=== muldiv_ctrl_flat ===
**src/rtl/muldiv_ctrl_if.sv**
```systemverilog
// EX-side mul/div request, HI/LO move and result bundle.
// The master modport is the pipeline side; the slave modport is the sequencer.
interface muldiv_ctrl_if #(
  parameter int unsigned DATA_W = 32
);

  logic              start;
  logic [1:0]        op;
  logic [DATA_W-1:0] operand_1;
  logic [DATA_W-1:0] operand_2;
  logic              flush;
  logic              whi;
  logic              wlo;
  logic [DATA_W-1:0] wdata;
  logic              stall_req;
  logic              busy;
  logic              done;
  logic              div_by_zero;
  logic [DATA_W-1:0] hi;
  logic [DATA_W-1:0] lo;

  modport master (
    output start, op, operand_1, operand_2, flush, whi, wlo, wdata,
    input  stall_req, busy, done, div_by_zero, hi, lo
  );

  modport slave (
    input  start, op, operand_1, operand_2, flush, whi, wlo, wdata,
    output stall_req, busy, done, div_by_zero, hi, lo
  );

endinterface

```
**src/rtl/muldiv_ctrl.sv**
```systemverilog
// Multi-cycle MULT/MULTU/DIV/DIVU sequencer owning HI/LO. One iteration per cycle on
// operand magnitudes (shift-add multiply, restoring divide), sign fix-up at commit.
module muldiv_ctrl #(
  parameter int unsigned DATA_W = 32
) (
  input logic          clk,
  input logic          rst,
  muldiv_ctrl_if.slave bus
);

  localparam int unsigned CntW = $clog2(DATA_W);
  localparam logic [CntW-1:0] LastCnt = CntW'(DATA_W - 1);

  typedef enum logic [1:0] {StIdle, StRun, StDone} state_e;

  state_e            state_q;
  logic [CntW-1:0]   cnt_q;
  logic [DATA_W-1:0] acc_hi_q;
  logic [DATA_W-1:0] acc_lo_q;
  logic [DATA_W-1:0] opb_q;
  logic [DATA_W-1:0] hi_q;
  logic [DATA_W-1:0] lo_q;
  logic              is_div_q;
  logic              neg_quo_q;
  logic              neg_rem_q;
  logic              done_q;
  logic              dbz_q;

  logic              op_div;
  logic              op_signed;
  logic              a_neg;
  logic              b_neg;
  logic [DATA_W-1:0] a_mag;
  logic [DATA_W-1:0] b_mag;

  assign op_div    = bus.op[1];
  assign op_signed = bus.op[0];
  assign a_neg     = op_signed & bus.operand_1[DATA_W-1];
  assign b_neg     = op_signed & bus.operand_2[DATA_W-1];
  assign a_mag     = a_neg ? -bus.operand_1 : bus.operand_1;
  assign b_mag     = b_neg ? -bus.operand_2 : bus.operand_2;

  logic [DATA_W:0]     mul_sum;
  logic [DATA_W:0]     div_shift;
  logic [DATA_W-1:0]   div_sub;
  logic                div_ok;
  logic [DATA_W-1:0]   iter_hi;
  logic [DATA_W-1:0]   iter_lo;
  logic [2*DATA_W-1:0] prod_raw;
  logic [2*DATA_W-1:0] prod;
  logic [DATA_W-1:0]   quo;
  logic [DATA_W-1:0]   rem;
  logic [DATA_W-1:0]   res_hi;
  logic [DATA_W-1:0]   res_lo;

  // acc_lo holds the multiplier (shifted out LSB first) or the dividend (shifted out MSB
  // first, quotient bits shifted in); acc_hi holds the partial product or remainder.
  always_comb begin
    mul_sum   = {1'b0, acc_hi_q} + (acc_lo_q[0] ? {1'b0, opb_q} : '0);
    div_shift = {acc_hi_q, acc_lo_q[DATA_W-1]};
    div_ok    = div_shift >= {1'b0, opb_q};
    div_sub   = div_shift[DATA_W-1:0] - opb_q;
    if (is_div_q) begin
      iter_hi = div_ok ? div_sub : div_shift[DATA_W-1:0];
      iter_lo = {acc_lo_q[DATA_W-2:0], div_ok};
    end else begin
      iter_hi = mul_sum[DATA_W:1];
      iter_lo = {mul_sum[0], acc_lo_q[DATA_W-1:1]};
    end
    prod_raw = {iter_hi, iter_lo};
    prod     = neg_quo_q ? -prod_raw : prod_raw;
    quo      = neg_quo_q ? -iter_lo : iter_lo;
    rem      = neg_rem_q ? -iter_hi : iter_hi;
    res_hi   = is_div_q ? rem : prod[2*DATA_W-1:DATA_W];
    res_lo   = is_div_q ? quo : prod[DATA_W-1:0];
  end

  always_ff @(posedge clk or negedge rst) begin
    if (!rst) begin
      state_q   <= StIdle;
      cnt_q     <= '0;
      acc_hi_q  <= '0;
      acc_lo_q  <= '0;
      opb_q     <= '0;
      hi_q      <= '0;
      lo_q      <= '0;
      is_div_q  <= 1'b0;
      neg_quo_q <= 1'b0;
      neg_rem_q <= 1'b0;
      done_q    <= 1'b0;
      dbz_q     <= 1'b0;
    end else begin
      done_q <= 1'b0;
      dbz_q  <= 1'b0;
      unique case (state_q)
        StIdle: begin
          if (bus.start && !bus.flush) begin
            is_div_q  <= op_div;
            neg_quo_q <= a_neg ^ b_neg;
            neg_rem_q <= a_neg;
            cnt_q     <= '0;
            acc_hi_q  <= '0;
            acc_lo_q  <= a_mag;
            opb_q     <= b_mag;
            if (op_div && bus.operand_2 == '0) begin
              state_q <= StDone;
              hi_q    <= bus.operand_1;
              lo_q    <= '1;
              done_q  <= 1'b1;
              dbz_q   <= 1'b1;
            end else begin
              state_q <= StRun;
            end
          end else if (!bus.start) begin
            if (bus.whi) hi_q <= bus.wdata;
            if (bus.wlo) lo_q <= bus.wdata;
          end
        end
        StRun: begin
          if (bus.flush) begin
            state_q <= StIdle;
          end else begin
            acc_hi_q <= iter_hi;
            acc_lo_q <= iter_lo;
            cnt_q    <= cnt_q + 1'b1;
            if (cnt_q == LastCnt) begin
              state_q <= StDone;
              hi_q    <= res_hi;
              lo_q    <= res_lo;
              done_q  <= 1'b1;
            end
          end
        end
        StDone: begin
          // start here is the same instruction still leaving EX
          state_q <= StIdle;
        end
        default: begin
          state_q <= StIdle;
        end
      endcase
    end
  end

  assign bus.stall_req   = (state_q == StIdle && bus.start && !bus.flush) || (state_q == StRun);
  assign bus.busy        = state_q != StIdle;
  assign bus.done        = done_q;
  assign bus.div_by_zero = dbz_q;
  assign bus.hi          = hi_q;
  assign bus.lo          = lo_q;

endmodule

```
**src/flat_wrapper.sv**
```systemverilog
// flat-port wrapper written by rule: the top's interface ports become plain ports
module muldiv_ctrl_flat 
#(
  parameter int unsigned DATA_W = 32
)
  (clk, rst, bus_start, bus_op, bus_operand_1, bus_operand_2, bus_flush, bus_whi, bus_wlo, bus_wdata, bus_stall_req, bus_busy, bus_done, bus_div_by_zero, bus_hi, bus_lo);
  muldiv_ctrl_if #(.DATA_W(DATA_W)) bus_i ();
  input logic clk;
  input logic rst;
  input wire logic [$bits(bus_i.start)-1:0] bus_start;
  input wire logic [$bits(bus_i.op)-1:0] bus_op;
  input wire logic [$bits(bus_i.operand_1)-1:0] bus_operand_1;
  input wire logic [$bits(bus_i.operand_2)-1:0] bus_operand_2;
  input wire logic [$bits(bus_i.flush)-1:0] bus_flush;
  input wire logic [$bits(bus_i.whi)-1:0] bus_whi;
  input wire logic [$bits(bus_i.wlo)-1:0] bus_wlo;
  input wire logic [$bits(bus_i.wdata)-1:0] bus_wdata;
  output wire logic [$bits(bus_i.stall_req)-1:0] bus_stall_req;
  output wire logic [$bits(bus_i.busy)-1:0] bus_busy;
  output wire logic [$bits(bus_i.done)-1:0] bus_done;
  output wire logic [$bits(bus_i.div_by_zero)-1:0] bus_div_by_zero;
  output wire logic [$bits(bus_i.hi)-1:0] bus_hi;
  output wire logic [$bits(bus_i.lo)-1:0] bus_lo;
  assign bus_i.start = bus_start;
  assign bus_i.op = bus_op;
  assign bus_i.operand_1 = bus_operand_1;
  assign bus_i.operand_2 = bus_operand_2;
  assign bus_i.flush = bus_flush;
  assign bus_i.whi = bus_whi;
  assign bus_i.wlo = bus_wlo;
  assign bus_i.wdata = bus_wdata;
  assign bus_stall_req = bus_i.stall_req;
  assign bus_busy = bus_i.busy;
  assign bus_done = bus_i.done;
  assign bus_div_by_zero = bus_i.div_by_zero;
  assign bus_hi = bus_i.hi;
  assign bus_lo = bus_i.lo;
  muldiv_ctrl #(.DATA_W(DATA_W)) u_core (.clk(clk), .rst(rst), .bus(bus_i));
endmodule
```
**config.mk**
```make
export PLATFORM = sky130hd
export DESIGN_NAME = muldiv_ctrl_flat
export DESIGN_NICKNAME = d
export VERILOG_FILES = /design/src/rtl/muldiv_ctrl_if.sv /design/src/rtl/muldiv_ctrl.sv /design/src/flat_wrapper.sv
export SDC_FILE = /design/constraint.sdc
export NUM_CORES = 1
export LEC_CHECK = 0
export CAP_MARGIN = 20
export CORE_MARGIN = 2
export CORE_UTILIZATION = 40
export CTS_BUF_LIST = sky130_fd_sc_hd__clkbuf_2 sky130_fd_sc_hd__clkbuf_4 sky130_fd_sc_hd__clkbuf_8
export CTS_CLUSTER_DIAMETER = 30
export DETAILED_ROUTE_END_ITERATION = 8
export PLACE_DENSITY = 0.68
export REMOVE_ABC_BUFFERS = 1
export SLEW_MARGIN = 0
export SYNTH_ARGS = -nofsm -noshare
export SYNTH_HDL_FRONTEND = slang
export SYNTH_SLANG_ARGS = --single-unit
```
**constraint.sdc**
```tcl
create_clock -name clk -period 16.15 [get_ports clk]
set_clock_uncertainty 0.2 [all_clocks]
set_input_delay 3.23 -clock clk [delete_from_list [all_inputs] [get_ports clk]]
set_output_delay 3.23 -clock clk [all_outputs]
set_load 0.02 [all_outputs]
```
=== video_fx_stream_wrap ===
--- src/rtl/video_fx_stream_wrap.sv ---
// Avalon-ST shell around a fixed-latency, non-stallable video effects pipeline, with a show-ahead output FIFO.
// Latency: accept to src_valid is FX_LATENCY+1 cycles when the FIFO is empty; FIFO push to src_valid is 1 cycle.
// Backpressure: snk_ready is withheld once buffered plus in-flight pixels reach DEPTH, so the pipeline never stalls.
//
// Ports (video_fx_stream_wrap):
//   clk, reset_n                       clock, asynchronous active-low reset
//   snk_data/valid/sop/eop, snk_ready  Avalon-ST sink (camera pixels, RGB565)
//   fx_pixel_out, fx_pixel_in          to / from the effects pipeline
//   src_data/valid/sop/eop, src_ready  Avalon-ST source (processed pixels)
//   fifo_level                         entries held in the output FIFO
//   overflow_err                       sticky, a FIFO write arrived while full

// Generic show-ahead FIFO; the head entry is visible on rd_dat while rd_vld is high.
// Latency: a push is visible on rd_* the next cycle (no bypass).
// Backpressure: a push while full without a pop is dropped and flagged on wr_drop.
module vfx_fifo #(
  parameter int W     = 18,
  parameter int DEPTH = 16
) (
  input  logic                         clk,
  input  logic                         rst_n,
  input  logic                         wr_vld,
  input  logic [W-1:0]                 wr_dat,
  output logic                         wr_drop,
  input  logic                         rd_rdy,
  output logic                         rd_vld,
  output logic [W-1:0]                 rd_dat,
  output logic [$clog2(DEPTH+1)-1:0]   level,
  output logic [$clog2(DEPTH+1)-1:0]   level_nxt
);
  localparam int LW = $clog2(DEPTH+1);
  localparam int PW = (DEPTH > 1) ? $clog2(DEPTH) : 1;

  logic [W-1:0]  mem_q [DEPTH];
  logic [PW-1:0] wr_ptr_q, wr_ptr_d;
  logic [PW-1:0] rd_ptr_q, rd_ptr_d;
  logic [LW-1:0] level_q, level_d;
  logic          empty, full, push, pop;

  assign empty   = (level_q == '0);
  assign full    = (level_q == LW'(DEPTH));
  assign pop     = rd_rdy & ~empty;
  // A simultaneous pop frees the slot, so a push at full is still legal then.
  assign push    = wr_vld & (~full | pop);
  assign wr_drop = wr_vld & full & ~pop;

  always_comb begin
    wr_ptr_d = wr_ptr_q;
    rd_ptr_d = rd_ptr_q;
    level_d  = level_q;
    // Pointers wrap explicitly so DEPTH need not be a power of two.
    if (push) wr_ptr_d = (wr_ptr_q == PW'(DEPTH-1)) ? '0 : wr_ptr_q + PW'(1);
    if (pop)  rd_ptr_d = (rd_ptr_q == PW'(DEPTH-1)) ? '0 : rd_ptr_q + PW'(1);
    case ({push, pop})
      2'b10:   level_d = level_q + LW'(1);
      2'b01:   level_d = level_q - LW'(1);
      default: level_d = level_q;
    endcase
  end

  always_ff @(posedge clk or negedge rst_n) begin
    if (!rst_n) begin
      wr_ptr_q <= '0;
      rd_ptr_q <= '0;
      level_q  <= '0;
    end else begin
      wr_ptr_q <= wr_ptr_d;
      rd_ptr_q <= rd_ptr_d;
      level_q  <= level_d;
    end
  end

  // Storage carries no reset; stale contents are masked while empty.
  always_ff @(posedge clk) begin
    if (push) mem_q[wr_ptr_q] <= wr_dat;
  end

  assign rd_vld    = ~empty;
  assign rd_dat    = empty ? '0 : mem_q[rd_ptr_q];
  assign level     = level_q;
  assign level_nxt = level_d;
endmodule

module video_fx_stream_wrap #(
  parameter int FX_LATENCY = 6,
  parameter int DEPTH      = 16
) (
  input  logic                       clk,
  input  logic                       reset_n,
  input  logic [15:0]                snk_data,
  input  logic                       snk_valid,
  input  logic                       snk_sop,
  input  logic                       snk_eop,
  output logic                       snk_ready,
  output logic [15:0]                fx_pixel_out,
  input  logic [15:0]                fx_pixel_in,
  output logic [15:0]                src_data,
  output logic                       src_valid,
  output logic                       src_sop,
  output logic                       src_eop,
  input  logic                       src_ready,
  output logic [$clog2(DEPTH+1)-1:0] fifo_level,
  output logic                       overflow_err
);
  localparam int LW = $clog2(DEPTH+1);

  logic [FX_LATENCY-1:0] tag_v_q, tag_v_d;
  logic [FX_LATENCY-1:0] tag_sop_q, tag_sop_d;
  logic [FX_LATENCY-1:0] tag_eop_q, tag_eop_d;
  logic [LW-1:0]         inflight_q, inflight_d;
  logic                  snk_ready_q, snk_ready_d;
  logic                  overflow_q, overflow_d;
  logic                  accept, tag_exit, wr_drop;
  logic [LW-1:0]         level, level_nxt;
  logic [17:0]           head_dat;

  assign fx_pixel_out = snk_data;
  assign accept       = snk_valid & snk_ready_q;
  assign tag_exit     = tag_v_q[FX_LATENCY-1];

  always_comb begin
    tag_v_d      = '0;
    tag_sop_d    = '0;
    tag_eop_d    = '0;
    tag_v_d[0]   = accept;
    tag_sop_d[0] = snk_sop;
    tag_eop_d[0] = snk_eop;
    for (int i = 1; i < FX_LATENCY; i++) begin
      tag_v_d[i]   = tag_v_q[i-1];
      tag_sop_d[i] = tag_sop_q[i-1];
      tag_eop_d[i] = tag_eop_q[i-1];
    end

    inflight_d = inflight_q;
    case ({accept, tag_exit})
      2'b10:   inflight_d = inflight_q + LW'(1);
      2'b01:   inflight_d = inflight_q - LW'(1);
      default: inflight_d = inflight_q;
    endcase

    // Registered credit check on next-state counts: same value as decoding the
    // current registers next cycle, but held low through reset.
    snk_ready_d = (({1'b0, level_nxt} + {1'b0, inflight_d}) < (LW+1)'(DEPTH));
    overflow_d  = overflow_q | wr_drop;
  end

  always_ff @(posedge clk or negedge reset_n) begin
    if (!reset_n) begin
      tag_v_q     <= '0;
      tag_sop_q   <= '0;
      tag_eop_q   <= '0;
      inflight_q  <= '0;
      snk_ready_q <= 1'b0;
      overflow_q  <= 1'b0;
    end else begin
      tag_v_q     <= tag_v_d;
      tag_sop_q   <= tag_sop_d;
      tag_eop_q   <= tag_eop_d;
      inflight_q  <= inflight_d;
      snk_ready_q <= snk_ready_d;
      overflow_q  <= overflow_d;
    end
  end

  // The processed pixel lines up with the tag leaving the last stage.
  vfx_fifo #(.W(18), .DEPTH(DEPTH)) u_out_fifo (
    .clk       (clk),
    .rst_n     (reset_n),
    .wr_vld    (tag_exit),
    .wr_dat    ({tag_sop_q[FX_LATENCY-1], tag_eop_q[FX_LATENCY-1], fx_pixel_in}),
    .wr_drop   (wr_drop),
    .rd_rdy    (src_ready),
    .rd_vld    (src_valid),
    .rd_dat    (head_dat),
    .level     (level),
    .level_nxt (level_nxt)
  );

  assign src_sop      = head_dat[17];
  assign src_eop      = head_dat[16];
  assign src_data     = head_dat[15:0];
  assign snk_ready    = snk_ready_q;
  assign fifo_level   = level;
  assign overflow_err = overflow_q;
endmodule

--- config.mk ---
export PLATFORM = sky130hd
export DESIGN_NAME = video_fx_stream_wrap
export DESIGN_NICKNAME = d
export VERILOG_FILES = /design/src/rtl/video_fx_stream_wrap.sv
export SDC_FILE = /design/constraint.sdc
export NUM_CORES = 1
export LEC_CHECK = 0
export ABC_AREA = 1
export CAP_MARGIN = 40
export CORE_MARGIN = 8
export CORE_UTILIZATION = 39
export CTS_BUF_LIST = sky130_fd_sc_hd__clkbuf_8
export CTS_CLUSTER_DIAMETER = 120
export DETAILED_ROUTE_END_ITERATION = 12
export PLACE_DENSITY = 0.64
export SYNTH_ARGS = -nofsm -noshare
export SYNTH_HDL_FRONTEND = slang
export SYNTH_SLANG_ARGS = --single-unit
--- constraint.sdc ---
create_clock -name clk -period 2.9 [get_ports clk]
set_input_delay 0.29 -clock clk [delete_from_list [all_inputs] [get_ports clk]]
set_output_delay 0.29 -clock clk [all_outputs]
set_load 0.02 [all_outputs]
=== clock_enable_controller ===
===== src/rtl/cg_pkg.sv =====
// Shared types and constants for the clock-enable controller and its per-domain FSMs.
package cg_pkg;

    typedef enum logic [1:0] {
        CG_OFF  = 2'd0,
        CG_WAKE = 2'd1,
        CG_ON   = 2'd2
    } cg_state_t;

    localparam int NUM_CG_DOMAINS = 3;

    localparam int CG_CONV = 0;
    localparam int CG_POOL = 1;
    localparam int CG_FC   = 2;

    // Counter widths cover the legal parameter ranges (wake 1..15, idle 1..255).
    localparam int WAKE_CNT_W = 4;
    localparam int IDLE_CNT_W = 8;

endpackage


===== src/rtl/cg_domain_fsm.sv =====
// One clock domain's OFF/WAKE/ON sequencer with wake/idle counters, sticky busy-misuse flag
// and, when CG_STATS_EN is defined, a saturating enabled-cycle counter.
module cg_domain_fsm
    import cg_pkg::*;
#(
    parameter int WAKE_CYCLES = 2,
    parameter int IDLE_CYCLES = 8
`ifdef CG_STATS_EN
    ,
    parameter int CNT_W       = 32
`endif
) (
    input  logic             i_clk,
    input  logic             i_rst,
    input  logic             i_req,
    input  logic             i_busy,
    input  logic             i_force,
`ifdef CG_STATS_EN
    input  logic             i_clr_stats,
    output logic [CNT_W-1:0] o_cyc,
`endif
    output logic             o_en,
    output logic             o_rdy,
    output logic             o_err,
    output logic [1:0]       o_state
);

    localparam logic [WAKE_CNT_W-1:0] WAKE_LOAD = WAKE_CNT_W'(WAKE_CYCLES - 1);
    localparam logic [IDLE_CNT_W-1:0] IDLE_LAST = IDLE_CNT_W'(IDLE_CYCLES - 1);

    cg_state_t             r_state;
    logic [WAKE_CNT_W-1:0] r_wake;
    logic [IDLE_CNT_W-1:0] r_idle;
    logic                  r_en;
    logic                  r_rdy;
    logic                  r_err;
    logic                  w_active;

    assign w_active = i_req | i_busy | i_force;

    always_ff @(posedge i_clk or posedge i_rst) begin
        if (i_rst) begin
            r_state <= CG_OFF;
            r_wake  <= '0;
            r_idle  <= '0;
            r_en    <= 1'b0;
            r_rdy   <= 1'b0;
            r_err   <= 1'b0;
        end else begin
            // An engine claiming busy before its clock is confirmed running is a protocol fault.
            if (i_busy && (r_state != CG_ON)) begin
                r_err <= 1'b1;
            end
            case (r_state)
                CG_OFF: begin
                    if (w_active) begin
                        r_state <= CG_WAKE;
                        r_en    <= 1'b1;
                        r_wake  <= WAKE_LOAD;
                    end
                end
                CG_WAKE: begin
                    if (r_wake == '0) begin
                        r_state <= CG_ON;
                        r_rdy   <= 1'b1;
                        r_idle  <= '0;
                    end else begin
                        r_wake <= r_wake - 1'b1;
                    end
                end
                CG_ON: begin
                    // An active cycle beats an expiring idle count, so there is no enable glitch.
                    if (w_active) begin
                        r_idle <= '0;
                    end else if (r_idle == IDLE_LAST) begin
                        r_state <= CG_OFF;
                        r_en    <= 1'b0;
                        r_rdy   <= 1'b0;
                        r_idle  <= '0;
                    end else begin
                        r_idle <= r_idle + 1'b1;
                    end
                end
                default: begin
                    r_state <= CG_OFF;
                    r_en    <= 1'b0;
                    r_rdy   <= 1'b0;
                end
            endcase
        end
    end

    assign o_en    = r_en;
    assign o_rdy   = r_rdy;
    assign o_err   = r_err;
    assign o_state = r_state;

`ifdef CG_STATS_EN
    logic [CNT_W-1:0] r_cyc;

    always_ff @(posedge i_clk or posedge i_rst) begin
        if (i_rst) begin
            r_cyc <= '0;
        end else if (i_clr_stats) begin
            r_cyc <= '0;
        end else if (r_en && (r_cyc != {CNT_W{1'b1}})) begin
            r_cyc <= r_cyc + {{(CNT_W-1){1'b0}}, 1'b1};
        end
    end

    assign o_cyc = r_cyc;
`endif

endmodule


===== src/rtl/clock_enable_controller.sv =====
// Per-engine clock-enable generator feeding the clock-gating unit (conv, pool, fc domains).
// Optional statistics counters and clr_stats are built only when CG_STATS_EN is defined.
module clock_enable_controller
    import cg_pkg::*;
#(
    parameter int WAKE_CYCLES = 2,
    parameter int IDLE_CYCLES = 8,
    parameter int CNT_W       = 32
) (
    input  logic             clk,
    input  logic             reset,
    input  logic             req_conv,
    input  logic             req_pool,
    input  logic             req_fc,
    input  logic             busy_conv,
    input  logic             busy_pool,
    input  logic             busy_fc,
    input  logic             force_on,
`ifdef CG_STATS_EN
    input  logic             clr_stats,
    output logic [CNT_W-1:0] cyc_conv,
    output logic [CNT_W-1:0] cyc_pool,
    output logic [CNT_W-1:0] cyc_fc,
`endif
    output logic             en_conv,
    output logic             en_pool,
    output logic             en_fc,
    output logic             rdy_conv,
    output logic             rdy_pool,
    output logic             rdy_fc,
    output logic             all_idle,
    output logic             proto_err
);

    if (WAKE_CYCLES < 1 || WAKE_CYCLES > 15 || IDLE_CYCLES < 1 || IDLE_CYCLES > 255 || CNT_W < 1)
    begin : g_param_check
        $error("clock_enable_controller: parameter out of legal range");
    end

    logic [NUM_CG_DOMAINS-1:0] w_req;
    logic [NUM_CG_DOMAINS-1:0] w_busy;
    logic [NUM_CG_DOMAINS-1:0] w_en;
    logic [NUM_CG_DOMAINS-1:0] w_rdy;
    logic [NUM_CG_DOMAINS-1:0] w_err;
    logic [NUM_CG_DOMAINS-1:0] w_off;
    logic [1:0]                w_state [NUM_CG_DOMAINS];
`ifdef CG_STATS_EN
    logic [CNT_W-1:0]          w_cyc   [NUM_CG_DOMAINS];
`endif
    logic                      r_live;

    assign w_req[CG_CONV]  = req_conv;
    assign w_req[CG_POOL]  = req_pool;
    assign w_req[CG_FC]    = req_fc;
    assign w_busy[CG_CONV] = busy_conv;
    assign w_busy[CG_POOL] = busy_pool;
    assign w_busy[CG_FC]   = busy_fc;

    for (genvar g = 0; g < NUM_CG_DOMAINS; g++) begin : g_dom
        cg_domain_fsm #(
            .WAKE_CYCLES (WAKE_CYCLES),
            .IDLE_CYCLES (IDLE_CYCLES)
`ifdef CG_STATS_EN
            ,
            .CNT_W       (CNT_W)
`endif
        ) u_fsm (
            .i_clk       (clk),
            .i_rst       (reset),
            .i_req       (w_req[g]),
            .i_busy      (w_busy[g]),
            .i_force     (force_on),
`ifdef CG_STATS_EN
            .i_clr_stats (clr_stats),
            .o_cyc       (w_cyc[g]),
`endif
            .o_en        (w_en[g]),
            .o_rdy       (w_rdy[g]),
            .o_err       (w_err[g]),
            .o_state     (w_state[g])
        );

        assign w_off[g] = (w_state[g] == CG_OFF);
    end

    // Low through reset and until the first edge after release, so all_idle reads 0 in reset.
    always_ff @(posedge clk or posedge reset) begin
        if (reset) begin
            r_live <= 1'b0;
        end else begin
            r_live <= 1'b1;
        end
    end

    assign en_conv   = w_en[CG_CONV];
    assign en_pool   = w_en[CG_POOL];
    assign en_fc     = w_en[CG_FC];
    assign rdy_conv  = w_rdy[CG_CONV];
    assign rdy_pool  = w_rdy[CG_POOL];
    assign rdy_fc    = w_rdy[CG_FC];
    assign all_idle  = r_live & (&w_off);
    assign proto_err = |w_err;

`ifdef CG_STATS_EN
    assign cyc_conv = w_cyc[CG_CONV];
    assign cyc_pool = w_cyc[CG_POOL];
    assign cyc_fc   = w_cyc[CG_FC];
`endif

endmodule


===== config.mk =====
export PLATFORM = sky130hd
export DESIGN_NAME = clock_enable_controller
export DESIGN_NICKNAME = d
export VERILOG_FILES = /design/src/rtl/cg_pkg.sv /design/src/rtl/cg_domain_fsm.sv /design/src/rtl/clock_enable_controller.sv
export SDC_FILE = /design/constraint.sdc
export NUM_CORES = 1
export LEC_CHECK = 0
export CAP_MARGIN = 20
export CORE_ASPECT_RATIO = 1.2
export CORE_MARGIN = 5
export CORE_UTILIZATION = 25
export DETAILED_ROUTE_END_ITERATION = 10
export PLACE_DENSITY = 0.45
export SLEW_MARGIN = 10
export SYNTH_ARGS = -nofsm -noshare
export SYNTH_HDL_FRONTEND = slang
export SYNTH_SLANG_ARGS = --single-unit

===== constraint.sdc =====
create_clock -name clk -period 6.15 [get_ports clk]
set_input_delay 0.615 -clock clk [delete_from_list [all_inputs] [get_ports clk]]
set_output_delay 0.615 -clock clk [all_outputs]
set_load 0.03 [all_outputs]

=== alu_op_sequencer ===
**src/rtl/alu_op_pkg.sv**
```systemverilog
// Shared op-code map, decode constants and FSM state type for the ALU-select sequencer.
// Op codes are 4 bits wide; wider alu_op ports zero-extend them.
package alu_op_pkg;

    localparam logic [3:0] OP_SLL  = 4'd0;
    localparam logic [3:0] OP_SRL  = 4'd1;
    localparam logic [3:0] OP_ADD  = 4'd2;
    localparam logic [3:0] OP_AND  = 4'd3;
    localparam logic [3:0] OP_OR   = 4'd4;
    localparam logic [3:0] OP_XOR  = 4'd5;
    localparam logic [3:0] OP_SLT  = 4'd6;
    localparam logic [3:0] OP_MUL  = 4'd7;
    localparam logic [3:0] OP_MULH = 4'd8;
    localparam logic [3:0] OP_DIV  = 4'd9;
    localparam logic [3:0] OP_REM  = 4'd10;
    localparam logic [3:0] OP_SUB  = 4'd11;
    localparam logic [3:0] OP_SRA  = 4'd12;
    localparam logic [3:0] OP_SLTU = 4'd13;
    localparam logic [3:0] OP_DIVU = 4'd14;
    localparam logic [3:0] OP_REMU = 4'd15;

    localparam logic [6:0] OPC_R    = 7'b0110011;
    localparam logic [6:0] OPC_I    = 7'b0010011;
    localparam logic [6:0] FUNCT7_M = 7'b0000001;

    typedef enum logic [1:0] {ST_IDLE, ST_EXEC, ST_HOLD} state_t;

    function automatic logic is_multi(input logic [3:0] op);
        return (op == OP_MUL) || (op == OP_MULH) || (op == OP_DIV) ||
               (op == OP_REM) || (op == OP_DIVU) || (op == OP_REMU);
    endfunction

    function automatic logic is_mul(input logic [3:0] op);
        return (op == OP_MUL) || (op == OP_MULH);
    endfunction

endpackage

```
**src/rtl/alu_op_decode.sv**
```systemverilog
// Pure combinational RV32IM instruction -> 4-bit ALU op decode; zero latency, no flow control.
// Anything that is not an uncompressed R/I arithmetic instruction decodes to ADD.
module alu_op_decode
    import alu_op_pkg::*;
(
    input  logic [31:0] i_instr,
    output logic [3:0]  o_op
);

    logic [6:0] w_opc;
    logic [2:0] w_f3;
    logic [6:0] w_f7;
    logic       w_alt;
    logic       w_unused_bits;

    assign w_opc         = i_instr[6:0];
    assign w_f3          = i_instr[14:12];
    assign w_f7          = i_instr[31:25];
    assign w_alt         = i_instr[30];
    assign w_unused_bits = ^{i_instr[24:15], i_instr[11:7]};

    // OPC_R/OPC_I both end in 2'b11, so compressed encodings fall through to ADD.
    always_comb begin
        o_op = OP_ADD;
        if (w_opc == OPC_R && w_f7 == FUNCT7_M) begin
            case (w_f3)
                3'b000:                 o_op = OP_MUL;
                3'b001, 3'b010, 3'b011: o_op = OP_MULH;
                3'b100:                 o_op = OP_DIV;
                3'b101:                 o_op = OP_DIVU;
                3'b110:                 o_op = OP_REM;
                default:                o_op = OP_REMU;
            endcase
        end else if (w_opc == OPC_R || w_opc == OPC_I) begin
            case (w_f3)
                3'b000:  o_op = (w_opc == OPC_R && w_alt) ? OP_SUB : OP_ADD;
                3'b001:  o_op = OP_SLL;
                3'b010:  o_op = OP_SLT;
                3'b011:  o_op = OP_SLTU;
                3'b100:  o_op = OP_XOR;
                3'b101:  o_op = w_alt ? OP_SRA : OP_SRL;
                3'b110:  o_op = OP_OR;
                default: o_op = OP_AND;
            endcase
        end
    end

endmodule

```
**src/rtl/alu_op_sequencer.sv**
```systemverilog
// Registered ALU-op decoder/sequencer: single-cycle ops valid 1 cycle after accept, MUL/DIV ops after LAT+1.
// Result holds until out_ready; in_ready follows out_ready in HOLD and is forced low by flush.
module alu_op_sequencer
    import alu_op_pkg::*;
#(
    parameter int OP_W    = 4,
    parameter int MUL_LAT = 3,
    parameter int DIV_LAT = 8
) (
    input  logic            clk,
    input  logic            rst_n,
    input  logic            in_valid,
    output logic            in_ready,
    input  logic [31:0]     instr,
    input  logic            flush,
    output logic [OP_W-1:0] alu_op,
    output logic            alu_start,
    output logic            busy,
    output logic            out_valid,
    input  logic            out_ready
);

    localparam int MAX_LAT = (MUL_LAT > DIV_LAT) ? MUL_LAT : DIV_LAT;
    localparam int CNT_W   = $clog2(MAX_LAT + 1);
    localparam logic [CNT_W-1:0] MUL_LOAD = CNT_W'(MUL_LAT - 1);
    localparam logic [CNT_W-1:0] DIV_LOAD = CNT_W'(DIV_LAT - 1);

    state_t           r_state;
    logic [3:0]       r_op;
    logic [CNT_W-1:0] r_cnt;
    logic             r_start;
    logic             r_busy;
    logic             r_out_valid;
    logic [3:0]       w_dec_op;
    logic             w_accept;

    alu_op_decode u_decode (
        .i_instr (instr),
        .o_op    (w_dec_op)
    );

    assign in_ready = !flush && ((r_state == ST_IDLE) || (r_state == ST_HOLD && out_ready));
    assign w_accept = in_valid && in_ready;

    always_ff @(posedge clk or negedge rst_n) begin
        if (!rst_n) begin
            r_state     <= ST_IDLE;
            r_op        <= OP_ADD;
            r_cnt       <= '0;
            r_start     <= 1'b0;
            r_busy      <= 1'b0;
            r_out_valid <= 1'b0;
        end else begin
            r_start <= 1'b0;
            if (flush) begin
                r_state     <= ST_IDLE;
                r_cnt       <= '0;
                r_busy      <= 1'b0;
                r_out_valid <= 1'b0;
            end else begin
                case (r_state)
                    ST_IDLE, ST_HOLD: begin
                        if (w_accept) begin
                            r_op <= w_dec_op;
                            if (is_multi(w_dec_op)) begin
                                r_state     <= ST_EXEC;
                                r_cnt       <= is_mul(w_dec_op) ? MUL_LOAD : DIV_LOAD;
                                r_start     <= 1'b1;
                                r_busy      <= 1'b1;
                                r_out_valid <= 1'b0;
                            end else begin
                                r_state     <= ST_HOLD;
                                r_busy      <= 1'b0;
                                r_out_valid <= 1'b1;
                            end
                        end else if (r_state == ST_HOLD && out_ready) begin
                            r_state     <= ST_IDLE;
                            r_out_valid <= 1'b0;
                        end
                    end
                    ST_EXEC: begin
                        // Counter starts at LAT-1, so EXEC lasts exactly LAT cycles.
                        if (r_cnt == '0) begin
                            r_state     <= ST_HOLD;
                            r_busy      <= 1'b0;
                            r_out_valid <= 1'b1;
                        end else begin
                            r_cnt <= r_cnt - CNT_W'(1);
                        end
                    end
                    default: begin
                        r_state     <= ST_IDLE;
                        r_busy      <= 1'b0;
                        r_out_valid <= 1'b0;
                    end
                endcase
            end
        end
    end

    assign alu_op    = OP_W'(r_op);
    assign alu_start = r_start;
    assign busy      = r_busy;
    assign out_valid = r_out_valid;

endmodule

```
**config.mk**
```make
export PLATFORM = sky130hd
export DESIGN_NAME = alu_op_sequencer
export DESIGN_NICKNAME = d
export VERILOG_FILES = /design/src/rtl/alu_op_pkg.sv /design/src/rtl/alu_op_decode.sv /design/src/rtl/alu_op_sequencer.sv
export SDC_FILE = /design/constraint.sdc
export NUM_CORES = 1
export LEC_CHECK = 0
export ABC_AREA = 0
export ABC_CLOCK_PERIOD_IN_PS = 2850
export CAP_MARGIN = 5
export CORE_UTILIZATION = 42
export DETAILED_ROUTE_END_ITERATION = 8
export HOLD_SLACK_MARGIN = 0.1
export PLACE_DENSITY = 0.84
export SLEW_MARGIN = 25
export SYNTH_ARGS = -nofsm -noshare
export SYNTH_HDL_FRONTEND = slang
export SYNTH_SLANG_ARGS = --single-unit
```
**constraint.sdc**
```tcl
create_clock -name clk -period 2.85 [get_ports clk]
set_input_delay 0.57 -clock clk [delete_from_list [all_inputs] [get_ports clk]]
set_output_delay 0.57 -clock clk [all_outputs]
set_load 0.05 [all_outputs]
```
video_fx_stream_wrap/wires.png
(2 px per µm) Two of the layers only.
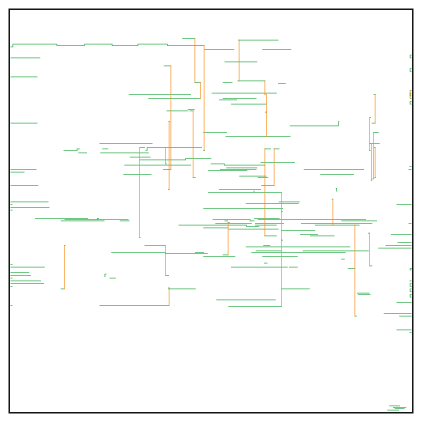
legend:
  green:
    layer: metal 3
    wire_length: 2090 µm
  orange:
    layer: metal 4
    wire_length: 650 µm

==> out/results.ini, video_fx_stream_wrap <==
[synth]
edf_count = 288
ys_async_sr_fraction_pct = 11.66
fa_ha_area_share_pct = 1.462

[pwr]
power.leakage_nw = 5.601
p_per_area_mw_per_mm2 = 931.2
p_sw_share_pct = 36.90

[final_timing]
finalCritPeriodShare_pct = 99.98
max_freq_mhz = 344.9

[outcome]
status = finished clean

[clock_network]
cts_buffers = 50

[placement]
place_hpwl_um = 18860
place_ws_ps = -140.1

[finish]
logic_area_mm2 = 0.003249
final_util_pct = 46.26

[setup_path]
max_stage_delay_ps = 560

## video_fx_stream_wrap: flip-flops by register name, indices dropped and copies added (netlist names)
name	cells
u_out_fifo.mem_q	288
tag_v_q	6
inflight_q	5
u_out_fifo.level	5
u_out_fifo.wr_ptr_q	4
u_out_fifo.rd_ptr_q	4
snk_ready	1
overflow_err	1
tag_eop_q	6
tag_sop_q	6
## video_fx_stream_wrap: metal layers
metal,track usage [%],part of all wire (%),up-vias
li1,-,-,3865
met1,21.00,44,4134
met2,25.88,48,265
met3,3.147,6.5,62
met4,4.809,2.0,0
met5,0,0,-
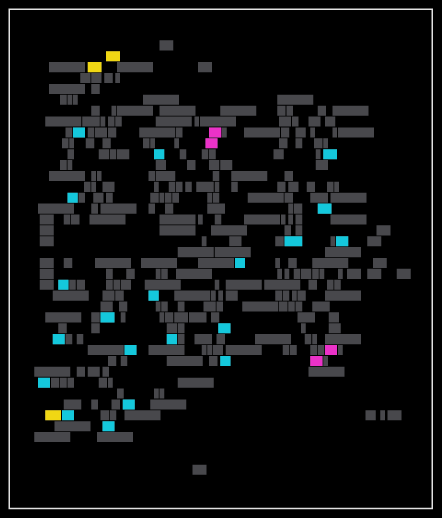
clock_enable_controller/logic_types.png
(4 px per µm)
legend:
  cyan:
    family: AND-OR and OR-AND gates
    cells: 20
    most_used: a21o_1
  magenta:
    family: XOR/XNOR gates
    cells: 4
    most_used: xor2_1
  yellow:
    family: multiplexers
    cells: 3
    most_used: mux2i_1

==> out/results.ini, clock_enable_controller <==
[finish]
inverters = 11
flops = 52
logic_area_mm2 = 0.001353

[floorplanning]
rows = 41
dieArea_mm2 = 0.01311
die_h_um = 124.5

[grt]
grt_pass1_wl_um = 10610
grt.met2_usage_pct = 15.43
overflow = 0
antenna_found_initial = 0

[pwr]
intPower_mw = 0.7653
top_power_group = registers
p_per_area_mw_per_mm2 = 385.4

[route]
dr.pass1.iters = 4

[outcome]
status = finished clean

[placement]
port-buffer-count = 16

[clock_network]
clock_latency_ps = 290
cts_resized = 0
clock_sinks = 52
htreeDepth = 2

[run]
warnings = 29
maxCapViolCount = 0

[final_timing]
tns_ps = 0
holdWs_ps = 454.9
drv_slew = 0
finClkSkew_ps = 6.819
slew_headroom_pct = 46.85

[synth]
yosysTopAreaCell = dfrtp_1
netlist_instances = 287
syn_area_mm2 = 0.002729

[clock_enable_controller: path summary, 6_finish.rpt]
check,from,to,slack [ps],cells after the start
max,g_dom[2].u_fsm.o_state[1],all_idle,3600,3
min,g_dom[2].u_fsm.o_err,g_dom[2].u_fsm.o_err,450,1
max reg2reg,g_dom[1].u_fsm.r_idle[5],g_dom[1].u_fsm.r_idle[6],4040,4
min reg2reg,g_dom[2].u_fsm.o_err,g_dom[2].u_fsm.o_err,450,1
max in group asynchronous,reset,g_dom[0].u_fsm.r_wake[3],4870,3
min in group asynchronous,reset,g_dom[1].u_fsm.r_wake[2],830,3
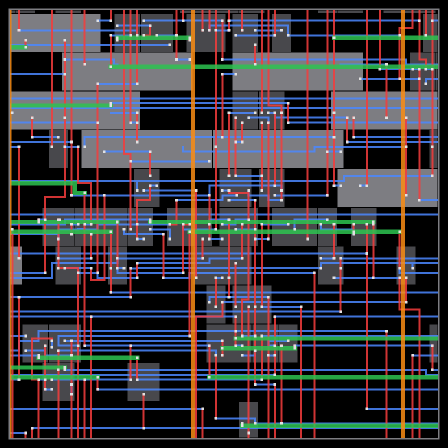
muldiv_ctrl_flat/detail.png
Region (87, 128) to (117, 158) µm. Cells in grey, sequential cells in the stronger grey; small squares are vias.
legend:
  blue:
    layer: metal 1
  green:
    layer: metal 3
  red:
    layer: metal 2
  orange:
    layer: metal 4
cells with their middle in the window: 44
most frequent: nand2_1 (8), dfrtp_1 (8), a21oi_1 (6)
netlist names of flops here include: u_core.acc_lo_q (4), u_core.bus.hi (4)
sequential cells in the window: 8

==> out/results.ini, muldiv_ctrl_flat <==
[final_timing]
finalCriticalPeriod_ps = 9320
rsz0062_at_grt = false
holdWs_ps = 285.9

[synth]
synthTopCellsByCount = nand2_1, o21ai_0, a21oi_1
ff_type = dfrtp_1
synth.top_cell.area_share_pct = 26.73
ys_seq_elements = 172
synth.most_common_cell = nand2_1
yosys.area_share.simple_pct = 22.49
logic_family = AND-OR/OR-AND gates
xor_share_pct = 7.561
syn_area_mm2 = 0.01610

[hold_path]
worstHoldStart = u_core.bus.lo[2]

[finish]
buffer_area_share_pct = 10.44
areaGrowthSynthToFinish_pct = 15.56
final_nets = 2379
comb_area_share_pct = 59.36
logic_gates = 1749
fillers = 4007
inverters = 68
final_cell_mix = nand2_1, o21ai_0, a21oi_1
flop_area_mm2 = 0.004308

[setup_path]
reg2reg_slack_ps = 9070
crit_type = in -> out
rr_worst_depth = 23
worstPathRequired_ps = 12720
critical_path_arrival_ps = 5890
start_kind = input port
crit_path_end_kind = output pin

[clock_network]
cts_tree = done
post_cts_buffers = 0
clk_pin_slew_ps = 100
htreeDepth = 4

[grt]
grt_pass1_wl_um = 88000
grt_max_degree = 104
grt.busiest_layer = met2

[pwr]
p_seq_share_pct = 23.6
fin_total_pwr_mw = 3.016
p_per_area_mw_per_mm2 = 162.1
power.leakage_nw = 7.596
clk-power_mw = 0.329

[placement]
place_congestion = 0.9550
placed_area_mm2 = 0.01813

[route]
postRouteAntennaNets = 0
drc_errors = 0

[floorplanning]
die_width_um = 204.6
rows = 73

[outcome]
status = finished clean

## muldiv_ctrl_flat: critical path, cell delays in order
cell and delay [ps]:
clkdlybuf4s50_1 510, nor2b_4 840, nand2_2 340, buf_12 270
nand2_1 80, clkdlybuf4s50_1 610
## muldiv_ctrl_flat: sequential cells by signal, summed over array words and instances, names as in the netlist, 2 cells and up
signal	count
u_core.acc_hi_q	32
u_core.acc_lo_q	32
u_core.bus.hi	32
u_core.bus.lo	32
u_core.cnt_q	5
u_core.opb_q	32
u_core.state_q	2
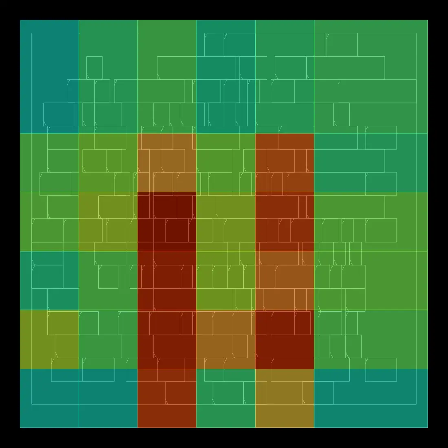
alu_op_sequencer/congestion.png
wire per inst: 13.30 µm
GRT busiest layer: met2
final core area utilization: 64.80%
GR Util met1: 23.91%

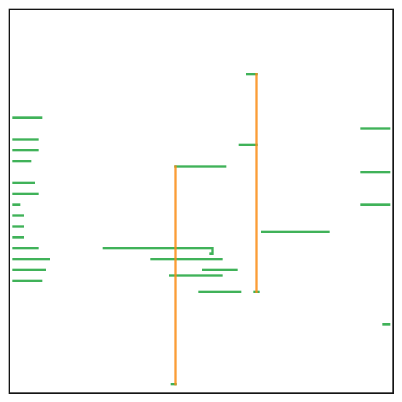
alu_op_sequencer/wires.png
(8 px per µm) Two of the layers only.
legend:
  orange:
    layer: metal 4
    wire_length: 54.4 µm
  green:
    layer: metal 3
    wire_length: 104 µm

==> out/results.ini, alu_op_sequencer <==
[final_timing]
finalCriticalPeriod_ps = 2456
max_freq_mhz = 407.2
rsz0062_at_grt = false
finClkSkew_ps = 7.473
finalHoldViolCount = 0
worst_pin_slew_ps = 604.7

[hold_path]
worstHoldStart = alu_op[3]

[floorplanning]
rows = 16
die_width_um = 47.80

[pwr]
p_clk_share_pct = 25.9
pg_comb_mw = 0.189
power.leakage_nw = 0.5276
fin_total_pwr_mw = 0.5356
top_power_group = registers
p_sw_share_pct = 32.80

[setup_path]
worst-path-buf-inv = 1
crit_path_end_kind = register
cp_max_fo = 6
reg2reg_slack_ps = 930
crit_end = r_cnt[0]
cp-startpoint = instr[27]
worstPathRequired_ps = 3010

[finish]
flops = 12
antenna_cells = 0
drive_gt1_share_pct = 17.91
inverters = 5
logic_gates = 79
logic_area_um2 = 543.0
dominant_cells = combinational gates
stdcell_area_mm2 = 0.001271
seq_share_pct = 23.72

[route]
drtIter0Drc = 17
postRouteAntennaNets = 0
wl_um = 2141
via_count = 894

[grt]
grt_pass1_wl_um = 3325
use_met3_pct = 2.264
overflow = 0
grt_max_degree = 13

[synth]
synth-compound-area-share_pct = 23.15
ys_seq_elements = 12
ys_cells = 99
yosys.area_share.simple_pct = 33.10
edf_count = 0
fa_ha_area_share_pct = 2.841
xor_share_pct = 0
ys_top_cells_by_area = dfrtp_1, a21oi_1, nor2_1
ys_chip_area_um2 = 880.8
syn-num-nets = 138

[run]
maxCapViolCount = 0

[clock_network]
htreeDepth = 1

[outcome]
status = finished clean

## alu_op_sequencer: Yosys cell counts (2+ instances only)
master and instances:
a211oi_1 2, a21oi_1 10, a31o_2 2, and3_2 2
buf_2 2, dfrtp_1 11, ha_1 2, inv_1 5
nand2_1 7, nand2b_1 2, nor2_1 9, nor2b_1 4
nor3_1 6, nor3b_1 2, o21ai_0 5, o21ai_1 2
o31ai_1 2
## alu_op_sequencer: state kept, by name (all words and copies together) (netlist names)
signal	flops
alu_op	4
r_cnt	4
alu_start	1
busy	1
out_valid	1
r_state	1

=== serial_mag_comparator ===
serial_mag_comparator/congestion.png
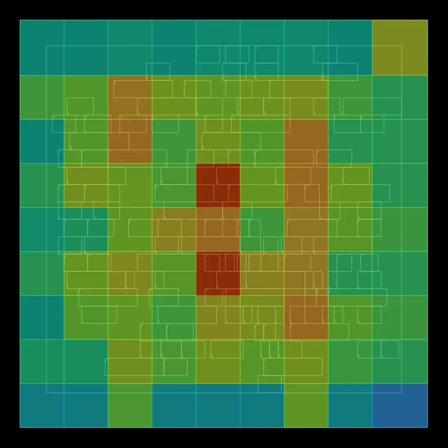

--- src/rtl/serial_cmp_pkg.sv ---
// Shared definitions for the bit-serial magnitude comparator: FSM state
// encoding and the helper used to size the bit counter.
package serial_cmp_pkg;

   typedef enum logic {
      ST_IDLE    = 1'b0,
      ST_COMPARE = 1'b1
   } state_e;

   // Number of bits needed to hold values 0..value-1.
   function automatic int clog2(input int value);
      int result;
      int v;
      result = 0;
      v = value - 1;
      while (v > 0) begin
         result++;
         v = v >> 1;
      end
      return result;
   endfunction

endpackage

--- src/rtl/serial_mag_comparator_bit.sv ---
// Existing single-bit magnitude comparator; evaluated on the current operand
// MSBs by the serial wrapper.
module comparator_1bit (
   input  logic a_in,
   input  logic b_in,
   output logic g_out,
   output logic e_out,
   output logic l_out
);

   assign g_out = a_in & ~b_in;
   assign e_out = ~(a_in ^ b_in);
   assign l_out = ~a_in & b_in;

endmodule

--- src/rtl/serial_mag_comparator.sv ---
// Bit-serial unsigned magnitude comparator: walks the captured operands
// MSB-first and stops at the first differing bit.
module serial_mag_comparator
   import serial_cmp_pkg::*;
#(
   parameter int WIDTH = 8
) (
   input  logic             clk_in,
   input  logic             rst_n_in,
   input  logic             start_in,
   input  logic [WIDTH-1:0] a_in,
   input  logic [WIDTH-1:0] b_in,
   output logic             busy_out,
   output logic             done_out,
   output logic             g_out,
   output logic             e_out,
   output logic             l_out
);

   localparam int CNT_W = clog2(WIDTH + 1);

   state_e             state_q, state_d;
   logic [WIDTH-1:0]   aSr_q, aSr_d;
   logic [WIDTH-1:0]   bSr_q, bSr_d;
   logic [CNT_W-1:0]   cnt_q, cnt_d;
   logic               busy_q, busy_d;
   logic               done_q, done_d;
   logic               g_q, g_d;
   logic               e_q, e_d;
   logic               l_q, l_d;

   logic               bitGt;
   logic               bitEq;
   logic               bitLt;

   comparator_1bit u_bit (
      .a_in  (aSr_q[WIDTH-1]),
      .b_in  (bSr_q[WIDTH-1]),
      .g_out (bitGt),
      .e_out (bitEq),
      .l_out (bitLt)
   );

   always_ff @(posedge clk_in or negedge rst_n_in) begin
      if (!rst_n_in) begin
         state_q <= ST_IDLE;
         aSr_q   <= '0;
         bSr_q   <= '0;
         cnt_q   <= '0;
         busy_q  <= 1'b0;
         done_q  <= 1'b0;
         g_q     <= 1'b0;
         e_q     <= 1'b0;
         l_q     <= 1'b0;
      end else begin
         state_q <= state_d;
         aSr_q   <= aSr_d;
         bSr_q   <= bSr_d;
         cnt_q   <= cnt_d;
         busy_q  <= busy_d;
         done_q  <= done_d;
         g_q     <= g_d;
         e_q     <= e_d;
         l_q     <= l_d;
      end
   end

   // Result flags hold their value until the next accepted start clears them.
   always_comb begin
      state_d = state_q;
      aSr_d   = aSr_q;
      bSr_d   = bSr_q;
      cnt_d   = cnt_q;
      busy_d  = busy_q;
      done_d  = 1'b0;
      g_d     = g_q;
      e_d     = e_q;
      l_d     = l_q;

      unique case (state_q)
         ST_IDLE: begin
            if (start_in) begin
               aSr_d   = a_in;
               bSr_d   = b_in;
               cnt_d   = CNT_W'(WIDTH);
               g_d     = 1'b0;
               e_d     = 1'b0;
               l_d     = 1'b0;
               busy_d  = 1'b1;
               state_d = ST_COMPARE;
            end
         end
         ST_COMPARE: begin
            if (!bitEq) begin
               g_d     = bitGt;
               l_d     = bitLt;
               e_d     = 1'b0;
               done_d  = 1'b1;
               busy_d  = 1'b0;
               state_d = ST_IDLE;
            end else if (cnt_q == CNT_W'(1)) begin
               e_d     = 1'b1;
               done_d  = 1'b1;
               busy_d  = 1'b0;
               state_d = ST_IDLE;
            end else begin
               aSr_d = aSr_q << 1;
               bSr_d = bSr_q << 1;
               cnt_d = cnt_q - CNT_W'(1);
            end
         end
         default: state_d = ST_IDLE;
      endcase
   end

   assign busy_out = busy_q;
   assign done_out = done_q;
   assign g_out    = g_q;
   assign e_out    = e_q;
   assign l_out    = l_q;

endmodule

--- config.mk ---
export PLATFORM = sky130hd
export DESIGN_NAME = serial_mag_comparator
export DESIGN_NICKNAME = d
export VERILOG_FILES = /design/src/rtl/serial_cmp_pkg.sv /design/src/rtl/serial_mag_comparator_bit.sv /design/src/rtl/serial_mag_comparator.sv
export SDC_FILE = /design/constraint.sdc
export NUM_CORES = 1
export LEC_CHECK = 0
export ABC_CLOCK_PERIOD_IN_PS = 3100
export CORE_MARGIN = 4
export CORE_UTILIZATION = 42
export DETAILED_ROUTE_END_ITERATION = 7
export PLACE_DENSITY = 0.63
export SYNTH_ARGS = -nofsm -noshare
export SYNTH_HDL_FRONTEND = slang
export SYNTH_SLANG_ARGS = --single-unit
--- constraint.sdc ---
create_clock -name clk_in -period 3.1 [get_ports clk_in]
set_input_delay 0.93 -clock clk_in [delete_from_list [all_inputs] [get_ports clk_in]]
set_output_delay 0.93 -clock clk_in [all_outputs]
set_load 0.01 [all_outputs]
=== ib_dbuf_flat ===
$ cat config.mk
export PLATFORM = sky130hd
export DESIGN_NAME = ib_dbuf_flat
export DESIGN_NICKNAME = d
export VERILOG_FILES = /design/src/rtl/ib_pkg.sv /design/src/rtl/ib_dbuf_if.sv /design/src/rtl/ib_bank.sv /design/src/rtl/ib_dbuf.sv /design/src/flat_wrapper.sv
export SDC_FILE = /design/constraint.sdc
export NUM_CORES = 1
export LEC_CHECK = 0
export ABC_AREA = 1
export CORE_ASPECT_RATIO = 0.7
export CORE_MARGIN = 2
export CORE_UTILIZATION = 35
export CTS_BUF_LIST = sky130_fd_sc_hd__clkbuf_8
export DETAILED_ROUTE_END_ITERATION = 7
export GPL_TIMING_DRIVEN = 0
export PLACE_DENSITY_LB_ADDON = 0.08
export RECOVER_POWER = 25
export SYNTH_ARGS = -nofsm -noshare
export SYNTH_HDL_FRONTEND = slang
export SYNTH_HIERARCHICAL = 1
export SYNTH_SLANG_ARGS = --single-unit
$ cat constraint.sdc
create_clock -name clk -period 1.7 [get_ports clk]
set_input_delay 0.255 -clock clk [delete_from_list [all_inputs] [get_ports clk]]
set_output_delay 0.255 -clock clk [all_outputs]
set_load 0.01 [all_outputs]
$ cat src/rtl/ib_pkg.sv
//------------------------------------------------------------------
// ib_pkg: shared defaults and drain FSM encoding for ib_dbuf.
// Rev 1.0
//------------------------------------------------------------------
`default_nettype none

package ib_pkg;

  localparam int IB_WIDTH = 8;
  localparam int IB_DEPTH = 4;

  typedef enum logic [0:0] {
    ST_IDLE  = 1'b0,
    ST_DRAIN = 1'b1
  } drain_st_e;

endpackage : ib_pkg

`default_nettype wire

$ cat src/rtl/ib_dbuf_if.sv
//------------------------------------------------------------------
// ib_dbuf_if: write, parallel-vector and serial-drain signal bundle.
// Rev 1.0
//------------------------------------------------------------------
`default_nettype none

interface ib_dbuf_if
  import ib_pkg::*;
#(
  parameter int WIDTH = IB_WIDTH,
  parameter int DEPTH = IB_DEPTH
) ();

  logic                   clr;
  logic                   wr_valid;
  logic                   wr_ready;
  logic [WIDTH-1:0]       wr_data;
  logic                   vec_valid;
  logic [DEPTH*WIDTH-1:0] vec_data;
  logic                   vec_ack;
  logic                   rd_start;
  logic                   rd_valid;
  logic [WIDTH-1:0]       rd_data;
  logic                   rd_last;
  logic [1:0]             full_cnt;

  modport master (
    output clr, wr_valid, wr_data, vec_ack, rd_start,
    input  wr_ready, vec_valid, vec_data, rd_valid, rd_data, rd_last, full_cnt
  );

  modport slave (
    input  clr, wr_valid, wr_data, vec_ack, rd_start,
    output wr_ready, vec_valid, vec_data, rd_valid, rd_data, rd_last, full_cnt
  );

endinterface : ib_dbuf_if

`default_nettype wire

$ cat src/rtl/ib_bank.sv
//------------------------------------------------------------------
// ib_bank: one DEPTH x WIDTH register bank with full flag and flat view.
// Rev 1.0
//------------------------------------------------------------------
`default_nettype none

module ib_bank
  import ib_pkg::*;
#(
  parameter int WIDTH = IB_WIDTH,
  parameter int DEPTH = IB_DEPTH,
  parameter int IW    = $clog2(DEPTH)
) (
  input  wire logic                   clk,
  input  wire logic                   rst,
  input  wire logic                   clr_i,
  input  wire logic                   we_i,
  input  wire logic [IW-1:0]          idx_i,
  input  wire logic [WIDTH-1:0]       data_i,
  input  wire logic                   rel_i,
  output      logic                   full_o,
  output      logic [DEPTH*WIDTH-1:0] vec_o
);

  localparam logic [IW-1:0] C_LAST = IW'(DEPTH - 1);

  logic [DEPTH-1:0][WIDTH-1:0] mem_q;
  logic                        full_q;

  // Storage survives clr; only the full flag is control state.
  always_ff @(posedge clk or negedge rst) begin
    if (!rst) begin
      mem_q  <= '0;
      full_q <= 1'b0;
    end else if (clr_i) begin
      full_q <= 1'b0;
    end else begin
      if (we_i) begin
        mem_q[idx_i] <= data_i;
        if (idx_i == C_LAST) full_q <= 1'b1;
      end
      if (rel_i) full_q <= 1'b0;
    end
  end

  assign full_o = full_q;
  assign vec_o  = mem_q;

endmodule : ib_bank

`default_nettype wire

$ cat src/rtl/ib_dbuf.sv
//------------------------------------------------------------------
// ib_dbuf: ping-pong vector buffer with parallel ack or serial drain.
// Rev 1.0
//------------------------------------------------------------------
`default_nettype none

module ib_dbuf
  import ib_pkg::*;
#(
  parameter int WIDTH = IB_WIDTH,
  parameter int DEPTH = IB_DEPTH
) (
  input wire logic clk,
  input wire logic rst,
  ib_dbuf_if.slave bus
);

  localparam int            IW     = $clog2(DEPTH);
  localparam logic [IW-1:0] C_LAST = IW'(DEPTH - 1);

  drain_st_e        state_q, state_d;
  logic             wb_q, wb_d, rb_q, rb_d;
  logic [IW-1:0]    wr_idx_q, wr_idx_d, rd_idx_q, rd_idx_d;
  logic             rd_valid_q, rd_valid_d, rd_last_q, rd_last_d;
  logic [WIDTH-1:0] rd_data_q, rd_data_d;

  logic                   w_full [2];
  logic [DEPTH*WIDTH-1:0] w_vec  [2];
  logic [1:0]             w_rel;
  logic                   w_wr_ready, w_wr_fire, w_vec_valid;
  logic [IW-1:0]          w_sel_idx;
  logic [WIDTH-1:0]       w_elem;

  for (genvar b = 0; b < 2; b++) begin : g_bank
    ib_bank #(
      .WIDTH (WIDTH),
      .DEPTH (DEPTH),
      .IW    (IW)
    ) u_bank (
      .clk    (clk),
      .rst    (rst),
      .clr_i  (bus.clr),
      .we_i   (w_wr_fire && (wb_q == 1'(b))),
      .idx_i  (wr_idx_q),
      .data_i (bus.wr_data),
      .rel_i  (w_rel[b]),
      .full_o (w_full[b]),
      .vec_o  (w_vec[b])
    );
  end

  assign w_wr_ready  = !w_full[wb_q];
  assign w_wr_fire   = bus.wr_valid && w_wr_ready;
  assign w_vec_valid = w_full[rb_q];
  assign w_sel_idx   = (state_q == ST_DRAIN) ? rd_idx_q : '0;

  always_comb begin
    w_elem = '0;
    for (int k = 0; k < DEPTH; k++) begin
      if (w_sel_idx == IW'(k)) w_elem = w_vec[rb_q][k*WIDTH +: WIDTH];
    end
  end

  always_comb begin
    state_d    = state_q;
    wb_d       = wb_q;
    rb_d       = rb_q;
    wr_idx_d   = wr_idx_q;
    rd_idx_d   = rd_idx_q;
    rd_valid_d = 1'b0;
    rd_last_d  = 1'b0;
    rd_data_d  = '0;
    w_rel      = 2'b00;

    if (w_wr_fire) begin
      if (wr_idx_q == C_LAST) begin
        wr_idx_d = '0;
        wb_d     = !wb_q;
      end else begin
        wr_idx_d = wr_idx_q + IW'(1);
      end
    end

    case (state_q)
      ST_IDLE: begin
        // Ack has priority over starting a drain of the same bank.
        if (w_vec_valid && bus.vec_ack) begin
          w_rel[rb_q] = 1'b1;
          rb_d        = !rb_q;
        end else if (w_vec_valid && bus.rd_start) begin
          state_d    = ST_DRAIN;
          rd_valid_d = 1'b1;
          rd_data_d  = w_elem;
          rd_idx_d   = IW'(1);
        end
      end
      ST_DRAIN: begin
        rd_valid_d = 1'b1;
        rd_data_d  = w_elem;
        if (rd_idx_q == C_LAST) begin
          rd_last_d   = 1'b1;
          w_rel[rb_q] = 1'b1;
          rb_d        = !rb_q;
          rd_idx_d    = '0;
          state_d     = ST_IDLE;
        end else begin
          rd_idx_d = rd_idx_q + IW'(1);
        end
      end
      default: state_d = ST_IDLE;
    endcase

    if (bus.clr) begin
      state_d    = ST_IDLE;
      wb_d       = 1'b0;
      rb_d       = 1'b0;
      wr_idx_d   = '0;
      rd_idx_d   = '0;
      rd_valid_d = 1'b0;
      rd_last_d  = 1'b0;
      rd_data_d  = '0;
      w_rel      = 2'b00;
    end
  end

  always_ff @(posedge clk or negedge rst) begin
    if (!rst) begin
      state_q    <= ST_IDLE;
      wb_q       <= 1'b0;
      rb_q       <= 1'b0;
      wr_idx_q   <= '0;
      rd_idx_q   <= '0;
      rd_valid_q <= 1'b0;
      rd_last_q  <= 1'b0;
      rd_data_q  <= '0;
    end else begin
      state_q    <= state_d;
      wb_q       <= wb_d;
      rb_q       <= rb_d;
      wr_idx_q   <= wr_idx_d;
      rd_idx_q   <= rd_idx_d;
      rd_valid_q <= rd_valid_d;
      rd_last_q  <= rd_last_d;
      rd_data_q  <= rd_data_d;
    end
  end

  assign bus.wr_ready  = w_wr_ready;
  assign bus.vec_valid = w_vec_valid;
  assign bus.vec_data  = w_vec[rb_q];
  assign bus.rd_valid  = rd_valid_q;
  assign bus.rd_last   = rd_last_q;
  assign bus.rd_data   = rd_data_q;
  assign bus.full_cnt  = {1'b0, w_full[0]} + {1'b0, w_full[1]};

endmodule : ib_dbuf

`default_nettype wire
$ cat src/flat_wrapper.sv
// flat-port wrapper written by rule: the top's interface ports become plain ports
module ib_dbuf_flat import ib_pkg::*;
#(
  parameter int WIDTH = IB_WIDTH,
  parameter int DEPTH = IB_DEPTH
)
  (clk, rst, bus_clr, bus_wr_valid, bus_wr_data, bus_vec_ack, bus_rd_start, bus_wr_ready, bus_vec_valid, bus_vec_data, bus_rd_valid, bus_rd_data, bus_rd_last, bus_full_cnt);
  ib_dbuf_if #(.WIDTH(WIDTH), .DEPTH(DEPTH)) bus_i ();
  input wire logic clk;
  input wire logic rst;
  input wire logic [$bits(bus_i.clr)-1:0] bus_clr;
  input wire logic [$bits(bus_i.wr_valid)-1:0] bus_wr_valid;
  input wire logic [$bits(bus_i.wr_data)-1:0] bus_wr_data;
  input wire logic [$bits(bus_i.vec_ack)-1:0] bus_vec_ack;
  input wire logic [$bits(bus_i.rd_start)-1:0] bus_rd_start;
  output wire logic [$bits(bus_i.wr_ready)-1:0] bus_wr_ready;
  output wire logic [$bits(bus_i.vec_valid)-1:0] bus_vec_valid;
  output wire logic [$bits(bus_i.vec_data)-1:0] bus_vec_data;
  output wire logic [$bits(bus_i.rd_valid)-1:0] bus_rd_valid;
  output wire logic [$bits(bus_i.rd_data)-1:0] bus_rd_data;
  output wire logic [$bits(bus_i.rd_last)-1:0] bus_rd_last;
  output wire logic [$bits(bus_i.full_cnt)-1:0] bus_full_cnt;
  assign bus_i.clr = bus_clr;
  assign bus_i.wr_valid = bus_wr_valid;
  assign bus_i.wr_data = bus_wr_data;
  assign bus_i.vec_ack = bus_vec_ack;
  assign bus_i.rd_start = bus_rd_start;
  assign bus_wr_ready = bus_i.wr_ready;
  assign bus_vec_valid = bus_i.vec_valid;
  assign bus_vec_data = bus_i.vec_data;
  assign bus_rd_valid = bus_i.rd_valid;
  assign bus_rd_data = bus_i.rd_data;
  assign bus_rd_last = bus_i.rd_last;
  assign bus_full_cnt = bus_i.full_cnt;
  ib_dbuf #(.WIDTH(WIDTH), .DEPTH(DEPTH)) u_core (.clk(clk), .rst(rst), .bus(bus_i));
endmodule
=== int_ctrl_n ===
File: src/rtl/int_ctrl_n.sv
// int_ctrl_n: N-channel interrupt controller for the Nano CPU io bus.
// Each external line is synchronised (s1, s2) and then delayed once more
// (s3) to detect a rising edge. The register file holds MASK, PEND, TRIG and
// ISR. The controller requests an interrupt for the highest-priority pending,
// enabled channel that outranks everything in service, and reports a vector.
//
// Ports:
//   clk     system clock, rising edge
//   rst     synchronous reset, active high
//   add     io address (register offset = add - BASE_ADD)
//   data_i  io write data
//   data_o  registered io read data (1-cycle latency, no read side effects)
//   we      io write strobe
//   eint    asynchronous external interrupt inputs
//   iack    CPU accept pulse
//   irq     interrupt request to CPU
//   irq_id  index of the highest-priority eligible channel (0 when irq=0)
//   ack     per-channel accept pulse, one cycle after the accepting edge
module int_ctrl_n #(
    parameter int                   NCH       = 8,
    parameter int                   ADD_WIDTH = 8,
    parameter logic [ADD_WIDTH-1:0] BASE_ADD  = 'h10
) (
    input  logic                 clk,
    input  logic                 rst,
    input  logic [ADD_WIDTH-1:0] add,
    input  logic [7:0]           data_i,
    output logic [7:0]           data_o,
    input  logic                 we,
    input  logic [NCH-1:0]       eint,
    input  logic                 iack,
    output logic                 irq,
    output logic [2:0]           irq_id,
    output logic [NCH-1:0]       ack
);

    typedef enum logic [2:0] {
        R_MASK = 3'd0,
        R_PEND = 3'd1,
        R_TRIG = 3'd2,
        R_ISR  = 3'd3,
        R_VEC  = 3'd4,
        R_EOI  = 3'd5,
        R_SWI  = 3'd6,
        R_RSVD = 3'd7
    } reg_e;

    logic [NCH-1:0]       s1, s2, s3;
    logic [NCH-1:0]       mask, pend, trig, isr;
    logic [NCH-1:0]       elig, acc, eoi_clr, edge_ev, w1c, swi, pend_nx;
    logic [NCH-1:0]       wdat;
    logic [ADD_WIDTH-1:0] off;
    logic                 in_map;
    reg_e                 sel;
    logic                 blocked, found;
    logic [7:0]           rd_val;

    assign off    = add - BASE_ADD;
    assign in_map = ((off >> 3) == '0);
    assign sel    = reg_e'(off[2:0]);
    assign wdat   = data_i[NCH-1:0];

    // Walking up from channel 0, the first in-service bit blocks itself and
    // every lower-priority channel, which realises "c < lowest ISR index".
    always_comb begin
        elig    = '0;
        blocked = 1'b0;
        found   = 1'b0;
        irq_id  = '0;
        for (int unsigned c = 0; c < NCH; c++) begin
            if (isr[c]) blocked = 1'b1;
            elig[c] = pend[c] & mask[c] & ~blocked;
        end
        for (int unsigned c = 0; c < NCH; c++) begin
            if (elig[c] && !found) begin
                irq_id = 3'(c);
                found  = 1'b1;
            end
        end
    end

    assign irq = |elig;

    assign acc     = (iack && irq) ? (NCH'(1) << irq_id) : '0;
    // isr & -isr isolates the lowest set in-service bit.
    assign eoi_clr = (we && in_map && sel == R_EOI) ? (isr & (~isr + NCH'(1))) : '0;
    assign w1c     = (we && in_map && sel == R_PEND) ? wdat : '0;
    assign swi     = (we && in_map && sel == R_SWI)  ? wdat : '0;
    assign edge_ev = s2 & ~s3;

    // Edge channels: clears (W1C, accept) lose to sets (edge event, SWI).
    // Level channels simply follow the synchronised input.
    assign pend_nx = (trig & s2) | (~trig & ((pend & ~w1c & ~acc) | edge_ev | swi));

    always_comb begin
        rd_val = '0;
        if (in_map) begin
            case (sel)
                R_MASK:  rd_val = 8'(mask);
                R_PEND:  rd_val = 8'(pend);
                R_TRIG:  rd_val = 8'(trig);
                R_ISR:   rd_val = 8'(isr);
                R_VEC:   rd_val = {irq, 4'b0000, irq_id};
                default: rd_val = '0;
            endcase
        end
    end

    always_ff @(posedge clk) begin
        if (rst) begin
            s1     <= '0;
            s2     <= '0;
            s3     <= '0;
            mask   <= '0;
            pend   <= '0;
            trig   <= '0;
            isr    <= '0;
            ack    <= '0;
            data_o <= '0;
        end else begin
            s1     <= eint;
            s2     <= s1;
            s3     <= s2;
            if (we && in_map && sel == R_MASK) mask <= wdat;
            if (we && in_map && sel == R_TRIG) trig <= wdat;
            pend   <= pend_nx;
            // EOI and accept both use pre-edge ISR, so they compose directly.
            isr    <= (isr & ~eoi_clr) | acc;
            ack    <= acc;
            data_o <= rd_val;
        end
    end

endmodule

File: config.mk
export PLATFORM = sky130hd
export DESIGN_NAME = int_ctrl_n
export DESIGN_NICKNAME = d
export VERILOG_FILES = /design/src/rtl/int_ctrl_n.sv
export SDC_FILE = /design/constraint.sdc
export NUM_CORES = 1
export LEC_CHECK = 0
export ABC_CLOCK_PERIOD_IN_PS = 4400
export CAP_MARGIN = 20
export CORE_ASPECT_RATIO = 0.75
export CORE_MARGIN = 5
export CORE_UTILIZATION = 43
export DETAILED_ROUTE_END_ITERATION = 16
export HOLD_SLACK_MARGIN = 0.03
export PLACE_DENSITY = 0.62
export SYNTH_ARGS = -nofsm -noshare
export SYNTH_HDL_FRONTEND = slang
export SYNTH_SLANG_ARGS = --single-unit
File: constraint.sdc
create_clock -name clk -period 4.4 [get_ports clk]
set_input_delay 0.44 -clock clk [delete_from_list [all_inputs] [get_ports clk]]
set_output_delay 0.44 -clock clk [all_outputs]
set_load 0.02 [all_outputs]

## Gallery

Zoomed window.
(a)
Region (17, 30) to (47, 60) µm. Cells in grey, sequential cells in the stronger grey; small squares are vias.
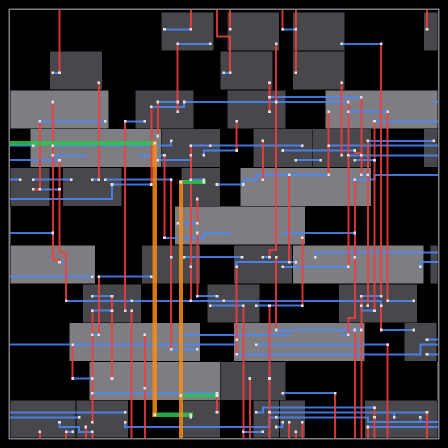
(b)
Region (41, 45) to (71, 75) µm. Cells in grey, sequential cells in the stronger grey; small squares are vias.
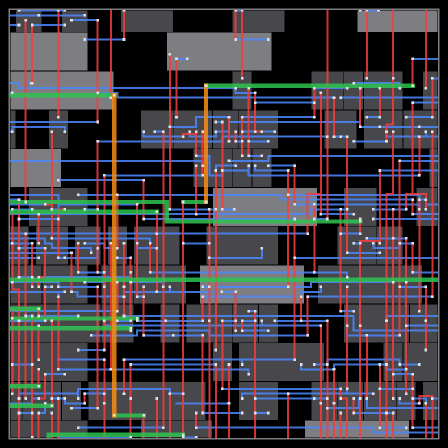
(c)
Region (53, 52) to (83, 82) µm. Cells in grey, sequential cells in the stronger grey; small squares are vias.
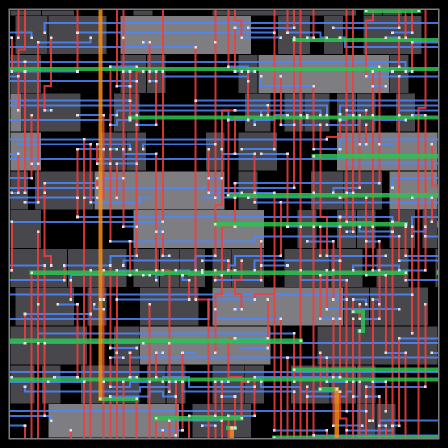
(c): ib_dbuf_flat
(b): int_ctrl_n
(a): serial_mag_comparator

Key to (c):
legend:
  green:
    layer: metal 3
  red:
    layer: metal 2
  orange:
    layer: metal 4
  blue:
    layer: metal 1
cells with their middle in the window: 70
most frequent: nand2_1 (22), nand3_1 (11), dfrtp_1 (8)
sequential cells in the window: 8
netlist names of flops here include: u_core/g_bank.u_bank/vec_o (8)

ib_dbuf_flat/logic_types.png
(3 px per µm)
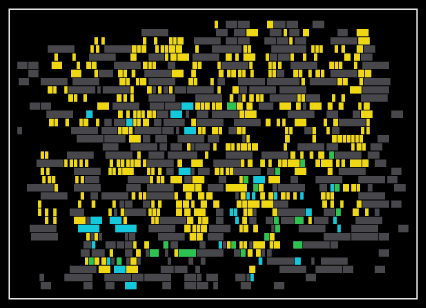
legend:
  yellow:
    family: NAND gates
    cells: 370
    most_used: nand2_1
  green:
    family: inverting AOI/OAI gates
    cells: 20
    most_used: a21oi_1
  cyan:
    family: NOR gates
    cells: 30
    most_used: nor2_1

==> out/results.ini, ib_dbuf_flat <==
[grt]
use_met3_pct = 5.213
grt_max_degree = 47
met1_usage_pct = 34.55
antenna_found_initial = 0

[final_timing]
finalCriticalPeriod_ps = 1782
tns_ps = -698.9
timing.final.ws_setup_ps = -81.57
finalHoldViolCount = 0
finalCritPeriodShare_pct = 104.8
drv_slew = 0
setup_viol = 18

[placement]
place_congestion = 0.8399
placed_area_mm2 = 0.005041
port-buffer-count = 59
place_ws_ps = -331.1

[setup_path]
critical_path_arrival_ps = 1530
crit_chain = buf_8 -> buf_6 -> buf_8 -> buf_6 -> nand2_4 -> nand2_4 -> buf_6
cp_max_fo = 7
worst-path-buf-inv = 5
start_kind = register
crit_top_cell = buf_6
worstPathRequired_ps = 1440

[synth]
synthMuxAreaShare_pct = 0
ys_chip_area_mm2 = 0.004229
netlist_instances = 550
logic_family = simple AND/OR/NAND/NOR gates
ys_top_cells_by_area = dfrtp_1, nand2_1, nand3_1
synth.distinct_cells = 24
ys_async_sr_fraction_pct = 100.0
synth-compound-area-share_pct = 2.633
synth.top_cell.area_share_pct = 49.11
xor_share_pct = 0.2071
synthTopCellsByCount = nand2_1, dfrtp_1, nand3_1
synth.most_common_cell = nand2_1

[finish]
dominant_cells = combinational gates
stdcell_count = 833
stdcell_area_mm2 = 0.006170
buffer_area_share_pct = 21.52
flops = 83
areaGrowthSynthToFinish_pct = 45.89
seq_share_pct = 33.68
nNonClkBuffers = 124
logic_area_mm2 = 0.002270

[clock_network]
clock_sinks = 83
clk_pin_slew_ps = 80
cts_resized = 224
ctsHoldBuffers = 1
clock_latency_ps = 360

[outcome]
status = finished with violations
failed_checks = setup timing

[route]
via_count = 4187
drc_errors = 0
postRouteAntennaNets = 0
via_per_inst = 5.026
wl_per_cell_um = 17.74

[floorplanning]
dieArea_mm2 = 0.01299
rows = 33
taps = 157
io_pins = 60
die_width_um = 135.4

[pwr]
p_seq_mw = 2.47
p_sw_share_pct = 34.27
ir_drop_mv = 0.4102
p_per_area_mw_per_mm2 = 932.0

[hold_path]
hold_path_class = reg -> reg

[ib_dbuf_flat: final timing paths]
kind / start / to / depth (start not counted)
max: u_core/rb_q / bus_vec_data[3] / 7
min: u_core/g_bank[1].u_bank/vec_o[6] / u_core/g_bank[1].u_bank/vec_o[6] / 2
max reg2reg: u_core/g_bank[0].u_bank/full_o / u_core/g_bank[0].u_bank/vec_o[10] / 11
min reg2reg: u_core/g_bank[1].u_bank/vec_o[6] / u_core/g_bank[1].u_bank/vec_o[6] / 2
max in group asynchronous: rst / u_core/g_bank[1].u_bank/vec_o[20] / 3
min in group asynchronous: rst / u_core/rb_q / 2
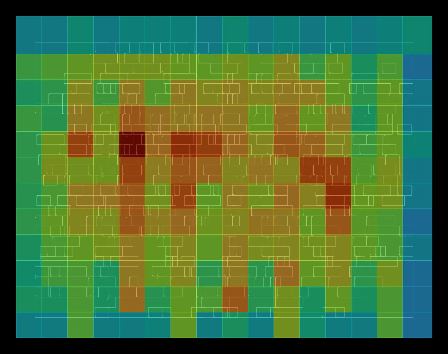
int_ctrl_n/congestion.png
final core area utilization: 54.98%
wire per inst: 16.84 µm
met3 usage: 5.994%
GRT busiest layer: met2
GRT Total Usage: 17.65%

==> out/results.ini, int_ctrl_n <==
[finish]
areaGrowthSynthToFinish_pct = 23.34
inverters = 18
fillers = 687
buffer_area_share_pct = 11.76

[placement]
port-buffer-count = 47
dp.cells = 468

[synth]
syn_avg_cell_area_um2 = 10.04
syn-num-nets = 359
yosys.area_share.simple_pct = 25.57
synth-compound-area-share_pct = 15.37
edf_count = 0
synth_seq_share_pct = 43.50

[final_timing]
drv_slew = 0
finalCritPeriodShare_pct = 68.85
holdWs_ps = 428.1

[route]
via_per_inst = 5.480
drtIter0Drc = 169

[floorplanning]
die_width_um = 111.4
dieArea_mm2 = 0.009579

[pwr]
p_seq_share_pct = 50.3
fin_total_pwr_mw = 1.336
ir_drop_mv = 0.1570

[outcome]
status = finished clean

[setup_path]
worstPathRequired_ps = 3960

[int_ctrl_n: metal layers]
metal / global-route usage (%) / routed length (µm)
met4: 5.525 / 74
met5: 0 / 0
met2: 28.02 / 3693
met1: 22.83 / 3891
met3: 5.994 / 474
[int_ctrl_n: power groups by stage]
stage                     sequential, mW  combinational, mW  clock [mW]
after global placement             0.687             0.0844           0
final                              0.672             0.0859       0.578
after global routing               0.674             0.0935       0.622
after floorplan                    0.685             0.0459           0
after detailed placement           0.687             0.0859           0
after CTS                          0.672             0.0864       0.594
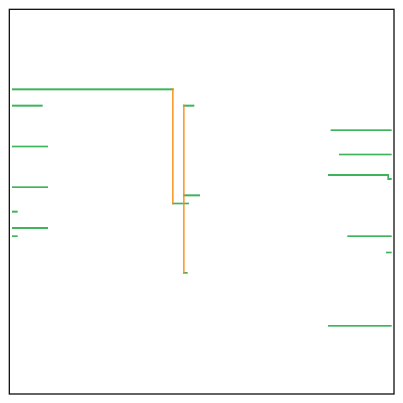
serial_mag_comparator/wires.png
(6 px per µm) Two of the layers only.
legend:
  green:
    layer: metal 3
    wire_length: 105 µm
  orange:
    layer: metal 4
    wire_length: 46.9 µm

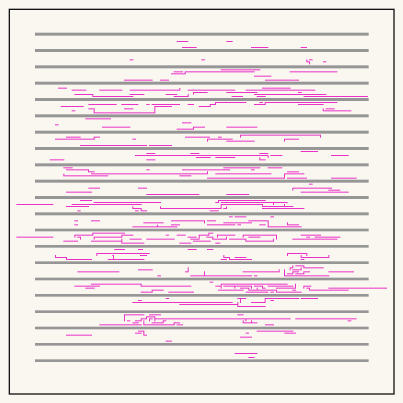
serial_mag_comparator/layer_met1.png
(6 px per µm) Supply wires on this layer in grey.
main direction: horizontal
longest straight run: 22.5 µm

About serial_mag_comparator/congestion.png:
final core area utilization: 53.14%
GRT busiest layer: met2

==> out/results.ini, serial_mag_comparator <==
[synth]
edf_count = 0
logic_family = multiplexers
ys_chip_area_mm2 = 0.001311

[run]
maxCapViolCount = 0

[grt]
grt.met2_usage_pct = 20.26
grt.total_usage_pct = 12.50
grt_pass1_vias = 894

[pwr]
p_comb_share_pct = 52.1
power.leakage_nw = 0.7019
ir_drop_mv = 0.4901

[clock_network]
post_cts_buffers = 0
ctsHoldBuffers = 0

[outcome]
status = finished clean

[floorplanning]
fp_util_pct = 43.31
die_h_um = 63.88
die_width_um = 63.88

[finish]
final_nets = 148

[route]
wl_met3_um = 104

[setup_path]
reg2reg_from = cnt_q[1]
critical_path_arrival_ps = 2500

[final_timing]
drv_slew = 0

serial_mag_comparator: critical path, delay by kind of cell:
| family | cells | cell delay, ps |
|---|---|---|
| buffers and inverters | 2 | 750 |
| AND/OR/NAND/NOR | 1 | 370 |
| multiplexers | 1 | 370 |
| AND-OR/OR-AND | 1 | 80 |
serial_mag_comparator: path summary, 6_finish.rpt:
path | end | slack, ps | cells after the start
max | aSr_q[1] | 830 | 5
min | bSr_q[0] | 510 | 1
max reg2reg | bSr_q[3] | 1200 | 6
min reg2reg | bSr_q[0] | 510 | 1
max in group asynchronous | cnt_q[0] | 1890 | 2
min in group asynchronous | e_out | 950 | 2

=== multicycle_control_unit ===
multicycle_control_unit/wires.png
(4 px per µm) Two of the layers only.
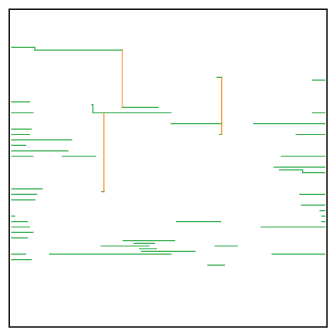

File: src/rtl/riscv_pkg.sv
// Shared encodings for the multi-cycle RV32I control path.
// Opcodes, FSM states and the mux/ALU select codes.
package riscv_pkg;

  localparam logic [6:0] OP_LOAD  = 7'b0000011;
  localparam logic [6:0] OP_STORE = 7'b0100011;
  localparam logic [6:0] OP_R     = 7'b0110011;
  localparam logic [6:0] OP_I     = 7'b0010011;
  localparam logic [6:0] OP_BR    = 7'b1100011;
  localparam logic [6:0] OP_JAL   = 7'b1101111;
  localparam logic [6:0] OP_JALR  = 7'b1100111;
  localparam logic [6:0] OP_LUI   = 7'b0110111;

  typedef enum logic [3:0] {
    S_FETCH,
    S_DECODE,
    S_MEMADR,
    S_MEMREAD,
    S_MEMWB,
    S_MEMWRITE,
    S_EXECR,
    S_EXECI,
    S_ALUWB,
    S_BRANCH,
    S_JAL,
    S_JALR1,
    S_JALR2,
    S_LUI,
    S_ILLEGAL
  } state_t;

  typedef enum logic [1:0] {
    AOP_ADD,
    AOP_BR,
    AOP_FN
  } aluop_t;

  localparam logic [2:0] ALU_ADD = 3'b000;
  localparam logic [2:0] ALU_SUB = 3'b001;
  localparam logic [2:0] ALU_AND = 3'b010;
  localparam logic [2:0] ALU_OR  = 3'b011;
  localparam logic [2:0] ALU_SLT = 3'b101;

  localparam logic [2:0] IMM_I = 3'b000;
  localparam logic [2:0] IMM_S = 3'b001;
  localparam logic [2:0] IMM_B = 3'b010;
  localparam logic [2:0] IMM_J = 3'b011;
  localparam logic [2:0] IMM_U = 3'b100;

  localparam logic [1:0] RES_ALUOUT = 2'b00;
  localparam logic [1:0] RES_DATA   = 2'b01;
  localparam logic [1:0] RES_ALURES = 2'b10;
  localparam logic [1:0] RES_IMM    = 2'b11;

  localparam logic [1:0] SRCA_PC    = 2'b00;
  localparam logic [1:0] SRCA_OLDPC = 2'b01;
  localparam logic [1:0] SRCA_RS1   = 2'b10;

  localparam logic [1:0] SRCB_RS2   = 2'b00;
  localparam logic [1:0] SRCB_IMM   = 2'b01;
  localparam logic [1:0] SRCB_FOUR  = 2'b10;

endpackage

File: src/rtl/alu_decoder.sv
// ALU operation select plus funct3 legality check
// for the multi-cycle controller.
module alu_decoder
  import riscv_pkg::*;
(
  input  logic [6:0] op,
  input  logic [2:0] funct3,
  input  logic       funct7b5,
  input  aluop_t     aluop,
  output logic [2:0] alucontrol,
  output logic       f3_illegal
);

  always_comb begin
    alucontrol = ALU_ADD;
    unique case (aluop)
      AOP_ADD: alucontrol = ALU_ADD;
      AOP_BR:  alucontrol = funct3[2] ? ALU_SLT : ALU_SUB;
      AOP_FN: begin
        case (funct3)
          3'b000: alucontrol =
            (op == OP_R && funct7b5) ? ALU_SUB : ALU_ADD;
          3'b010:  alucontrol = ALU_SLT;
          3'b110:  alucontrol = ALU_OR;
          3'b111:  alucontrol = ALU_AND;
          default: alucontrol = ALU_ADD;
        endcase
      end
      default: alucontrol = ALU_ADD;
    endcase
  end

  always_comb begin
    f3_illegal = 1'b0;
    unique case (1'b1)
      (op == OP_LOAD),
      (op == OP_STORE):
        f3_illegal = (funct3 != 3'b010);
      (op == OP_JALR):
        f3_illegal = (funct3 != 3'b000);
      (op == OP_BR):
        f3_illegal = funct3[1];
      (op == OP_R),
      (op == OP_I):
        f3_illegal = !(funct3 == 3'b000 ||
                       funct3 == 3'b010 ||
                       funct3 == 3'b110 ||
                       funct3 == 3'b111);
      default: f3_illegal = 1'b0;
    endcase
  end

endmodule

File: src/rtl/multicycle_control_unit.sv
// FSM controller sequencing the shared ALU and unified memory
// of the multi-cycle RV32I data path.
module multicycle_control_unit
  import riscv_pkg::*;
#(
  parameter int MEM_WAIT = 1,
  parameter int CNT_W    = 32
) (
  input  logic             clk,
  input  logic             reset,
  input  logic [6:0]       op,
  input  logic [2:0]       funct3,
  input  logic [6:0]       funct7,
  input  logic             Zero,
  input  logic             mem_ready,
  output logic             PCWrite,
  output logic             AdrSrc,
  output logic             MemWrite,
  output logic             IRWrite,
  output logic             RegWrite,
  output logic [1:0]       ResultSrc,
  output logic [1:0]       ALUSrcA,
  output logic [1:0]       ALUSrcB,
  output logic [2:0]       ALUControl,
  output logic [2:0]       ImmSrc,
  output logic             illegal,
  output logic [CNT_W-1:0] instret
);

  state_t state, state_n;
  aluop_t aluop;

  logic rdy;
  logic f3_bad;
  logic taken;
  logic pcupdate;
  logic memw;
  logic irw;
  logic regw;
  logic retire;
  logic illegal_q;
  logic [CNT_W-1:0] instret_q;

  assign rdy = (MEM_WAIT != 0) ? mem_ready : 1'b1;

  // bne/blt invert Zero; beq/bge use it directly
  assign taken = Zero ^ funct3[0] ^ funct3[2];

  alu_decoder u_dec (
    .op         (op),
    .funct3     (funct3),
    .funct7b5   (funct7[5]),
    .aluop      (aluop),
    .alucontrol (ALUControl),
    .f3_illegal (f3_bad)
  );

  always_comb begin
    ImmSrc = IMM_I;
    unique case (1'b1)
      (op == OP_STORE): ImmSrc = IMM_S;
      (op == OP_BR):    ImmSrc = IMM_B;
      (op == OP_JAL):   ImmSrc = IMM_J;
      (op == OP_LUI):   ImmSrc = IMM_U;
      default:          ImmSrc = IMM_I;
    endcase
  end

  always_comb begin
    state_n   = state;
    aluop     = AOP_ADD;
    AdrSrc    = 1'b0;
    ResultSrc = RES_ALUOUT;
    ALUSrcA   = SRCA_PC;
    ALUSrcB   = SRCB_RS2;
    pcupdate  = 1'b0;
    memw      = 1'b0;
    irw       = 1'b0;
    regw      = 1'b0;
    retire    = 1'b0;
    unique case (state)
      S_FETCH: begin
        ALUSrcB   = SRCB_FOUR;
        ResultSrc = RES_ALURES;
        irw       = rdy;
        pcupdate  = rdy;
        if (rdy) state_n = S_DECODE;
      end
      S_DECODE: begin
        ALUSrcA = SRCA_OLDPC;
        ALUSrcB = SRCB_IMM;
        if (f3_bad) state_n = S_ILLEGAL;
        else begin
          case (op)
            OP_LOAD:  state_n = S_MEMADR;
            OP_STORE: state_n = S_MEMADR;
            OP_R:     state_n = S_EXECR;
            OP_I:     state_n = S_EXECI;
            OP_BR:    state_n = S_BRANCH;
            OP_JAL:   state_n = S_JAL;
            OP_JALR:  state_n = S_JALR1;
            OP_LUI:   state_n = S_LUI;
            default:  state_n = S_ILLEGAL;
          endcase
        end
      end
      S_MEMADR: begin
        ALUSrcA = SRCA_RS1;
        ALUSrcB = SRCB_IMM;
        state_n = (op == OP_STORE) ? S_MEMWRITE : S_MEMREAD;
      end
      S_MEMREAD: begin
        AdrSrc = 1'b1;
        if (rdy) state_n = S_MEMWB;
      end
      S_MEMWB: begin
        ResultSrc = RES_DATA;
        regw      = 1'b1;
        retire    = 1'b1;
        state_n   = S_FETCH;
      end
      S_MEMWRITE: begin
        AdrSrc = 1'b1;
        memw   = rdy;
        retire = rdy;
        if (rdy) state_n = S_FETCH;
      end
      S_EXECR: begin
        ALUSrcA = SRCA_RS1;
        aluop   = AOP_FN;
        state_n = S_ALUWB;
      end
      S_EXECI: begin
        ALUSrcA = SRCA_RS1;
        ALUSrcB = SRCB_IMM;
        aluop   = AOP_FN;
        state_n = S_ALUWB;
      end
      S_ALUWB: begin
        regw    = 1'b1;
        retire  = 1'b1;
        state_n = S_FETCH;
      end
      S_BRANCH: begin
        ALUSrcA = SRCA_RS1;
        aluop   = AOP_BR;
        retire  = 1'b1;
        state_n = S_FETCH;
      end
      S_JAL, S_JALR2: begin
        ALUSrcA  = SRCA_OLDPC;
        ALUSrcB  = SRCB_FOUR;
        pcupdate = 1'b1;
        state_n  = S_ALUWB;
      end
      S_JALR1: begin
        ALUSrcA = SRCA_RS1;
        ALUSrcB = SRCB_IMM;
        state_n = S_JALR2;
      end
      S_LUI: begin
        ResultSrc = RES_IMM;
        regw      = 1'b1;
        retire    = 1'b1;
        state_n   = S_FETCH;
      end
      S_ILLEGAL: state_n = S_ILLEGAL;
      default:   state_n = S_FETCH;
    endcase
  end

  assign PCWrite  = !reset &
    (pcupdate | ((state == S_BRANCH) & taken));
  assign MemWrite = !reset & memw;
  assign IRWrite  = !reset & irw;
  assign RegWrite = !reset & regw;
  assign illegal  = illegal_q;
  assign instret  = instret_q;

  always_ff @(posedge clk) begin
    if (reset) begin
      state     <= S_FETCH;
      illegal_q <= 1'b0;
      instret_q <= '0;
    end else begin
      state <= state_n;
      if (state_n == S_ILLEGAL) illegal_q <= 1'b1;
      if (retire) instret_q <= instret_q + CNT_W'(1);
    end
  end

endmodule

File: config.mk
export PLATFORM = sky130hd
export DESIGN_NAME = multicycle_control_unit
export DESIGN_NICKNAME = d
export VERILOG_FILES = /design/src/rtl/riscv_pkg.sv /design/src/rtl/alu_decoder.sv /design/src/rtl/multicycle_control_unit.sv
export SDC_FILE = /design/constraint.sdc
export NUM_CORES = 1
export LEC_CHECK = 0
export CORE_MARGIN = 3
export CORE_UTILIZATION = 45
export CTS_CLUSTER_DIAMETER = 40
export DETAILED_ROUTE_END_ITERATION = 6
export DONT_BUFFER_PORTS = 1
export PLACE_DENSITY_LB_ADDON = 0.1
export SLEW_MARGIN = 15
export SYNTH_ARGS = -nofsm -noshare
export SYNTH_HDL_FRONTEND = slang
export SYNTH_SLANG_ARGS = --single-unit
File: constraint.sdc
create_clock -name clk -period 6.67 [get_ports clk]
set_input_delay 1.334 -clock clk [delete_from_list [all_inputs] [get_ports clk]]
set_output_delay 1.334 -clock clk [all_outputs]
set_load 0.01 [all_outputs]
=== ram_sync_clr ===
===== config.mk =====
export PLATFORM = sky130hd
export DESIGN_NAME = ram_sync_clr
export DESIGN_NICKNAME = d
export VERILOG_FILES = /design/src/rtl/ram_sync_clr.sv
export SDC_FILE = /design/constraint.sdc
export NUM_CORES = 1
export LEC_CHECK = 0
export ABC_AREA = 1
export CAP_MARGIN = 20
export CORE_MARGIN = 5
export CORE_UTILIZATION = 59
export CTS_CLUSTER_SIZE = 10
export DETAILED_ROUTE_END_ITERATION = 10
export PLACE_DENSITY = 0.79
export SYNTH_ARGS = -nofsm -noshare
export SYNTH_HDL_FRONTEND = slang
export SYNTH_SLANG_ARGS = --single-unit

===== constraint.sdc =====
create_clock -name clk -period 1.8 [get_ports clk]
set_input_delay 0.45 -clock clk [delete_from_list [all_inputs] [get_ports clk]]
set_output_delay 0.45 -clock clk [all_outputs]
set_load 0.05 [all_outputs]

===== src/rtl/ram_sync_clr.sv =====
// ram_sync_clr: synchronous RAM with registered read, selectable read-during-write and a built-in clear engine
// Ports:
//   clk        system clock, rising edge
//   rst        asynchronous active-high reset; restarts the clear engine
//   CS         chip select; 0 means no access and dataOut holds
//   write_en   1 = write, 0 = read (qualified by CS)
//   addr       word address; addresses >= DEPTH read as 0 and ignore writes
//   dataIN     write data
//   clear_req  single-cycle pulse, starts a full clear from IDLE
//   dataOut    registered read data (one-cycle latency)
//   ready      1 while accesses are accepted (IDLE)
module ram_sync_clr #(
  parameter int DATA_W = 4,
  parameter int ADDR_W = 4,
  parameter int DEPTH = 16,
  parameter int RDW_MODE = 0,
  parameter logic [DATA_W-1:0] CLEAR_VAL = '0
) (
  input  logic              clk,
  input  logic              rst,
  input  logic              CS,
  input  logic              write_en,
  input  logic [ADDR_W-1:0] addr,
  input  logic [DATA_W-1:0] dataIN,
  input  logic              clear_req,
  output logic [DATA_W-1:0] dataOut,
  output logic              ready
);
  localparam int PTR_W = ADDR_W > 1 ? ADDR_W : 1;
  typedef enum logic {CLEAR, IDLE} stateT;
  stateT state, nextState;
  logic [PTR_W-1:0] ptr, nextPtr, wrAddr;
  logic [DATA_W-1:0] mem [DEPTH];
  logic [DATA_W-1:0] nextOut, wrData, rdData;
  logic wrEn, inRange, lastPtr;
  assign inRange = 32'(addr) < DEPTH;
  // terminal compare against DEPTH-1 so ptr never needs to hold DEPTH
  assign lastPtr = ptr == PTR_W'(DEPTH - 1);
  assign rdData = inRange ? mem[addr] : '0;
  assign ready = state == IDLE;
  always_comb begin
    nextState = state;
    nextPtr = ptr;
    wrEn = 1'b0;
    wrAddr = PTR_W'(addr);
    wrData = dataIN;
    nextOut = dataOut;
    if (state == CLEAR) begin
      wrEn = 1'b1;
      wrAddr = ptr;
      wrData = CLEAR_VAL;
      nextPtr = lastPtr ? '0 : ptr + 1'b1;
      nextState = lastPtr ? IDLE : CLEAR;
    end else if (clear_req) begin
      nextPtr = '0;
      nextState = CLEAR;
    end else if (CS) begin
      wrEn = write_en && inRange;
      nextOut = (write_en && RDW_MODE == 1 && inRange) ? dataIN : rdData;
    end
  end
  // array has no reset so it can map onto block RAM; the clear engine zeroes it
  always_ff @(posedge clk)
    if (wrEn) mem[wrAddr] <= wrData;
  always_ff @(posedge clk or posedge rst)
    if (rst) begin
      state <= CLEAR;
      ptr <= '0;
      dataOut <= '0;
    end else begin
      state <= nextState;
      ptr <= nextPtr;
      dataOut <= nextOut;
    end
endmodule


=== io_link_ctrl_flat ===
==> config.mk <==
export PLATFORM = sky130hd
export DESIGN_NAME = io_link_ctrl_flat
export DESIGN_NICKNAME = d
export VERILOG_FILES = /design/src/rtl/io_link_if.sv /design/src/rtl/io_link_ctrl.sv /design/src/flat_wrapper.sv
export SDC_FILE = /design/constraint.sdc
export NUM_CORES = 1
export LEC_CHECK = 0
export CAP_MARGIN = 10
export CORE_ASPECT_RATIO = 0.6
export CORE_MARGIN = 10
export CORE_UTILIZATION = 50
export DETAILED_ROUTE_END_ITERATION = 12
export PLACE_DENSITY = 0.69
export SYNTH_ARGS = -nofsm -noshare
export SYNTH_HDL_FRONTEND = slang
export SYNTH_SLANG_ARGS = --single-unit
==> constraint.sdc <==
create_clock -name clk -period 8.1 [get_ports clk]
set_input_delay 1.62 -clock clk [delete_from_list [all_inputs] [get_ports clk]]
set_output_delay 1.62 -clock clk [all_outputs]
set_load 0.02 [all_outputs]
==> src/rtl/io_link_if.sv <==
`default_nettype none
// ============================================================================
//  Module   : io_link_if
//  Purpose  : Bundles the host-side FIFO handshake, the shared link bus to
//             the accelerator and the result/header outputs of io_link_ctrl.
//  Modports : master - controller view (drives ready/link/result signals)
//             slave  - environment view (drives host words, done, data_in)
//  Signals  : src_valid/src_data/src_last/src_ready - host load words
//             intrpt/cmd/done/data_out/data_oe/data_in - accelerator link
//             res_valid/res_data/res_eol/res_last     - result stream
//             hdr_t/hdr_n/hdr_err/busy                - header and status
//  Revision : 1.0 - initial release
// ============================================================================
interface io_link_if #(
  parameter int DATA_W = 32,
  parameter int T_W    = 4,
  parameter int N_W    = 6
);
  logic              src_valid;
  logic [DATA_W-1:0] src_data;
  logic              src_last;
  logic              src_ready;
  logic              intrpt;
  logic              cmd;
  logic              done;
  logic [DATA_W-1:0] data_out;
  logic              data_oe;
  logic [DATA_W-1:0] data_in;
  logic              res_valid;
  logic [DATA_W-1:0] res_data;
  logic              res_eol;
  logic              res_last;
  logic [T_W-1:0]    hdr_t;
  logic [N_W-1:0]    hdr_n;
  logic              hdr_err;
  logic              busy;

  modport master (
    input  src_valid, src_data, src_last, done, data_in,
    output src_ready, intrpt, cmd, data_out, data_oe,
           res_valid, res_data, res_eol, res_last,
           hdr_t, hdr_n, hdr_err, busy
  );

  modport slave (
    output src_valid, src_data, src_last, done, data_in,
    input  src_ready, intrpt, cmd, data_out, data_oe,
           res_valid, res_data, res_eol, res_last,
           hdr_t, hdr_n, hdr_err, busy
  );
endinterface
`default_nettype wire

==> src/rtl/io_link_ctrl.sv <==
`default_nettype none
// ============================================================================
//  Module   : io_link_ctrl
//  Purpose  : Host-to-accelerator link controller. Buffers host load words in
//             a TX FIFO, strobes them onto the shared link one LOAD command at
//             a time, then issues a PROCESS command, captures the result
//             header (T rows x N columns) and streams T*N result words back
//             with end-of-row / end-of-result markers.
//  Ports    : clk   - clock, all logic on the rising edge
//             reset - synchronous active-low reset
//             link  - io_link_if.master (handshake, link bus, results)
//  Note     : the interface instance must use the same DATA_W/T_W/N_W.
//  Revision : 1.0 - initial release
// ============================================================================
module io_link_ctrl #(
  parameter int DATA_W = 32,
  parameter int DEPTH  = 16,
  parameter int T_W    = 4,
  parameter int N_W    = 6
) (
  input  logic       clk,
  input  logic       reset,
  io_link_if.master  link
);

  localparam int AW  = $clog2(DEPTH);
  localparam int E_W = T_W + N_W;
  localparam logic [AW:0] FULL_CNT = (AW+1)'(DEPTH);

  localparam logic [2:0] S_IDLE = 3'd0;
  localparam logic [2:0] S_LOAD = 3'd1;
  localparam logic [2:0] S_GAP  = 3'd2;
  localparam logic [2:0] S_PROC = 3'd3;
  localparam logic [2:0] S_RX   = 3'd4;

  // --------------------------------------------------------------------------
  // TX FIFO: entries are {last, data}
  // --------------------------------------------------------------------------
  logic [DATA_W:0]   mem [DEPTH];
  logic [AW-1:0]     wr_ptr;
  logic [AW-1:0]     rd_ptr;
  logic [AW:0]       count;
  logic              full;
  logic              empty;
  logic              push;
  logic              pop;
  logic [DATA_W:0]   head;

  logic [2:0]        state;

  assign full  = (count == FULL_CNT);
  assign empty = (count == '0);
  assign head  = mem[rd_ptr];
  assign push  = link.src_valid && !full;
  // LOAD is only entered with a non-empty FIFO and only left by this pop,
  // so the head is always valid here.
  assign pop   = (state == S_LOAD) && link.done;

  // Storage has no reset; emptiness is tracked by pointers and count.
  always_ff @(posedge clk) begin
    if (push) begin
      mem[wr_ptr] <= {link.src_last, link.src_data};
    end
  end

  always_ff @(posedge clk) begin
    if (!reset) begin
      wr_ptr <= '0;
      rd_ptr <= '0;
      count  <= '0;
    end else begin
      if (push) wr_ptr <= wr_ptr + 1'b1;
      if (pop)  rd_ptr <= rd_ptr + 1'b1;
      case ({push, pop})
        2'b10:   count <= count + 1'b1;
        2'b01:   count <= count - 1'b1;
        default: count <= count;
      endcase
    end
  end

  // --------------------------------------------------------------------------
  // Control FSM and result path
  // --------------------------------------------------------------------------
  logic [T_W-1:0]    hdr_t_r;
  logic [N_W-1:0]    hdr_n_r;
  logic [N_W-1:0]    col_cnt;
  logic [E_W-1:0]    elem_cnt;
  logic [E_W-1:0]    total;
  logic [T_W-1:0]    in_t;
  logic [N_W-1:0]    in_n;
  logic              res_valid_r;
  logic [DATA_W-1:0] res_data_r;
  logic              res_eol_r;
  logic              res_last_r;
  logic              hdr_err_r;

  assign in_t  = link.data_in[T_W-1:0];
  assign in_n  = link.data_in[E_W-1:T_W];
  // Both operands widened to T_W+N_W so the product cannot overflow.
  assign total = E_W'(hdr_t_r) * E_W'(hdr_n_r);

  always_ff @(posedge clk) begin
    if (!reset) begin
      state       <= S_IDLE;
      hdr_t_r     <= '0;
      hdr_n_r     <= '0;
      col_cnt     <= '0;
      elem_cnt    <= '0;
      res_valid_r <= 1'b0;
      res_data_r  <= '0;
      res_eol_r   <= 1'b0;
      res_last_r  <= 1'b0;
      hdr_err_r   <= 1'b0;
    end else begin
      res_valid_r <= 1'b0;
      res_eol_r   <= 1'b0;
      res_last_r  <= 1'b0;
      hdr_err_r   <= 1'b0;
      case (state)
        S_IDLE: begin
          if (!empty) state <= S_LOAD;
        end
        S_LOAD: begin
          if (link.done) state <= head[DATA_W] ? S_PROC : S_GAP;
        end
        S_GAP: begin
          // Wait for done to drop so a held acknowledge cannot pop twice.
          if (!link.done && !empty) state <= S_LOAD;
        end
        S_PROC: begin
          if (link.done) begin
            hdr_t_r  <= in_t;
            hdr_n_r  <= in_n;
            col_cnt  <= '0;
            elem_cnt <= '0;
            if (in_t == '0 || in_n == '0) begin
              hdr_err_r <= 1'b1;
              state     <= S_IDLE;
            end else begin
              state <= S_RX;
            end
          end
        end
        S_RX: begin
          if (link.done) begin
            res_valid_r <= 1'b1;
            res_data_r  <= link.data_in;
            if (col_cnt == hdr_n_r - N_W'(1)) begin
              res_eol_r <= 1'b1;
              col_cnt   <= '0;
            end else begin
              col_cnt <= col_cnt + 1'b1;
            end
            elem_cnt <= elem_cnt + 1'b1;
            if (elem_cnt == total - E_W'(1)) begin
              res_last_r <= 1'b1;
              state      <= S_IDLE;
            end
          end
        end
        default: state <= S_IDLE;
      endcase
    end
  end

  // --------------------------------------------------------------------------
  // Outputs
  // --------------------------------------------------------------------------
  assign link.src_ready = !full;
  assign link.intrpt    = (state == S_LOAD) || (state == S_PROC);
  assign link.cmd       = !((state == S_PROC) || (state == S_RX));
  assign link.data_oe   = (state == S_LOAD);
  assign link.data_out  = (state == S_LOAD) ? head[DATA_W-1:0] : '0;
  assign link.res_valid = res_valid_r;
  assign link.res_data  = res_data_r;
  assign link.res_eol   = res_eol_r;
  assign link.res_last  = res_last_r;
  assign link.hdr_t     = hdr_t_r;
  assign link.hdr_n     = hdr_n_r;
  assign link.hdr_err   = hdr_err_r;
  assign link.busy      = (state != S_IDLE);

endmodule
`default_nettype wire

==> src/flat_wrapper.sv <==
// flat-port wrapper written by rule: the top's interface ports become plain ports
module io_link_ctrl_flat 
#(
  parameter int DATA_W = 32,
  parameter int DEPTH  = 16,
  parameter int T_W    = 4,
  parameter int N_W    = 6
)
  (clk, reset, link_src_valid, link_src_data, link_src_last, link_done, link_data_in, link_src_ready, link_intrpt, link_cmd, link_data_out, link_data_oe, link_res_valid, link_res_data, link_res_eol, link_res_last, link_hdr_t, link_hdr_n, link_hdr_err, link_busy);
  io_link_if #(.DATA_W(DATA_W), .T_W(T_W), .N_W(N_W)) link_i ();
  input  logic clk;
  input  logic reset;
  input wire logic [$bits(link_i.src_valid)-1:0] link_src_valid;
  input wire logic [$bits(link_i.src_data)-1:0] link_src_data;
  input wire logic [$bits(link_i.src_last)-1:0] link_src_last;
  input wire logic [$bits(link_i.done)-1:0] link_done;
  input wire logic [$bits(link_i.data_in)-1:0] link_data_in;
  output wire logic [$bits(link_i.src_ready)-1:0] link_src_ready;
  output wire logic [$bits(link_i.intrpt)-1:0] link_intrpt;
  output wire logic [$bits(link_i.cmd)-1:0] link_cmd;
  output wire logic [$bits(link_i.data_out)-1:0] link_data_out;
  output wire logic [$bits(link_i.data_oe)-1:0] link_data_oe;
  output wire logic [$bits(link_i.res_valid)-1:0] link_res_valid;
  output wire logic [$bits(link_i.res_data)-1:0] link_res_data;
  output wire logic [$bits(link_i.res_eol)-1:0] link_res_eol;
  output wire logic [$bits(link_i.res_last)-1:0] link_res_last;
  output wire logic [$bits(link_i.hdr_t)-1:0] link_hdr_t;
  output wire logic [$bits(link_i.hdr_n)-1:0] link_hdr_n;
  output wire logic [$bits(link_i.hdr_err)-1:0] link_hdr_err;
  output wire logic [$bits(link_i.busy)-1:0] link_busy;
  assign link_i.src_valid = link_src_valid;
  assign link_i.src_data = link_src_data;
  assign link_i.src_last = link_src_last;
  assign link_i.done = link_done;
  assign link_i.data_in = link_data_in;
  assign link_src_ready = link_i.src_ready;
  assign link_intrpt = link_i.intrpt;
  assign link_cmd = link_i.cmd;
  assign link_data_out = link_i.data_out;
  assign link_data_oe = link_i.data_oe;
  assign link_res_valid = link_i.res_valid;
  assign link_res_data = link_i.res_data;
  assign link_res_eol = link_i.res_eol;
  assign link_res_last = link_i.res_last;
  assign link_hdr_t = link_i.hdr_t;
  assign link_hdr_n = link_i.hdr_n;
  assign link_hdr_err = link_i.hdr_err;
  assign link_busy = link_i.busy;
  io_link_ctrl #(.DATA_W(DATA_W), .DEPTH(DEPTH), .T_W(T_W), .N_W(N_W)) u_core (.clk(clk), .reset(reset), .link(link_i));
endmodule
=== micro_cmd_issuer ===
$ cat src/rtl/file_register_pkg.sv
// Shared definitions for the gpio command protocol spoken between the
// micro-side issuer and file_register.
package file_register_pkg;

    localparam int CMD_W      = 8;
    localparam int DATA_W     = 24;
    localparam int INST_W     = CMD_W + DATA_W;
    localparam int ENABLE_IDX = DATA_W - 1;

    localparam logic [CMD_W-1:0] KERNEL_SEL     = 8'h00;
    localparam logic [CMD_W-1:0] LOAD_FRAME     = 8'h01;
    localparam logic [CMD_W-1:0] END_FRAME      = 8'h02;
    localparam logic [CMD_W-1:0] IS_FRAME_READY = 8'h03;
    localparam logic [CMD_W-1:0] GET_FRAME      = 8'h04;

    typedef enum logic [2:0] {
        ST_IDLE    = 3'd0,
        ST_SETUP   = 3'd1,
        ST_STROBE  = 3'd2,
        ST_HOLD    = 3'd3,
        ST_CAPTURE = 3'd4,
        ST_RESP    = 3'd5
    } issuer_state_t;

endpackage

$ cat src/rtl/micro_cmd_issuer.sv
// Drives {CMD, ENABLE, DATA} onto gpo with a setup/strobe/hold enable pulse
// and, for read commands, returns the sampled gpi word on a response handshake.
module micro_cmd_issuer
    import file_register_pkg::*;
#(
    parameter int NB_C0M     = CMD_W,
    parameter int NB_DATA    = DATA_W,
    parameter int NB_INST    = INST_W,
    parameter int NB_CNT     = 8,
    parameter int SETUP_CYC  = 1,
    parameter int STROBE_CYC = 1,
    parameter int HOLD_CYC   = 1,
    parameter int RSP_WAIT   = 2
) (
    input  logic               clock,
    input  logic               reset,
    input  logic               i_req_valid,
    output logic               o_req_ready,
    input  logic [NB_C0M-1:0]  i_req_cmd,
    input  logic [NB_DATA-2:0] i_req_data,
    output logic [NB_INST-1:0] o_gpo,
    input  logic [NB_INST-1:0] i_gpi,
    output logic               o_rsp_valid,
    input  logic               i_rsp_ready,
    output logic [NB_INST-1:0] o_rsp_data,
    output logic               o_busy
);

    issuer_state_t      state_r, state_s;
    logic [NB_CNT-1:0]  cnt_r, cnt_s;
    logic [NB_C0M-1:0]  cmd_r, cmd_s;
    logic [NB_DATA-2:0] data_r, data_s;
    logic [NB_INST-1:0] gpo_r, gpo_s;
    logic               rsp_valid_r, rsp_valid_s;
    logic [NB_INST-1:0] rsp_data_r, rsp_data_s;
    logic               is_read_s;
    logic               cnt_done_s;

    // Read commands are the only ones that expect a gpi word back.
    always_comb begin
        is_read_s  = (cmd_r == NB_C0M'(IS_FRAME_READY)) || (cmd_r == NB_C0M'(GET_FRAME));
        cnt_done_s = (cnt_r == {NB_CNT{1'b0}});
    end

    // Next-state, phase counter and next registered output values.
    always_comb begin
        state_s     = state_r;
        cnt_s       = cnt_r;
        cmd_s       = cmd_r;
        data_s      = data_r;
        gpo_s       = gpo_r;
        rsp_valid_s = rsp_valid_r;
        rsp_data_s  = rsp_data_r;
        case (state_r)
            ST_IDLE: begin
                if (i_req_valid) begin
                    cmd_s   = i_req_cmd;
                    data_s  = i_req_data;
                    gpo_s   = {i_req_cmd, 1'b0, i_req_data};
                    cnt_s   = NB_CNT'(SETUP_CYC - 1);
                    state_s = ST_SETUP;
                end else begin
                    state_s = ST_IDLE;
                end
            end
            ST_SETUP: begin
                if (cnt_done_s) begin
                    gpo_s   = {cmd_r, 1'b1, data_r};
                    cnt_s   = NB_CNT'(STROBE_CYC - 1);
                    state_s = ST_STROBE;
                end else begin
                    cnt_s = cnt_r - NB_CNT'(1);
                end
            end
            ST_STROBE: begin
                if (cnt_done_s) begin
                    gpo_s   = {cmd_r, 1'b0, data_r};
                    cnt_s   = NB_CNT'(HOLD_CYC - 1);
                    state_s = ST_HOLD;
                end else begin
                    cnt_s = cnt_r - NB_CNT'(1);
                end
            end
            ST_HOLD: begin
                if (cnt_done_s) begin
                    if (is_read_s) begin
                        cnt_s   = NB_CNT'(RSP_WAIT - 1);
                        state_s = ST_CAPTURE;
                    end else begin
                        state_s = ST_IDLE;
                    end
                end else begin
                    cnt_s = cnt_r - NB_CNT'(1);
                end
            end
            ST_CAPTURE: begin
                if (cnt_done_s) begin
                    rsp_data_s  = i_gpi;
                    rsp_valid_s = 1'b1;
                    state_s     = ST_RESP;
                end else begin
                    cnt_s = cnt_r - NB_CNT'(1);
                end
            end
            ST_RESP: begin
                if (i_rsp_ready) begin
                    rsp_valid_s = 1'b0;
                    state_s     = ST_IDLE;
                end else begin
                    state_s = ST_RESP;
                end
            end
            default: begin
                gpo_s       = {NB_INST{1'b0}};
                rsp_valid_s = 1'b0;
                state_s     = ST_IDLE;
            end
        endcase
    end

    // State and output registers; reset clears ENABLE immediately.
    always_ff @(posedge clock or negedge reset) begin
        if (!reset) begin
            state_r     <= ST_IDLE;
            cnt_r       <= {NB_CNT{1'b0}};
            cmd_r       <= {NB_C0M{1'b0}};
            data_r      <= {(NB_DATA-1){1'b0}};
            gpo_r       <= {NB_INST{1'b0}};
            rsp_valid_r <= 1'b0;
            rsp_data_r  <= {NB_INST{1'b0}};
        end else begin
            state_r     <= state_s;
            cnt_r       <= cnt_s;
            cmd_r       <= cmd_s;
            data_r      <= data_s;
            gpo_r       <= gpo_s;
            rsp_valid_r <= rsp_valid_s;
            rsp_data_r  <= rsp_data_s;
        end
    end

    // Handshake flags decode straight from the state register.
    always_comb begin
        o_req_ready = (state_r == ST_IDLE);
        o_busy      = (state_r != ST_IDLE);
        o_gpo       = gpo_r;
        o_rsp_valid = rsp_valid_r;
        o_rsp_data  = rsp_data_r;
    end

endmodule
$ cat config.mk
export PLATFORM = sky130hd
export DESIGN_NAME = micro_cmd_issuer
export DESIGN_NICKNAME = d
export VERILOG_FILES = /design/src/rtl/file_register_pkg.sv /design/src/rtl/micro_cmd_issuer.sv
export SDC_FILE = /design/constraint.sdc
export NUM_CORES = 1
export LEC_CHECK = 0
export CAP_MARGIN = 25
export CORE_MARGIN = 4
export CORE_UTILIZATION = 40
export CTS_CLUSTER_SIZE = 12
export DETAILED_ROUTE_END_ITERATION = 8
export PLACE_DENSITY = 0.74
export SYNTH_ARGS = -nofsm -noshare
export SYNTH_HDL_FRONTEND = slang
export SYNTH_SLANG_ARGS = --single-unit
$ cat constraint.sdc
create_clock -name clock -period 2 [get_ports clock]
set_input_delay 0.4 -clock clock [delete_from_list [all_inputs] [get_ports clock]]
set_output_delay 0.4 -clock clock [all_outputs]
set_load 0.05 [all_outputs]
ram_sync_clr/wires.png
(4 px per µm) Two of the layers only.
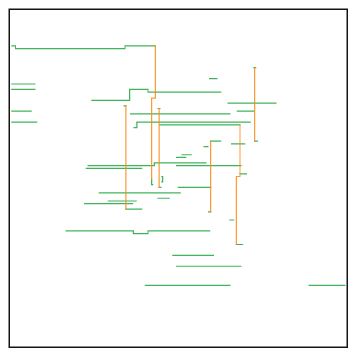
legend:
  orange:
    layer: metal 4
    wire_length: 147 µm
  green:
    layer: metal 3
    wire_length: 417 µm

==> out/results.ini, ram_sync_clr <==
[final_timing]
worst_pin_slew_ps = 371.5
rsz0062_at_grt = false
tns_ps = 0
timing.final.ws_setup_ps = 99.80
max_freq_mhz = 588.2

[run]
warnings = 26

[grt]
grt_max_degree = 25
overflow = 0
grt_pass1_vias = 2307
use_met3_pct = 6.318
grt_pass1_wl_um = 11010

[setup_path]
worst-path-buf-inv = 2
reg2reg_from = ready
cpMaxStageDelayCell = clkdlybuf4s50_1
crit_top_cell = nand2_1
crit_type = in -> reg
crit_cells = 10
crit_family = buffers and inverters
r2r_end = mem[10][0]
rr_worst_depth = 4
cp_max_fo = 24
crit_chain = clkdlybuf4s50_1 -> buf_4 -> nand2_1 -> nand3_1 -> nand3_1 -> nand2_1 -> nand2_1 -> nand2_1 -> nand2_1 -> nand2_1
max_stage_delay_ps = 580
worstPathRequired_ps = 2080
start_kind = input port

[route]
drc_errors = 0
wl_per_cell_um = 15.44
via_count = 2267
postRouteAntennaNets = 0
drtIter0Drc = 188
topRoutingLayerUsed = met4
met1_length_um = 2729

[finish]
logic_area_um2 = 915.9
antenna_cells = 0
fillers = 369
comb_area_share_pct = 23.87
final_cell_mix = nand2_1, edfxtp_1, nand3_1
layout.cells.most_common = nand2_1
clock_cell_area_share_pct = 4.304

[synth]
synth_seq_share_pct = 66.23
syn_avg_cell_area_um2 = 10.56
netlist_instances = 307
ys_chip_area_mm2 = 0.003242
yosysWarningCount = 0
synth-compound-area-share_pct = 1.698
syn-num-nets = 321
fa_ha_area_share_pct = 0.3860
synth.top_cell.area_share_pct = 59.28

[pwr]
p_per_area_mw_per_mm2 = 1426
p_seq_share_pct = 47.4
p_sw_mw = 1.882
pg_comb_mw = 1.80
clk-power_mw = 1.08

[floorplanning]
die_width_um = 84.13
fp_util_pct = 59.60
die_h_um = 84.13

[clock_network]
cts_buffer_depth = 2
post_cts_buffers = 0
cts_resized = 0
cts_buffers = 9
clock_sinks = 73
clk_pin_slew_ps = 70
cts_tree = done
ctsHoldBuffers = 0
htreeDepth = 3

[outcome]
status = finished clean

[placement]
place_hpwl_um = 4709
dp.cells = 415
place_ws_ps = -245.8
placed_area_mm2 = 0.003661

==> ram_sync_clr: synth_stat cells (all sizes together) <==
| cell | n |
|---|---|
| a21oi | 1 |
| buf | 12 |
| dfrtp | 9 |
| edfxtp | 64 |
| ha | 1 |
| inv | 18 |
| nand2 | 120 |
| nand3 | 52 |
| nor2 | 22 |
| o21ai | 5 |
| o22ai | 1 |
| or2 | 1 |
| xor2 | 1 |
==> ram_sync_clr: flip-flops by register name (all words and copies together), names as in the netlist <==
register,count
ready,1
ptr,4
mem,64
dataOut,4
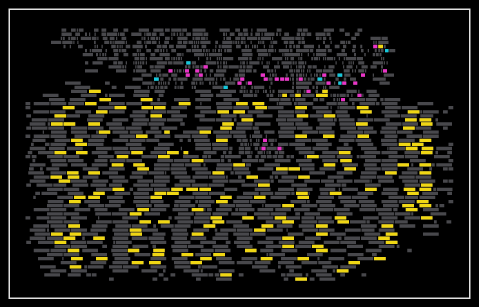
io_link_ctrl_flat/logic_types.png
(1.5 px per µm)
legend:
  magenta:
    family: XOR/XNOR gates
    cells: 28
    most_used: xnor2_1
  yellow:
    family: multiplexers
    cells: 170
    most_used: mux4_2
  cyan:
    family: AND-OR and OR-AND gates
    cells: 7
    most_used: a21o_1

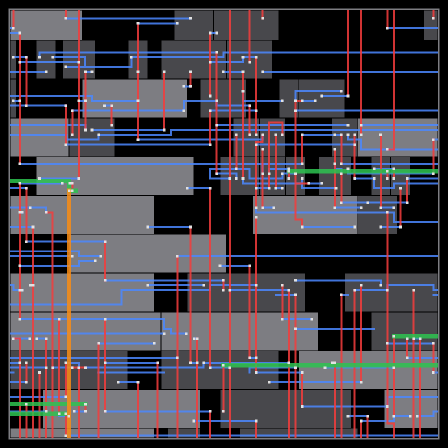
io_link_ctrl_flat/detail.png
Region (138, 119) to (168, 149) µm. Cells in grey, sequential cells in the stronger grey; small squares are vias.
legend:
  blue:
    layer: metal 1
  green:
    layer: metal 3
  orange:
    layer: metal 4
  red:
    layer: metal 2
netlist names of flops here include: u_core.mem (8), u_core.elem_cnt (4)
sequential cells in the window: 13
cells with their middle in the window: 40
most frequent: edfxtp_1 (8), mux4_2 (5), dfxtp_1 (5)

==> out/results.ini, io_link_ctrl_flat <==
[synth]
ys_chip_area_mm2 = 0.02454
ys_async_sr_fraction_pct = 0
yosysTopAreaCell = edfxtp_1

[setup_path]
crit_chain = buf_12 -> mux4_2 -> mux4_2 -> and2_1 -> clkdlybuf4s50_1
cpMaxStageDelayCell = dfxtp_4

[hold_path]
holdPathEnd = u_core.link.res_data[23]

[final_timing]
setup_viol = 0
rsz0062_at_grt = false
slew_headroom_pct = 27.97

[placement]
dp.cells = 2099

[finish]
nNonClkBuffers = 181
areaGrowthSynthToFinish_pct = 16.87
layout.cells.most_common = edfxtp_1
final_util_pct = 59.53

[outcome]
status = finished clean

[pwr]
p_per_area_mw_per_mm2 = 246.0

[clock_network]
post_cts_buffers = 0

==> io_link_ctrl_flat: where the power goes <==
group          leakage (nW)  total [mW]  internal [mW]  switching [mW]
Combinational          2.70       0.918          0.476           0.442
Clock                 0.859        2.58           1.43            1.15
Sequential             5.43        3.56           3.48          0.0826
==> io_link_ctrl_flat: worst max-delay path, delay by kind of cell, from the launching register on <==
kind / cells / cell delay, ps
muxes: 2 / 1110
DFF: 1 / 1040
buffers and inverters: 2 / 1040
and+or+nand+nor: 1 / 190
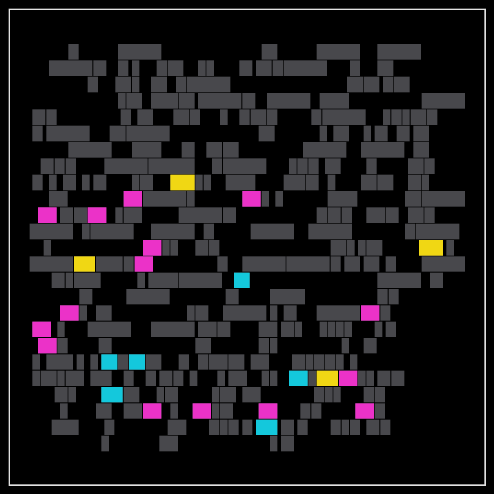
multicycle_control_unit/logic_types.png
(6 px per µm)
legend:
  yellow:
    family: multiplexers
    cells: 4
  magenta:
    family: XOR/XNOR gates
    cells: 15
    most_used: xnor2_1
  cyan:
    family: AND-OR and OR-AND gates
    cells: 6
    most_used: a21o_1

Notes on multicycle_control_unit/wires.png above:
legend:
  green:
    layer: metal 3
    wire_length: 392 µm
  orange:
    layer: metal 4
    wire_length: 48.3 µm

==> out/results.ini, multicycle_control_unit <==
[outcome]
status = finished clean

[setup_path]
cpMaxStageDelayCell = dfxtp_1
reg2reg_from = state[0]
cp-startpoint = state[0]
r2r_end = instret[31]
crit_family = simple AND/OR/NAND/NOR gates
worstPathRequired_ps = 5340
crit_path_end_kind = output pin
crit_chain = inv_1 -> or3_1 -> nor2_1 -> ha_1 -> nor3b_1
rr_worst_depth = 5
cp_max_fo = 17
start_kind = register

[final_timing]
finalCriticalPeriod_ps = 3901
drv_slew = 0
holdWs_ps = 535.5
slew_headroom_pct = 51.14
timing.final.ws_setup_ps = 2769
setup_viol = 0
finalHoldViolCount = 0
max_freq_mhz = 256.4

[route]
dr.pass1.iters = 4
via_count = 2235
wl_met3_um = 392
postRouteAntennaNets = 0
wl_um = 5747
met1_length_um = 2868

[clock_network]
cts_buffer_depth = 2
post_cts_buffers = 0
htreeDepth = 2
clock_sinks = 37
clock_latency_ps = 280
cts_buffers = 5

[grt]
use_met3_pct = 4.875
met1_usage_pct = 28.63
overflow = 0
grt_pass1_wl_um = 9784
grt.busiest_layer = met1
grt_pass1_vias = 2007

[synth]
ys_seq_elements = 37
ys_cells = 314
synthTopCellsByCount = dfxtp_1, a21oi_1, nor2_1
ff_type = dfxtp_1
ys_async_sr_fraction_pct = 0
synth_seq_share_pct = 30.83
edf_count = 0
ys_top_cells_by_area = dfxtp_1, a21oi_1, o31ai_1
yosysTopAreaCell = dfxtp_1

[pwr]
top_power_group = registers
pg_comb_mw = 0.266
fin_total_pwr_mw = 0.7139
clk-power_mw = 0.148
p_comb_share_pct = 37.3
p_per_area_mw_per_mm2 = 288.5
p_sw_share_pct = 42.40
power.leakage_nw = 0.7931

[hold_path]
hold_path_depth = 2

[placement]
place_ws_ps = 3047
placed_area_mm2 = 0.002395
port-buffer-count = 0
place_hpwl_um = 4017

[finish]
antenna_cells = 0
layout.cells.most_common = dfxtp_1
areaGrowthSynthToFinish_pct = 3.021
stdcell_area_mm2 = 0.002475
final_cell_mix = dfxtp_1, a21oi_1, nor2_1

[floorplanning]
core_mm2 = 0.004942
die_width_um = 79.07

[run]
warnings = 33

multicycle_control_unit: cells by family (layout without fill, tap and decap cells):
logic type                 count (synthesis)  count (layout)  share of synthesized area [%]
and+or+nand+nor                          137             137                          32.50
AOI/OAI and AO/OA                         82              82                          21.72
DFF                                       37              37                          30.83
buffers and inverters                     36              23                          6.146
xor gates and xnor gates                  15              15                          5.469
muxes                                      4               4                          1.771
adders and majority gates                  3               3                          1.563
multicycle_control_unit: final cells by class:
cell class,instances,area [µm²]
clock buffers,8,80.08
fillers,512,2467
inverters,15,56.30
multi-input cells,241,1514
flip-flops and latches,37,740.7
well taps,67,83.83
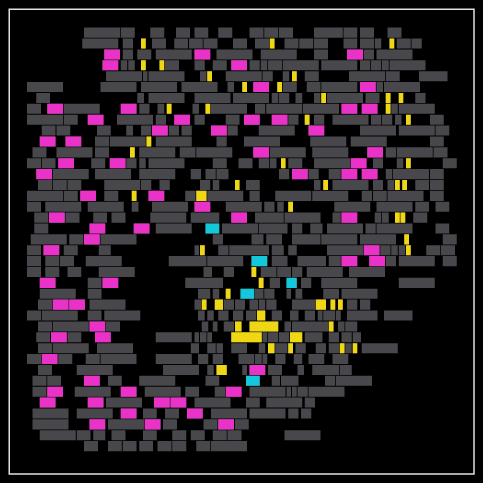
micro_cmd_issuer/logic_types.png
(4 px per µm)
legend:
  magenta:
    family: multiplexers
    cells: 64
    most_used: mux2_2
    where: widely spread
  yellow:
    family: NAND gates
    cells: 52
    most_used: nand2_1
  cyan:
    family: AND-OR and OR-AND gates
    cells: 5
    where: centre

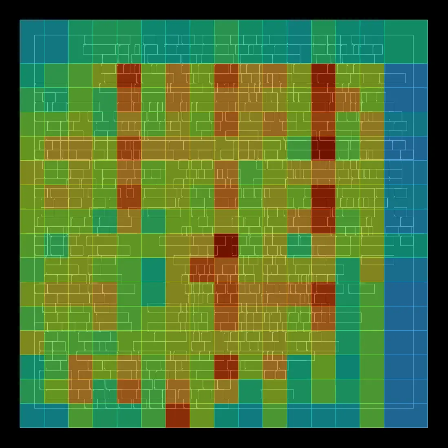
micro_cmd_issuer/congestion.png
wire per inst: 16.12 µm
GRT busiest layer: met2

==> out/results.ini, micro_cmd_issuer <==
[finish]
flops = 107
inverters = 6
stdcell_count = 697
logic_area_mm2 = 0.001916
final_util_pct = 60.26
seq_share_pct = 38.95
clock_buffers = 10
final_cell_mix = clkdlybuf4s50_1, dfrtp_1, mux2_2
nNonClkBuffers = 180
fillers = 950

[grt]
grt.total_usage_pct = 17.10
antenna_found_initial = 0
grt_pass1_wl_um = 18200

[setup_path]
max_stage_delay_ps = 550
crit_chain = or4_4 -> a211oi_4 -> o41ai_4 -> buf_4 -> or4_4 -> a21oi_2
start_kind = register
reg2reg_from = cmd_r[3]
crit_type = reg -> reg
crit_family = simple AND/OR/NAND/NOR gates
crit_path_end_kind = register

[synth]
synth-compound-area-share_pct = 13.88
syn_avg_cell_area_um2 = 12.14
ys_async_sr_fraction_pct = 100.0
edf_count = 0
synthMuxAreaShare_pct = 15.50
ys_top_cells_by_area = dfrtp_1, mux2_2, a22oi_1
ys_cells = 383
synth.most_common_cell = dfrtp_1
syn-num-nets = 452
fa_ha_area_share_pct = 0.7802
yosysWarningCount = 0

[route]
drc_errors = 0
via_per_inst = 5.166

[final_timing]
rsz0062_at_grt = true
timing.final.ws_setup_ps = -96.02
worst_pin_slew_ps = 531.3
setup_viol = 1

[clock_network]
cts-root-buf = clkbuf_16
htreeDepth = 3
clock_sinks = 107

[pwr]
ir_drop_mv = 0.8784

[placement]
dp.cells = 668

[outcome]
failed_checks = setup timing
status = finished with violations

[floorplanning]
dieArea_mm2 = 0.01342
die_width_um = 115.8

## micro_cmd_issuer: worst reg2reg max path, cell delays in order (launching register included)
cell,delay [ps]
dfrtp_1,380
or4_4,550
a211oi_4,230
o41ai_4,110
buf_4,150
or4_4,480
a21oi_2,120
## micro_cmd_issuer: layer usage
metal	part of all wire [%]	track usage, %
met2	50	27.96
met3	7.4	6.110
met5	0	0
met4	1.7	5.955
met1	41	21.06
## micro_cmd_issuer: report_power, final
part           internal (mW)  total, mW  switching, mW
sequential              2.98       3.46          0.477
clock                  0.872       1.72          0.844
combinational           2.58       5.92           3.34


## Gallery

Metal layers overlaid.
shot_01.png
(3 px per µm) Two of the layers only.
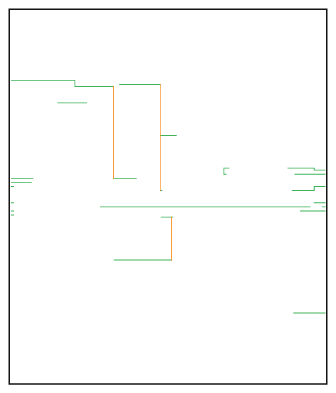
shot_02.png
(3 px per µm) Two of the layers only.
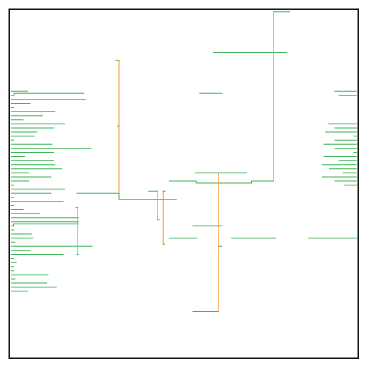
shot_03.png
(2 px per µm) Two of the layers only.
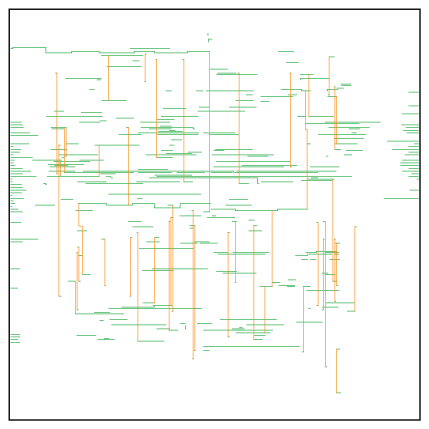
shot_04.png
(3 px per µm) Two of the layers only.
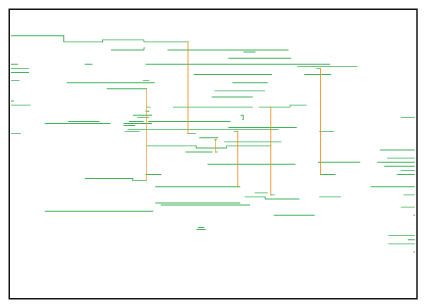
shot_05.png
(3 px per µm) Two of the layers only.
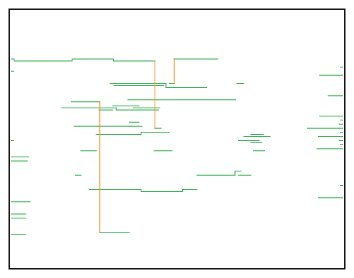
shot_06.png
(1 px per µm) Two of the layers only.
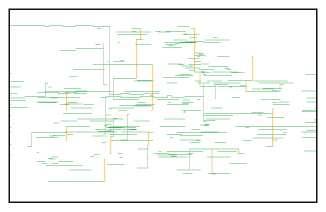
- largest die: shot_06.png
- smallest die: shot_05.png
shot_06.png -> io_link_ctrl_flat
shot_02.png -> micro_cmd_issuer
shot_04.png -> ib_dbuf_flat
shot_03.png -> muldiv_ctrl_flat
shot_05.png -> int_ctrl_n
shot_01.png -> clock_enable_controller

Key to shot_03.png:
legend:
  green:
    layer: metal 3
    wire_length: 3250 µm
  orange:
    layer: metal 4
    wire_length: 1780 µm


==> gallery <==
Zoomed window.
image #1
Region (27, 44) to (57, 74) µm. Cells in grey, sequential cells in the stronger grey; small squares are vias.
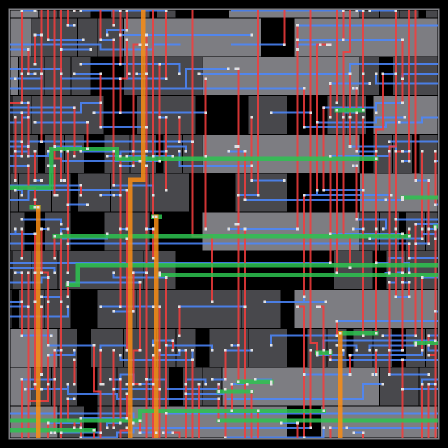
image #2
Region (43, 66) to (73, 96) µm. Cells in grey, sequential cells in the stronger grey; small squares are vias.
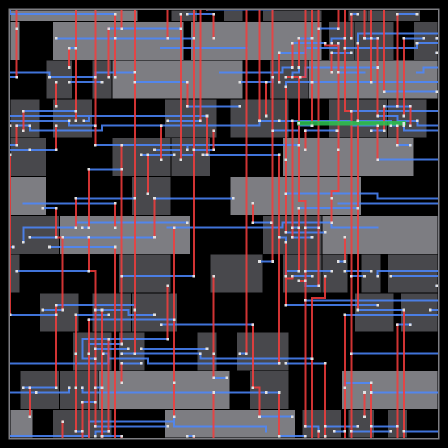
image #3
Region (25, 40) to (55, 70) µm. Cells in grey, sequential cells in the stronger grey; small squares are vias.
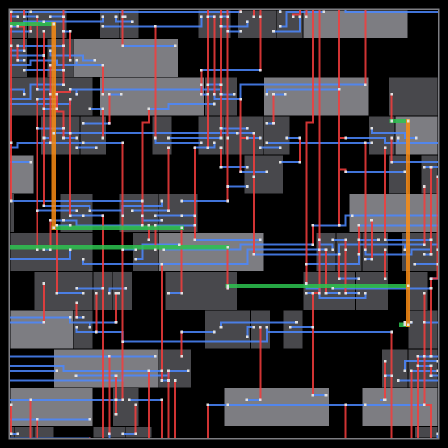
image #4
Region (9, 18) to (39, 48) µm. Cells in grey, sequential cells in the stronger grey; small squares are vias.
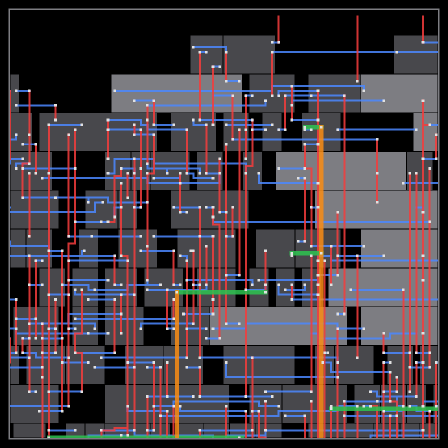
image #5
Region (38, 72) to (68, 102) µm. Cells in grey, sequential cells in the stronger grey; small squares are vias.
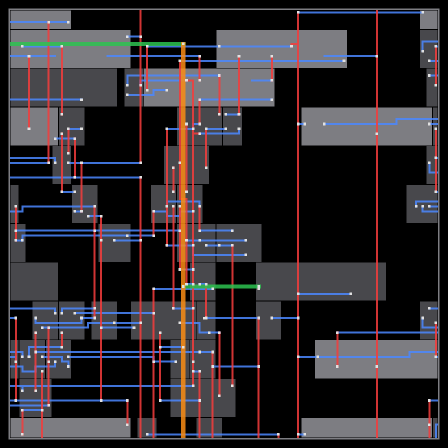
image #6
Region (86, 126) to (116, 156) µm. Cells in grey, sequential cells in the stronger grey; small squares are vias.
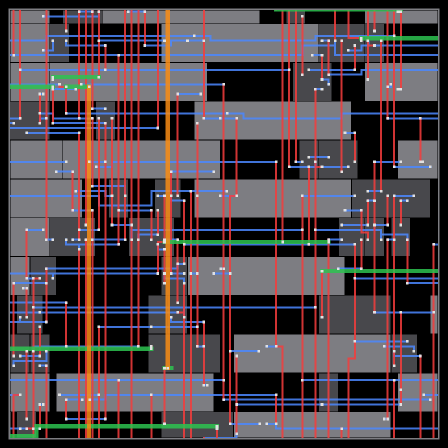
multicycle_control_unit: image #3
clock_enable_controller: image #5
alu_op_sequencer: image #4
micro_cmd_issuer: image #2
ram_sync_clr: image #1
video_fx_stream_wrap: image #6

Power figures rest on the tool's default switching activity, not on a simulated workload.
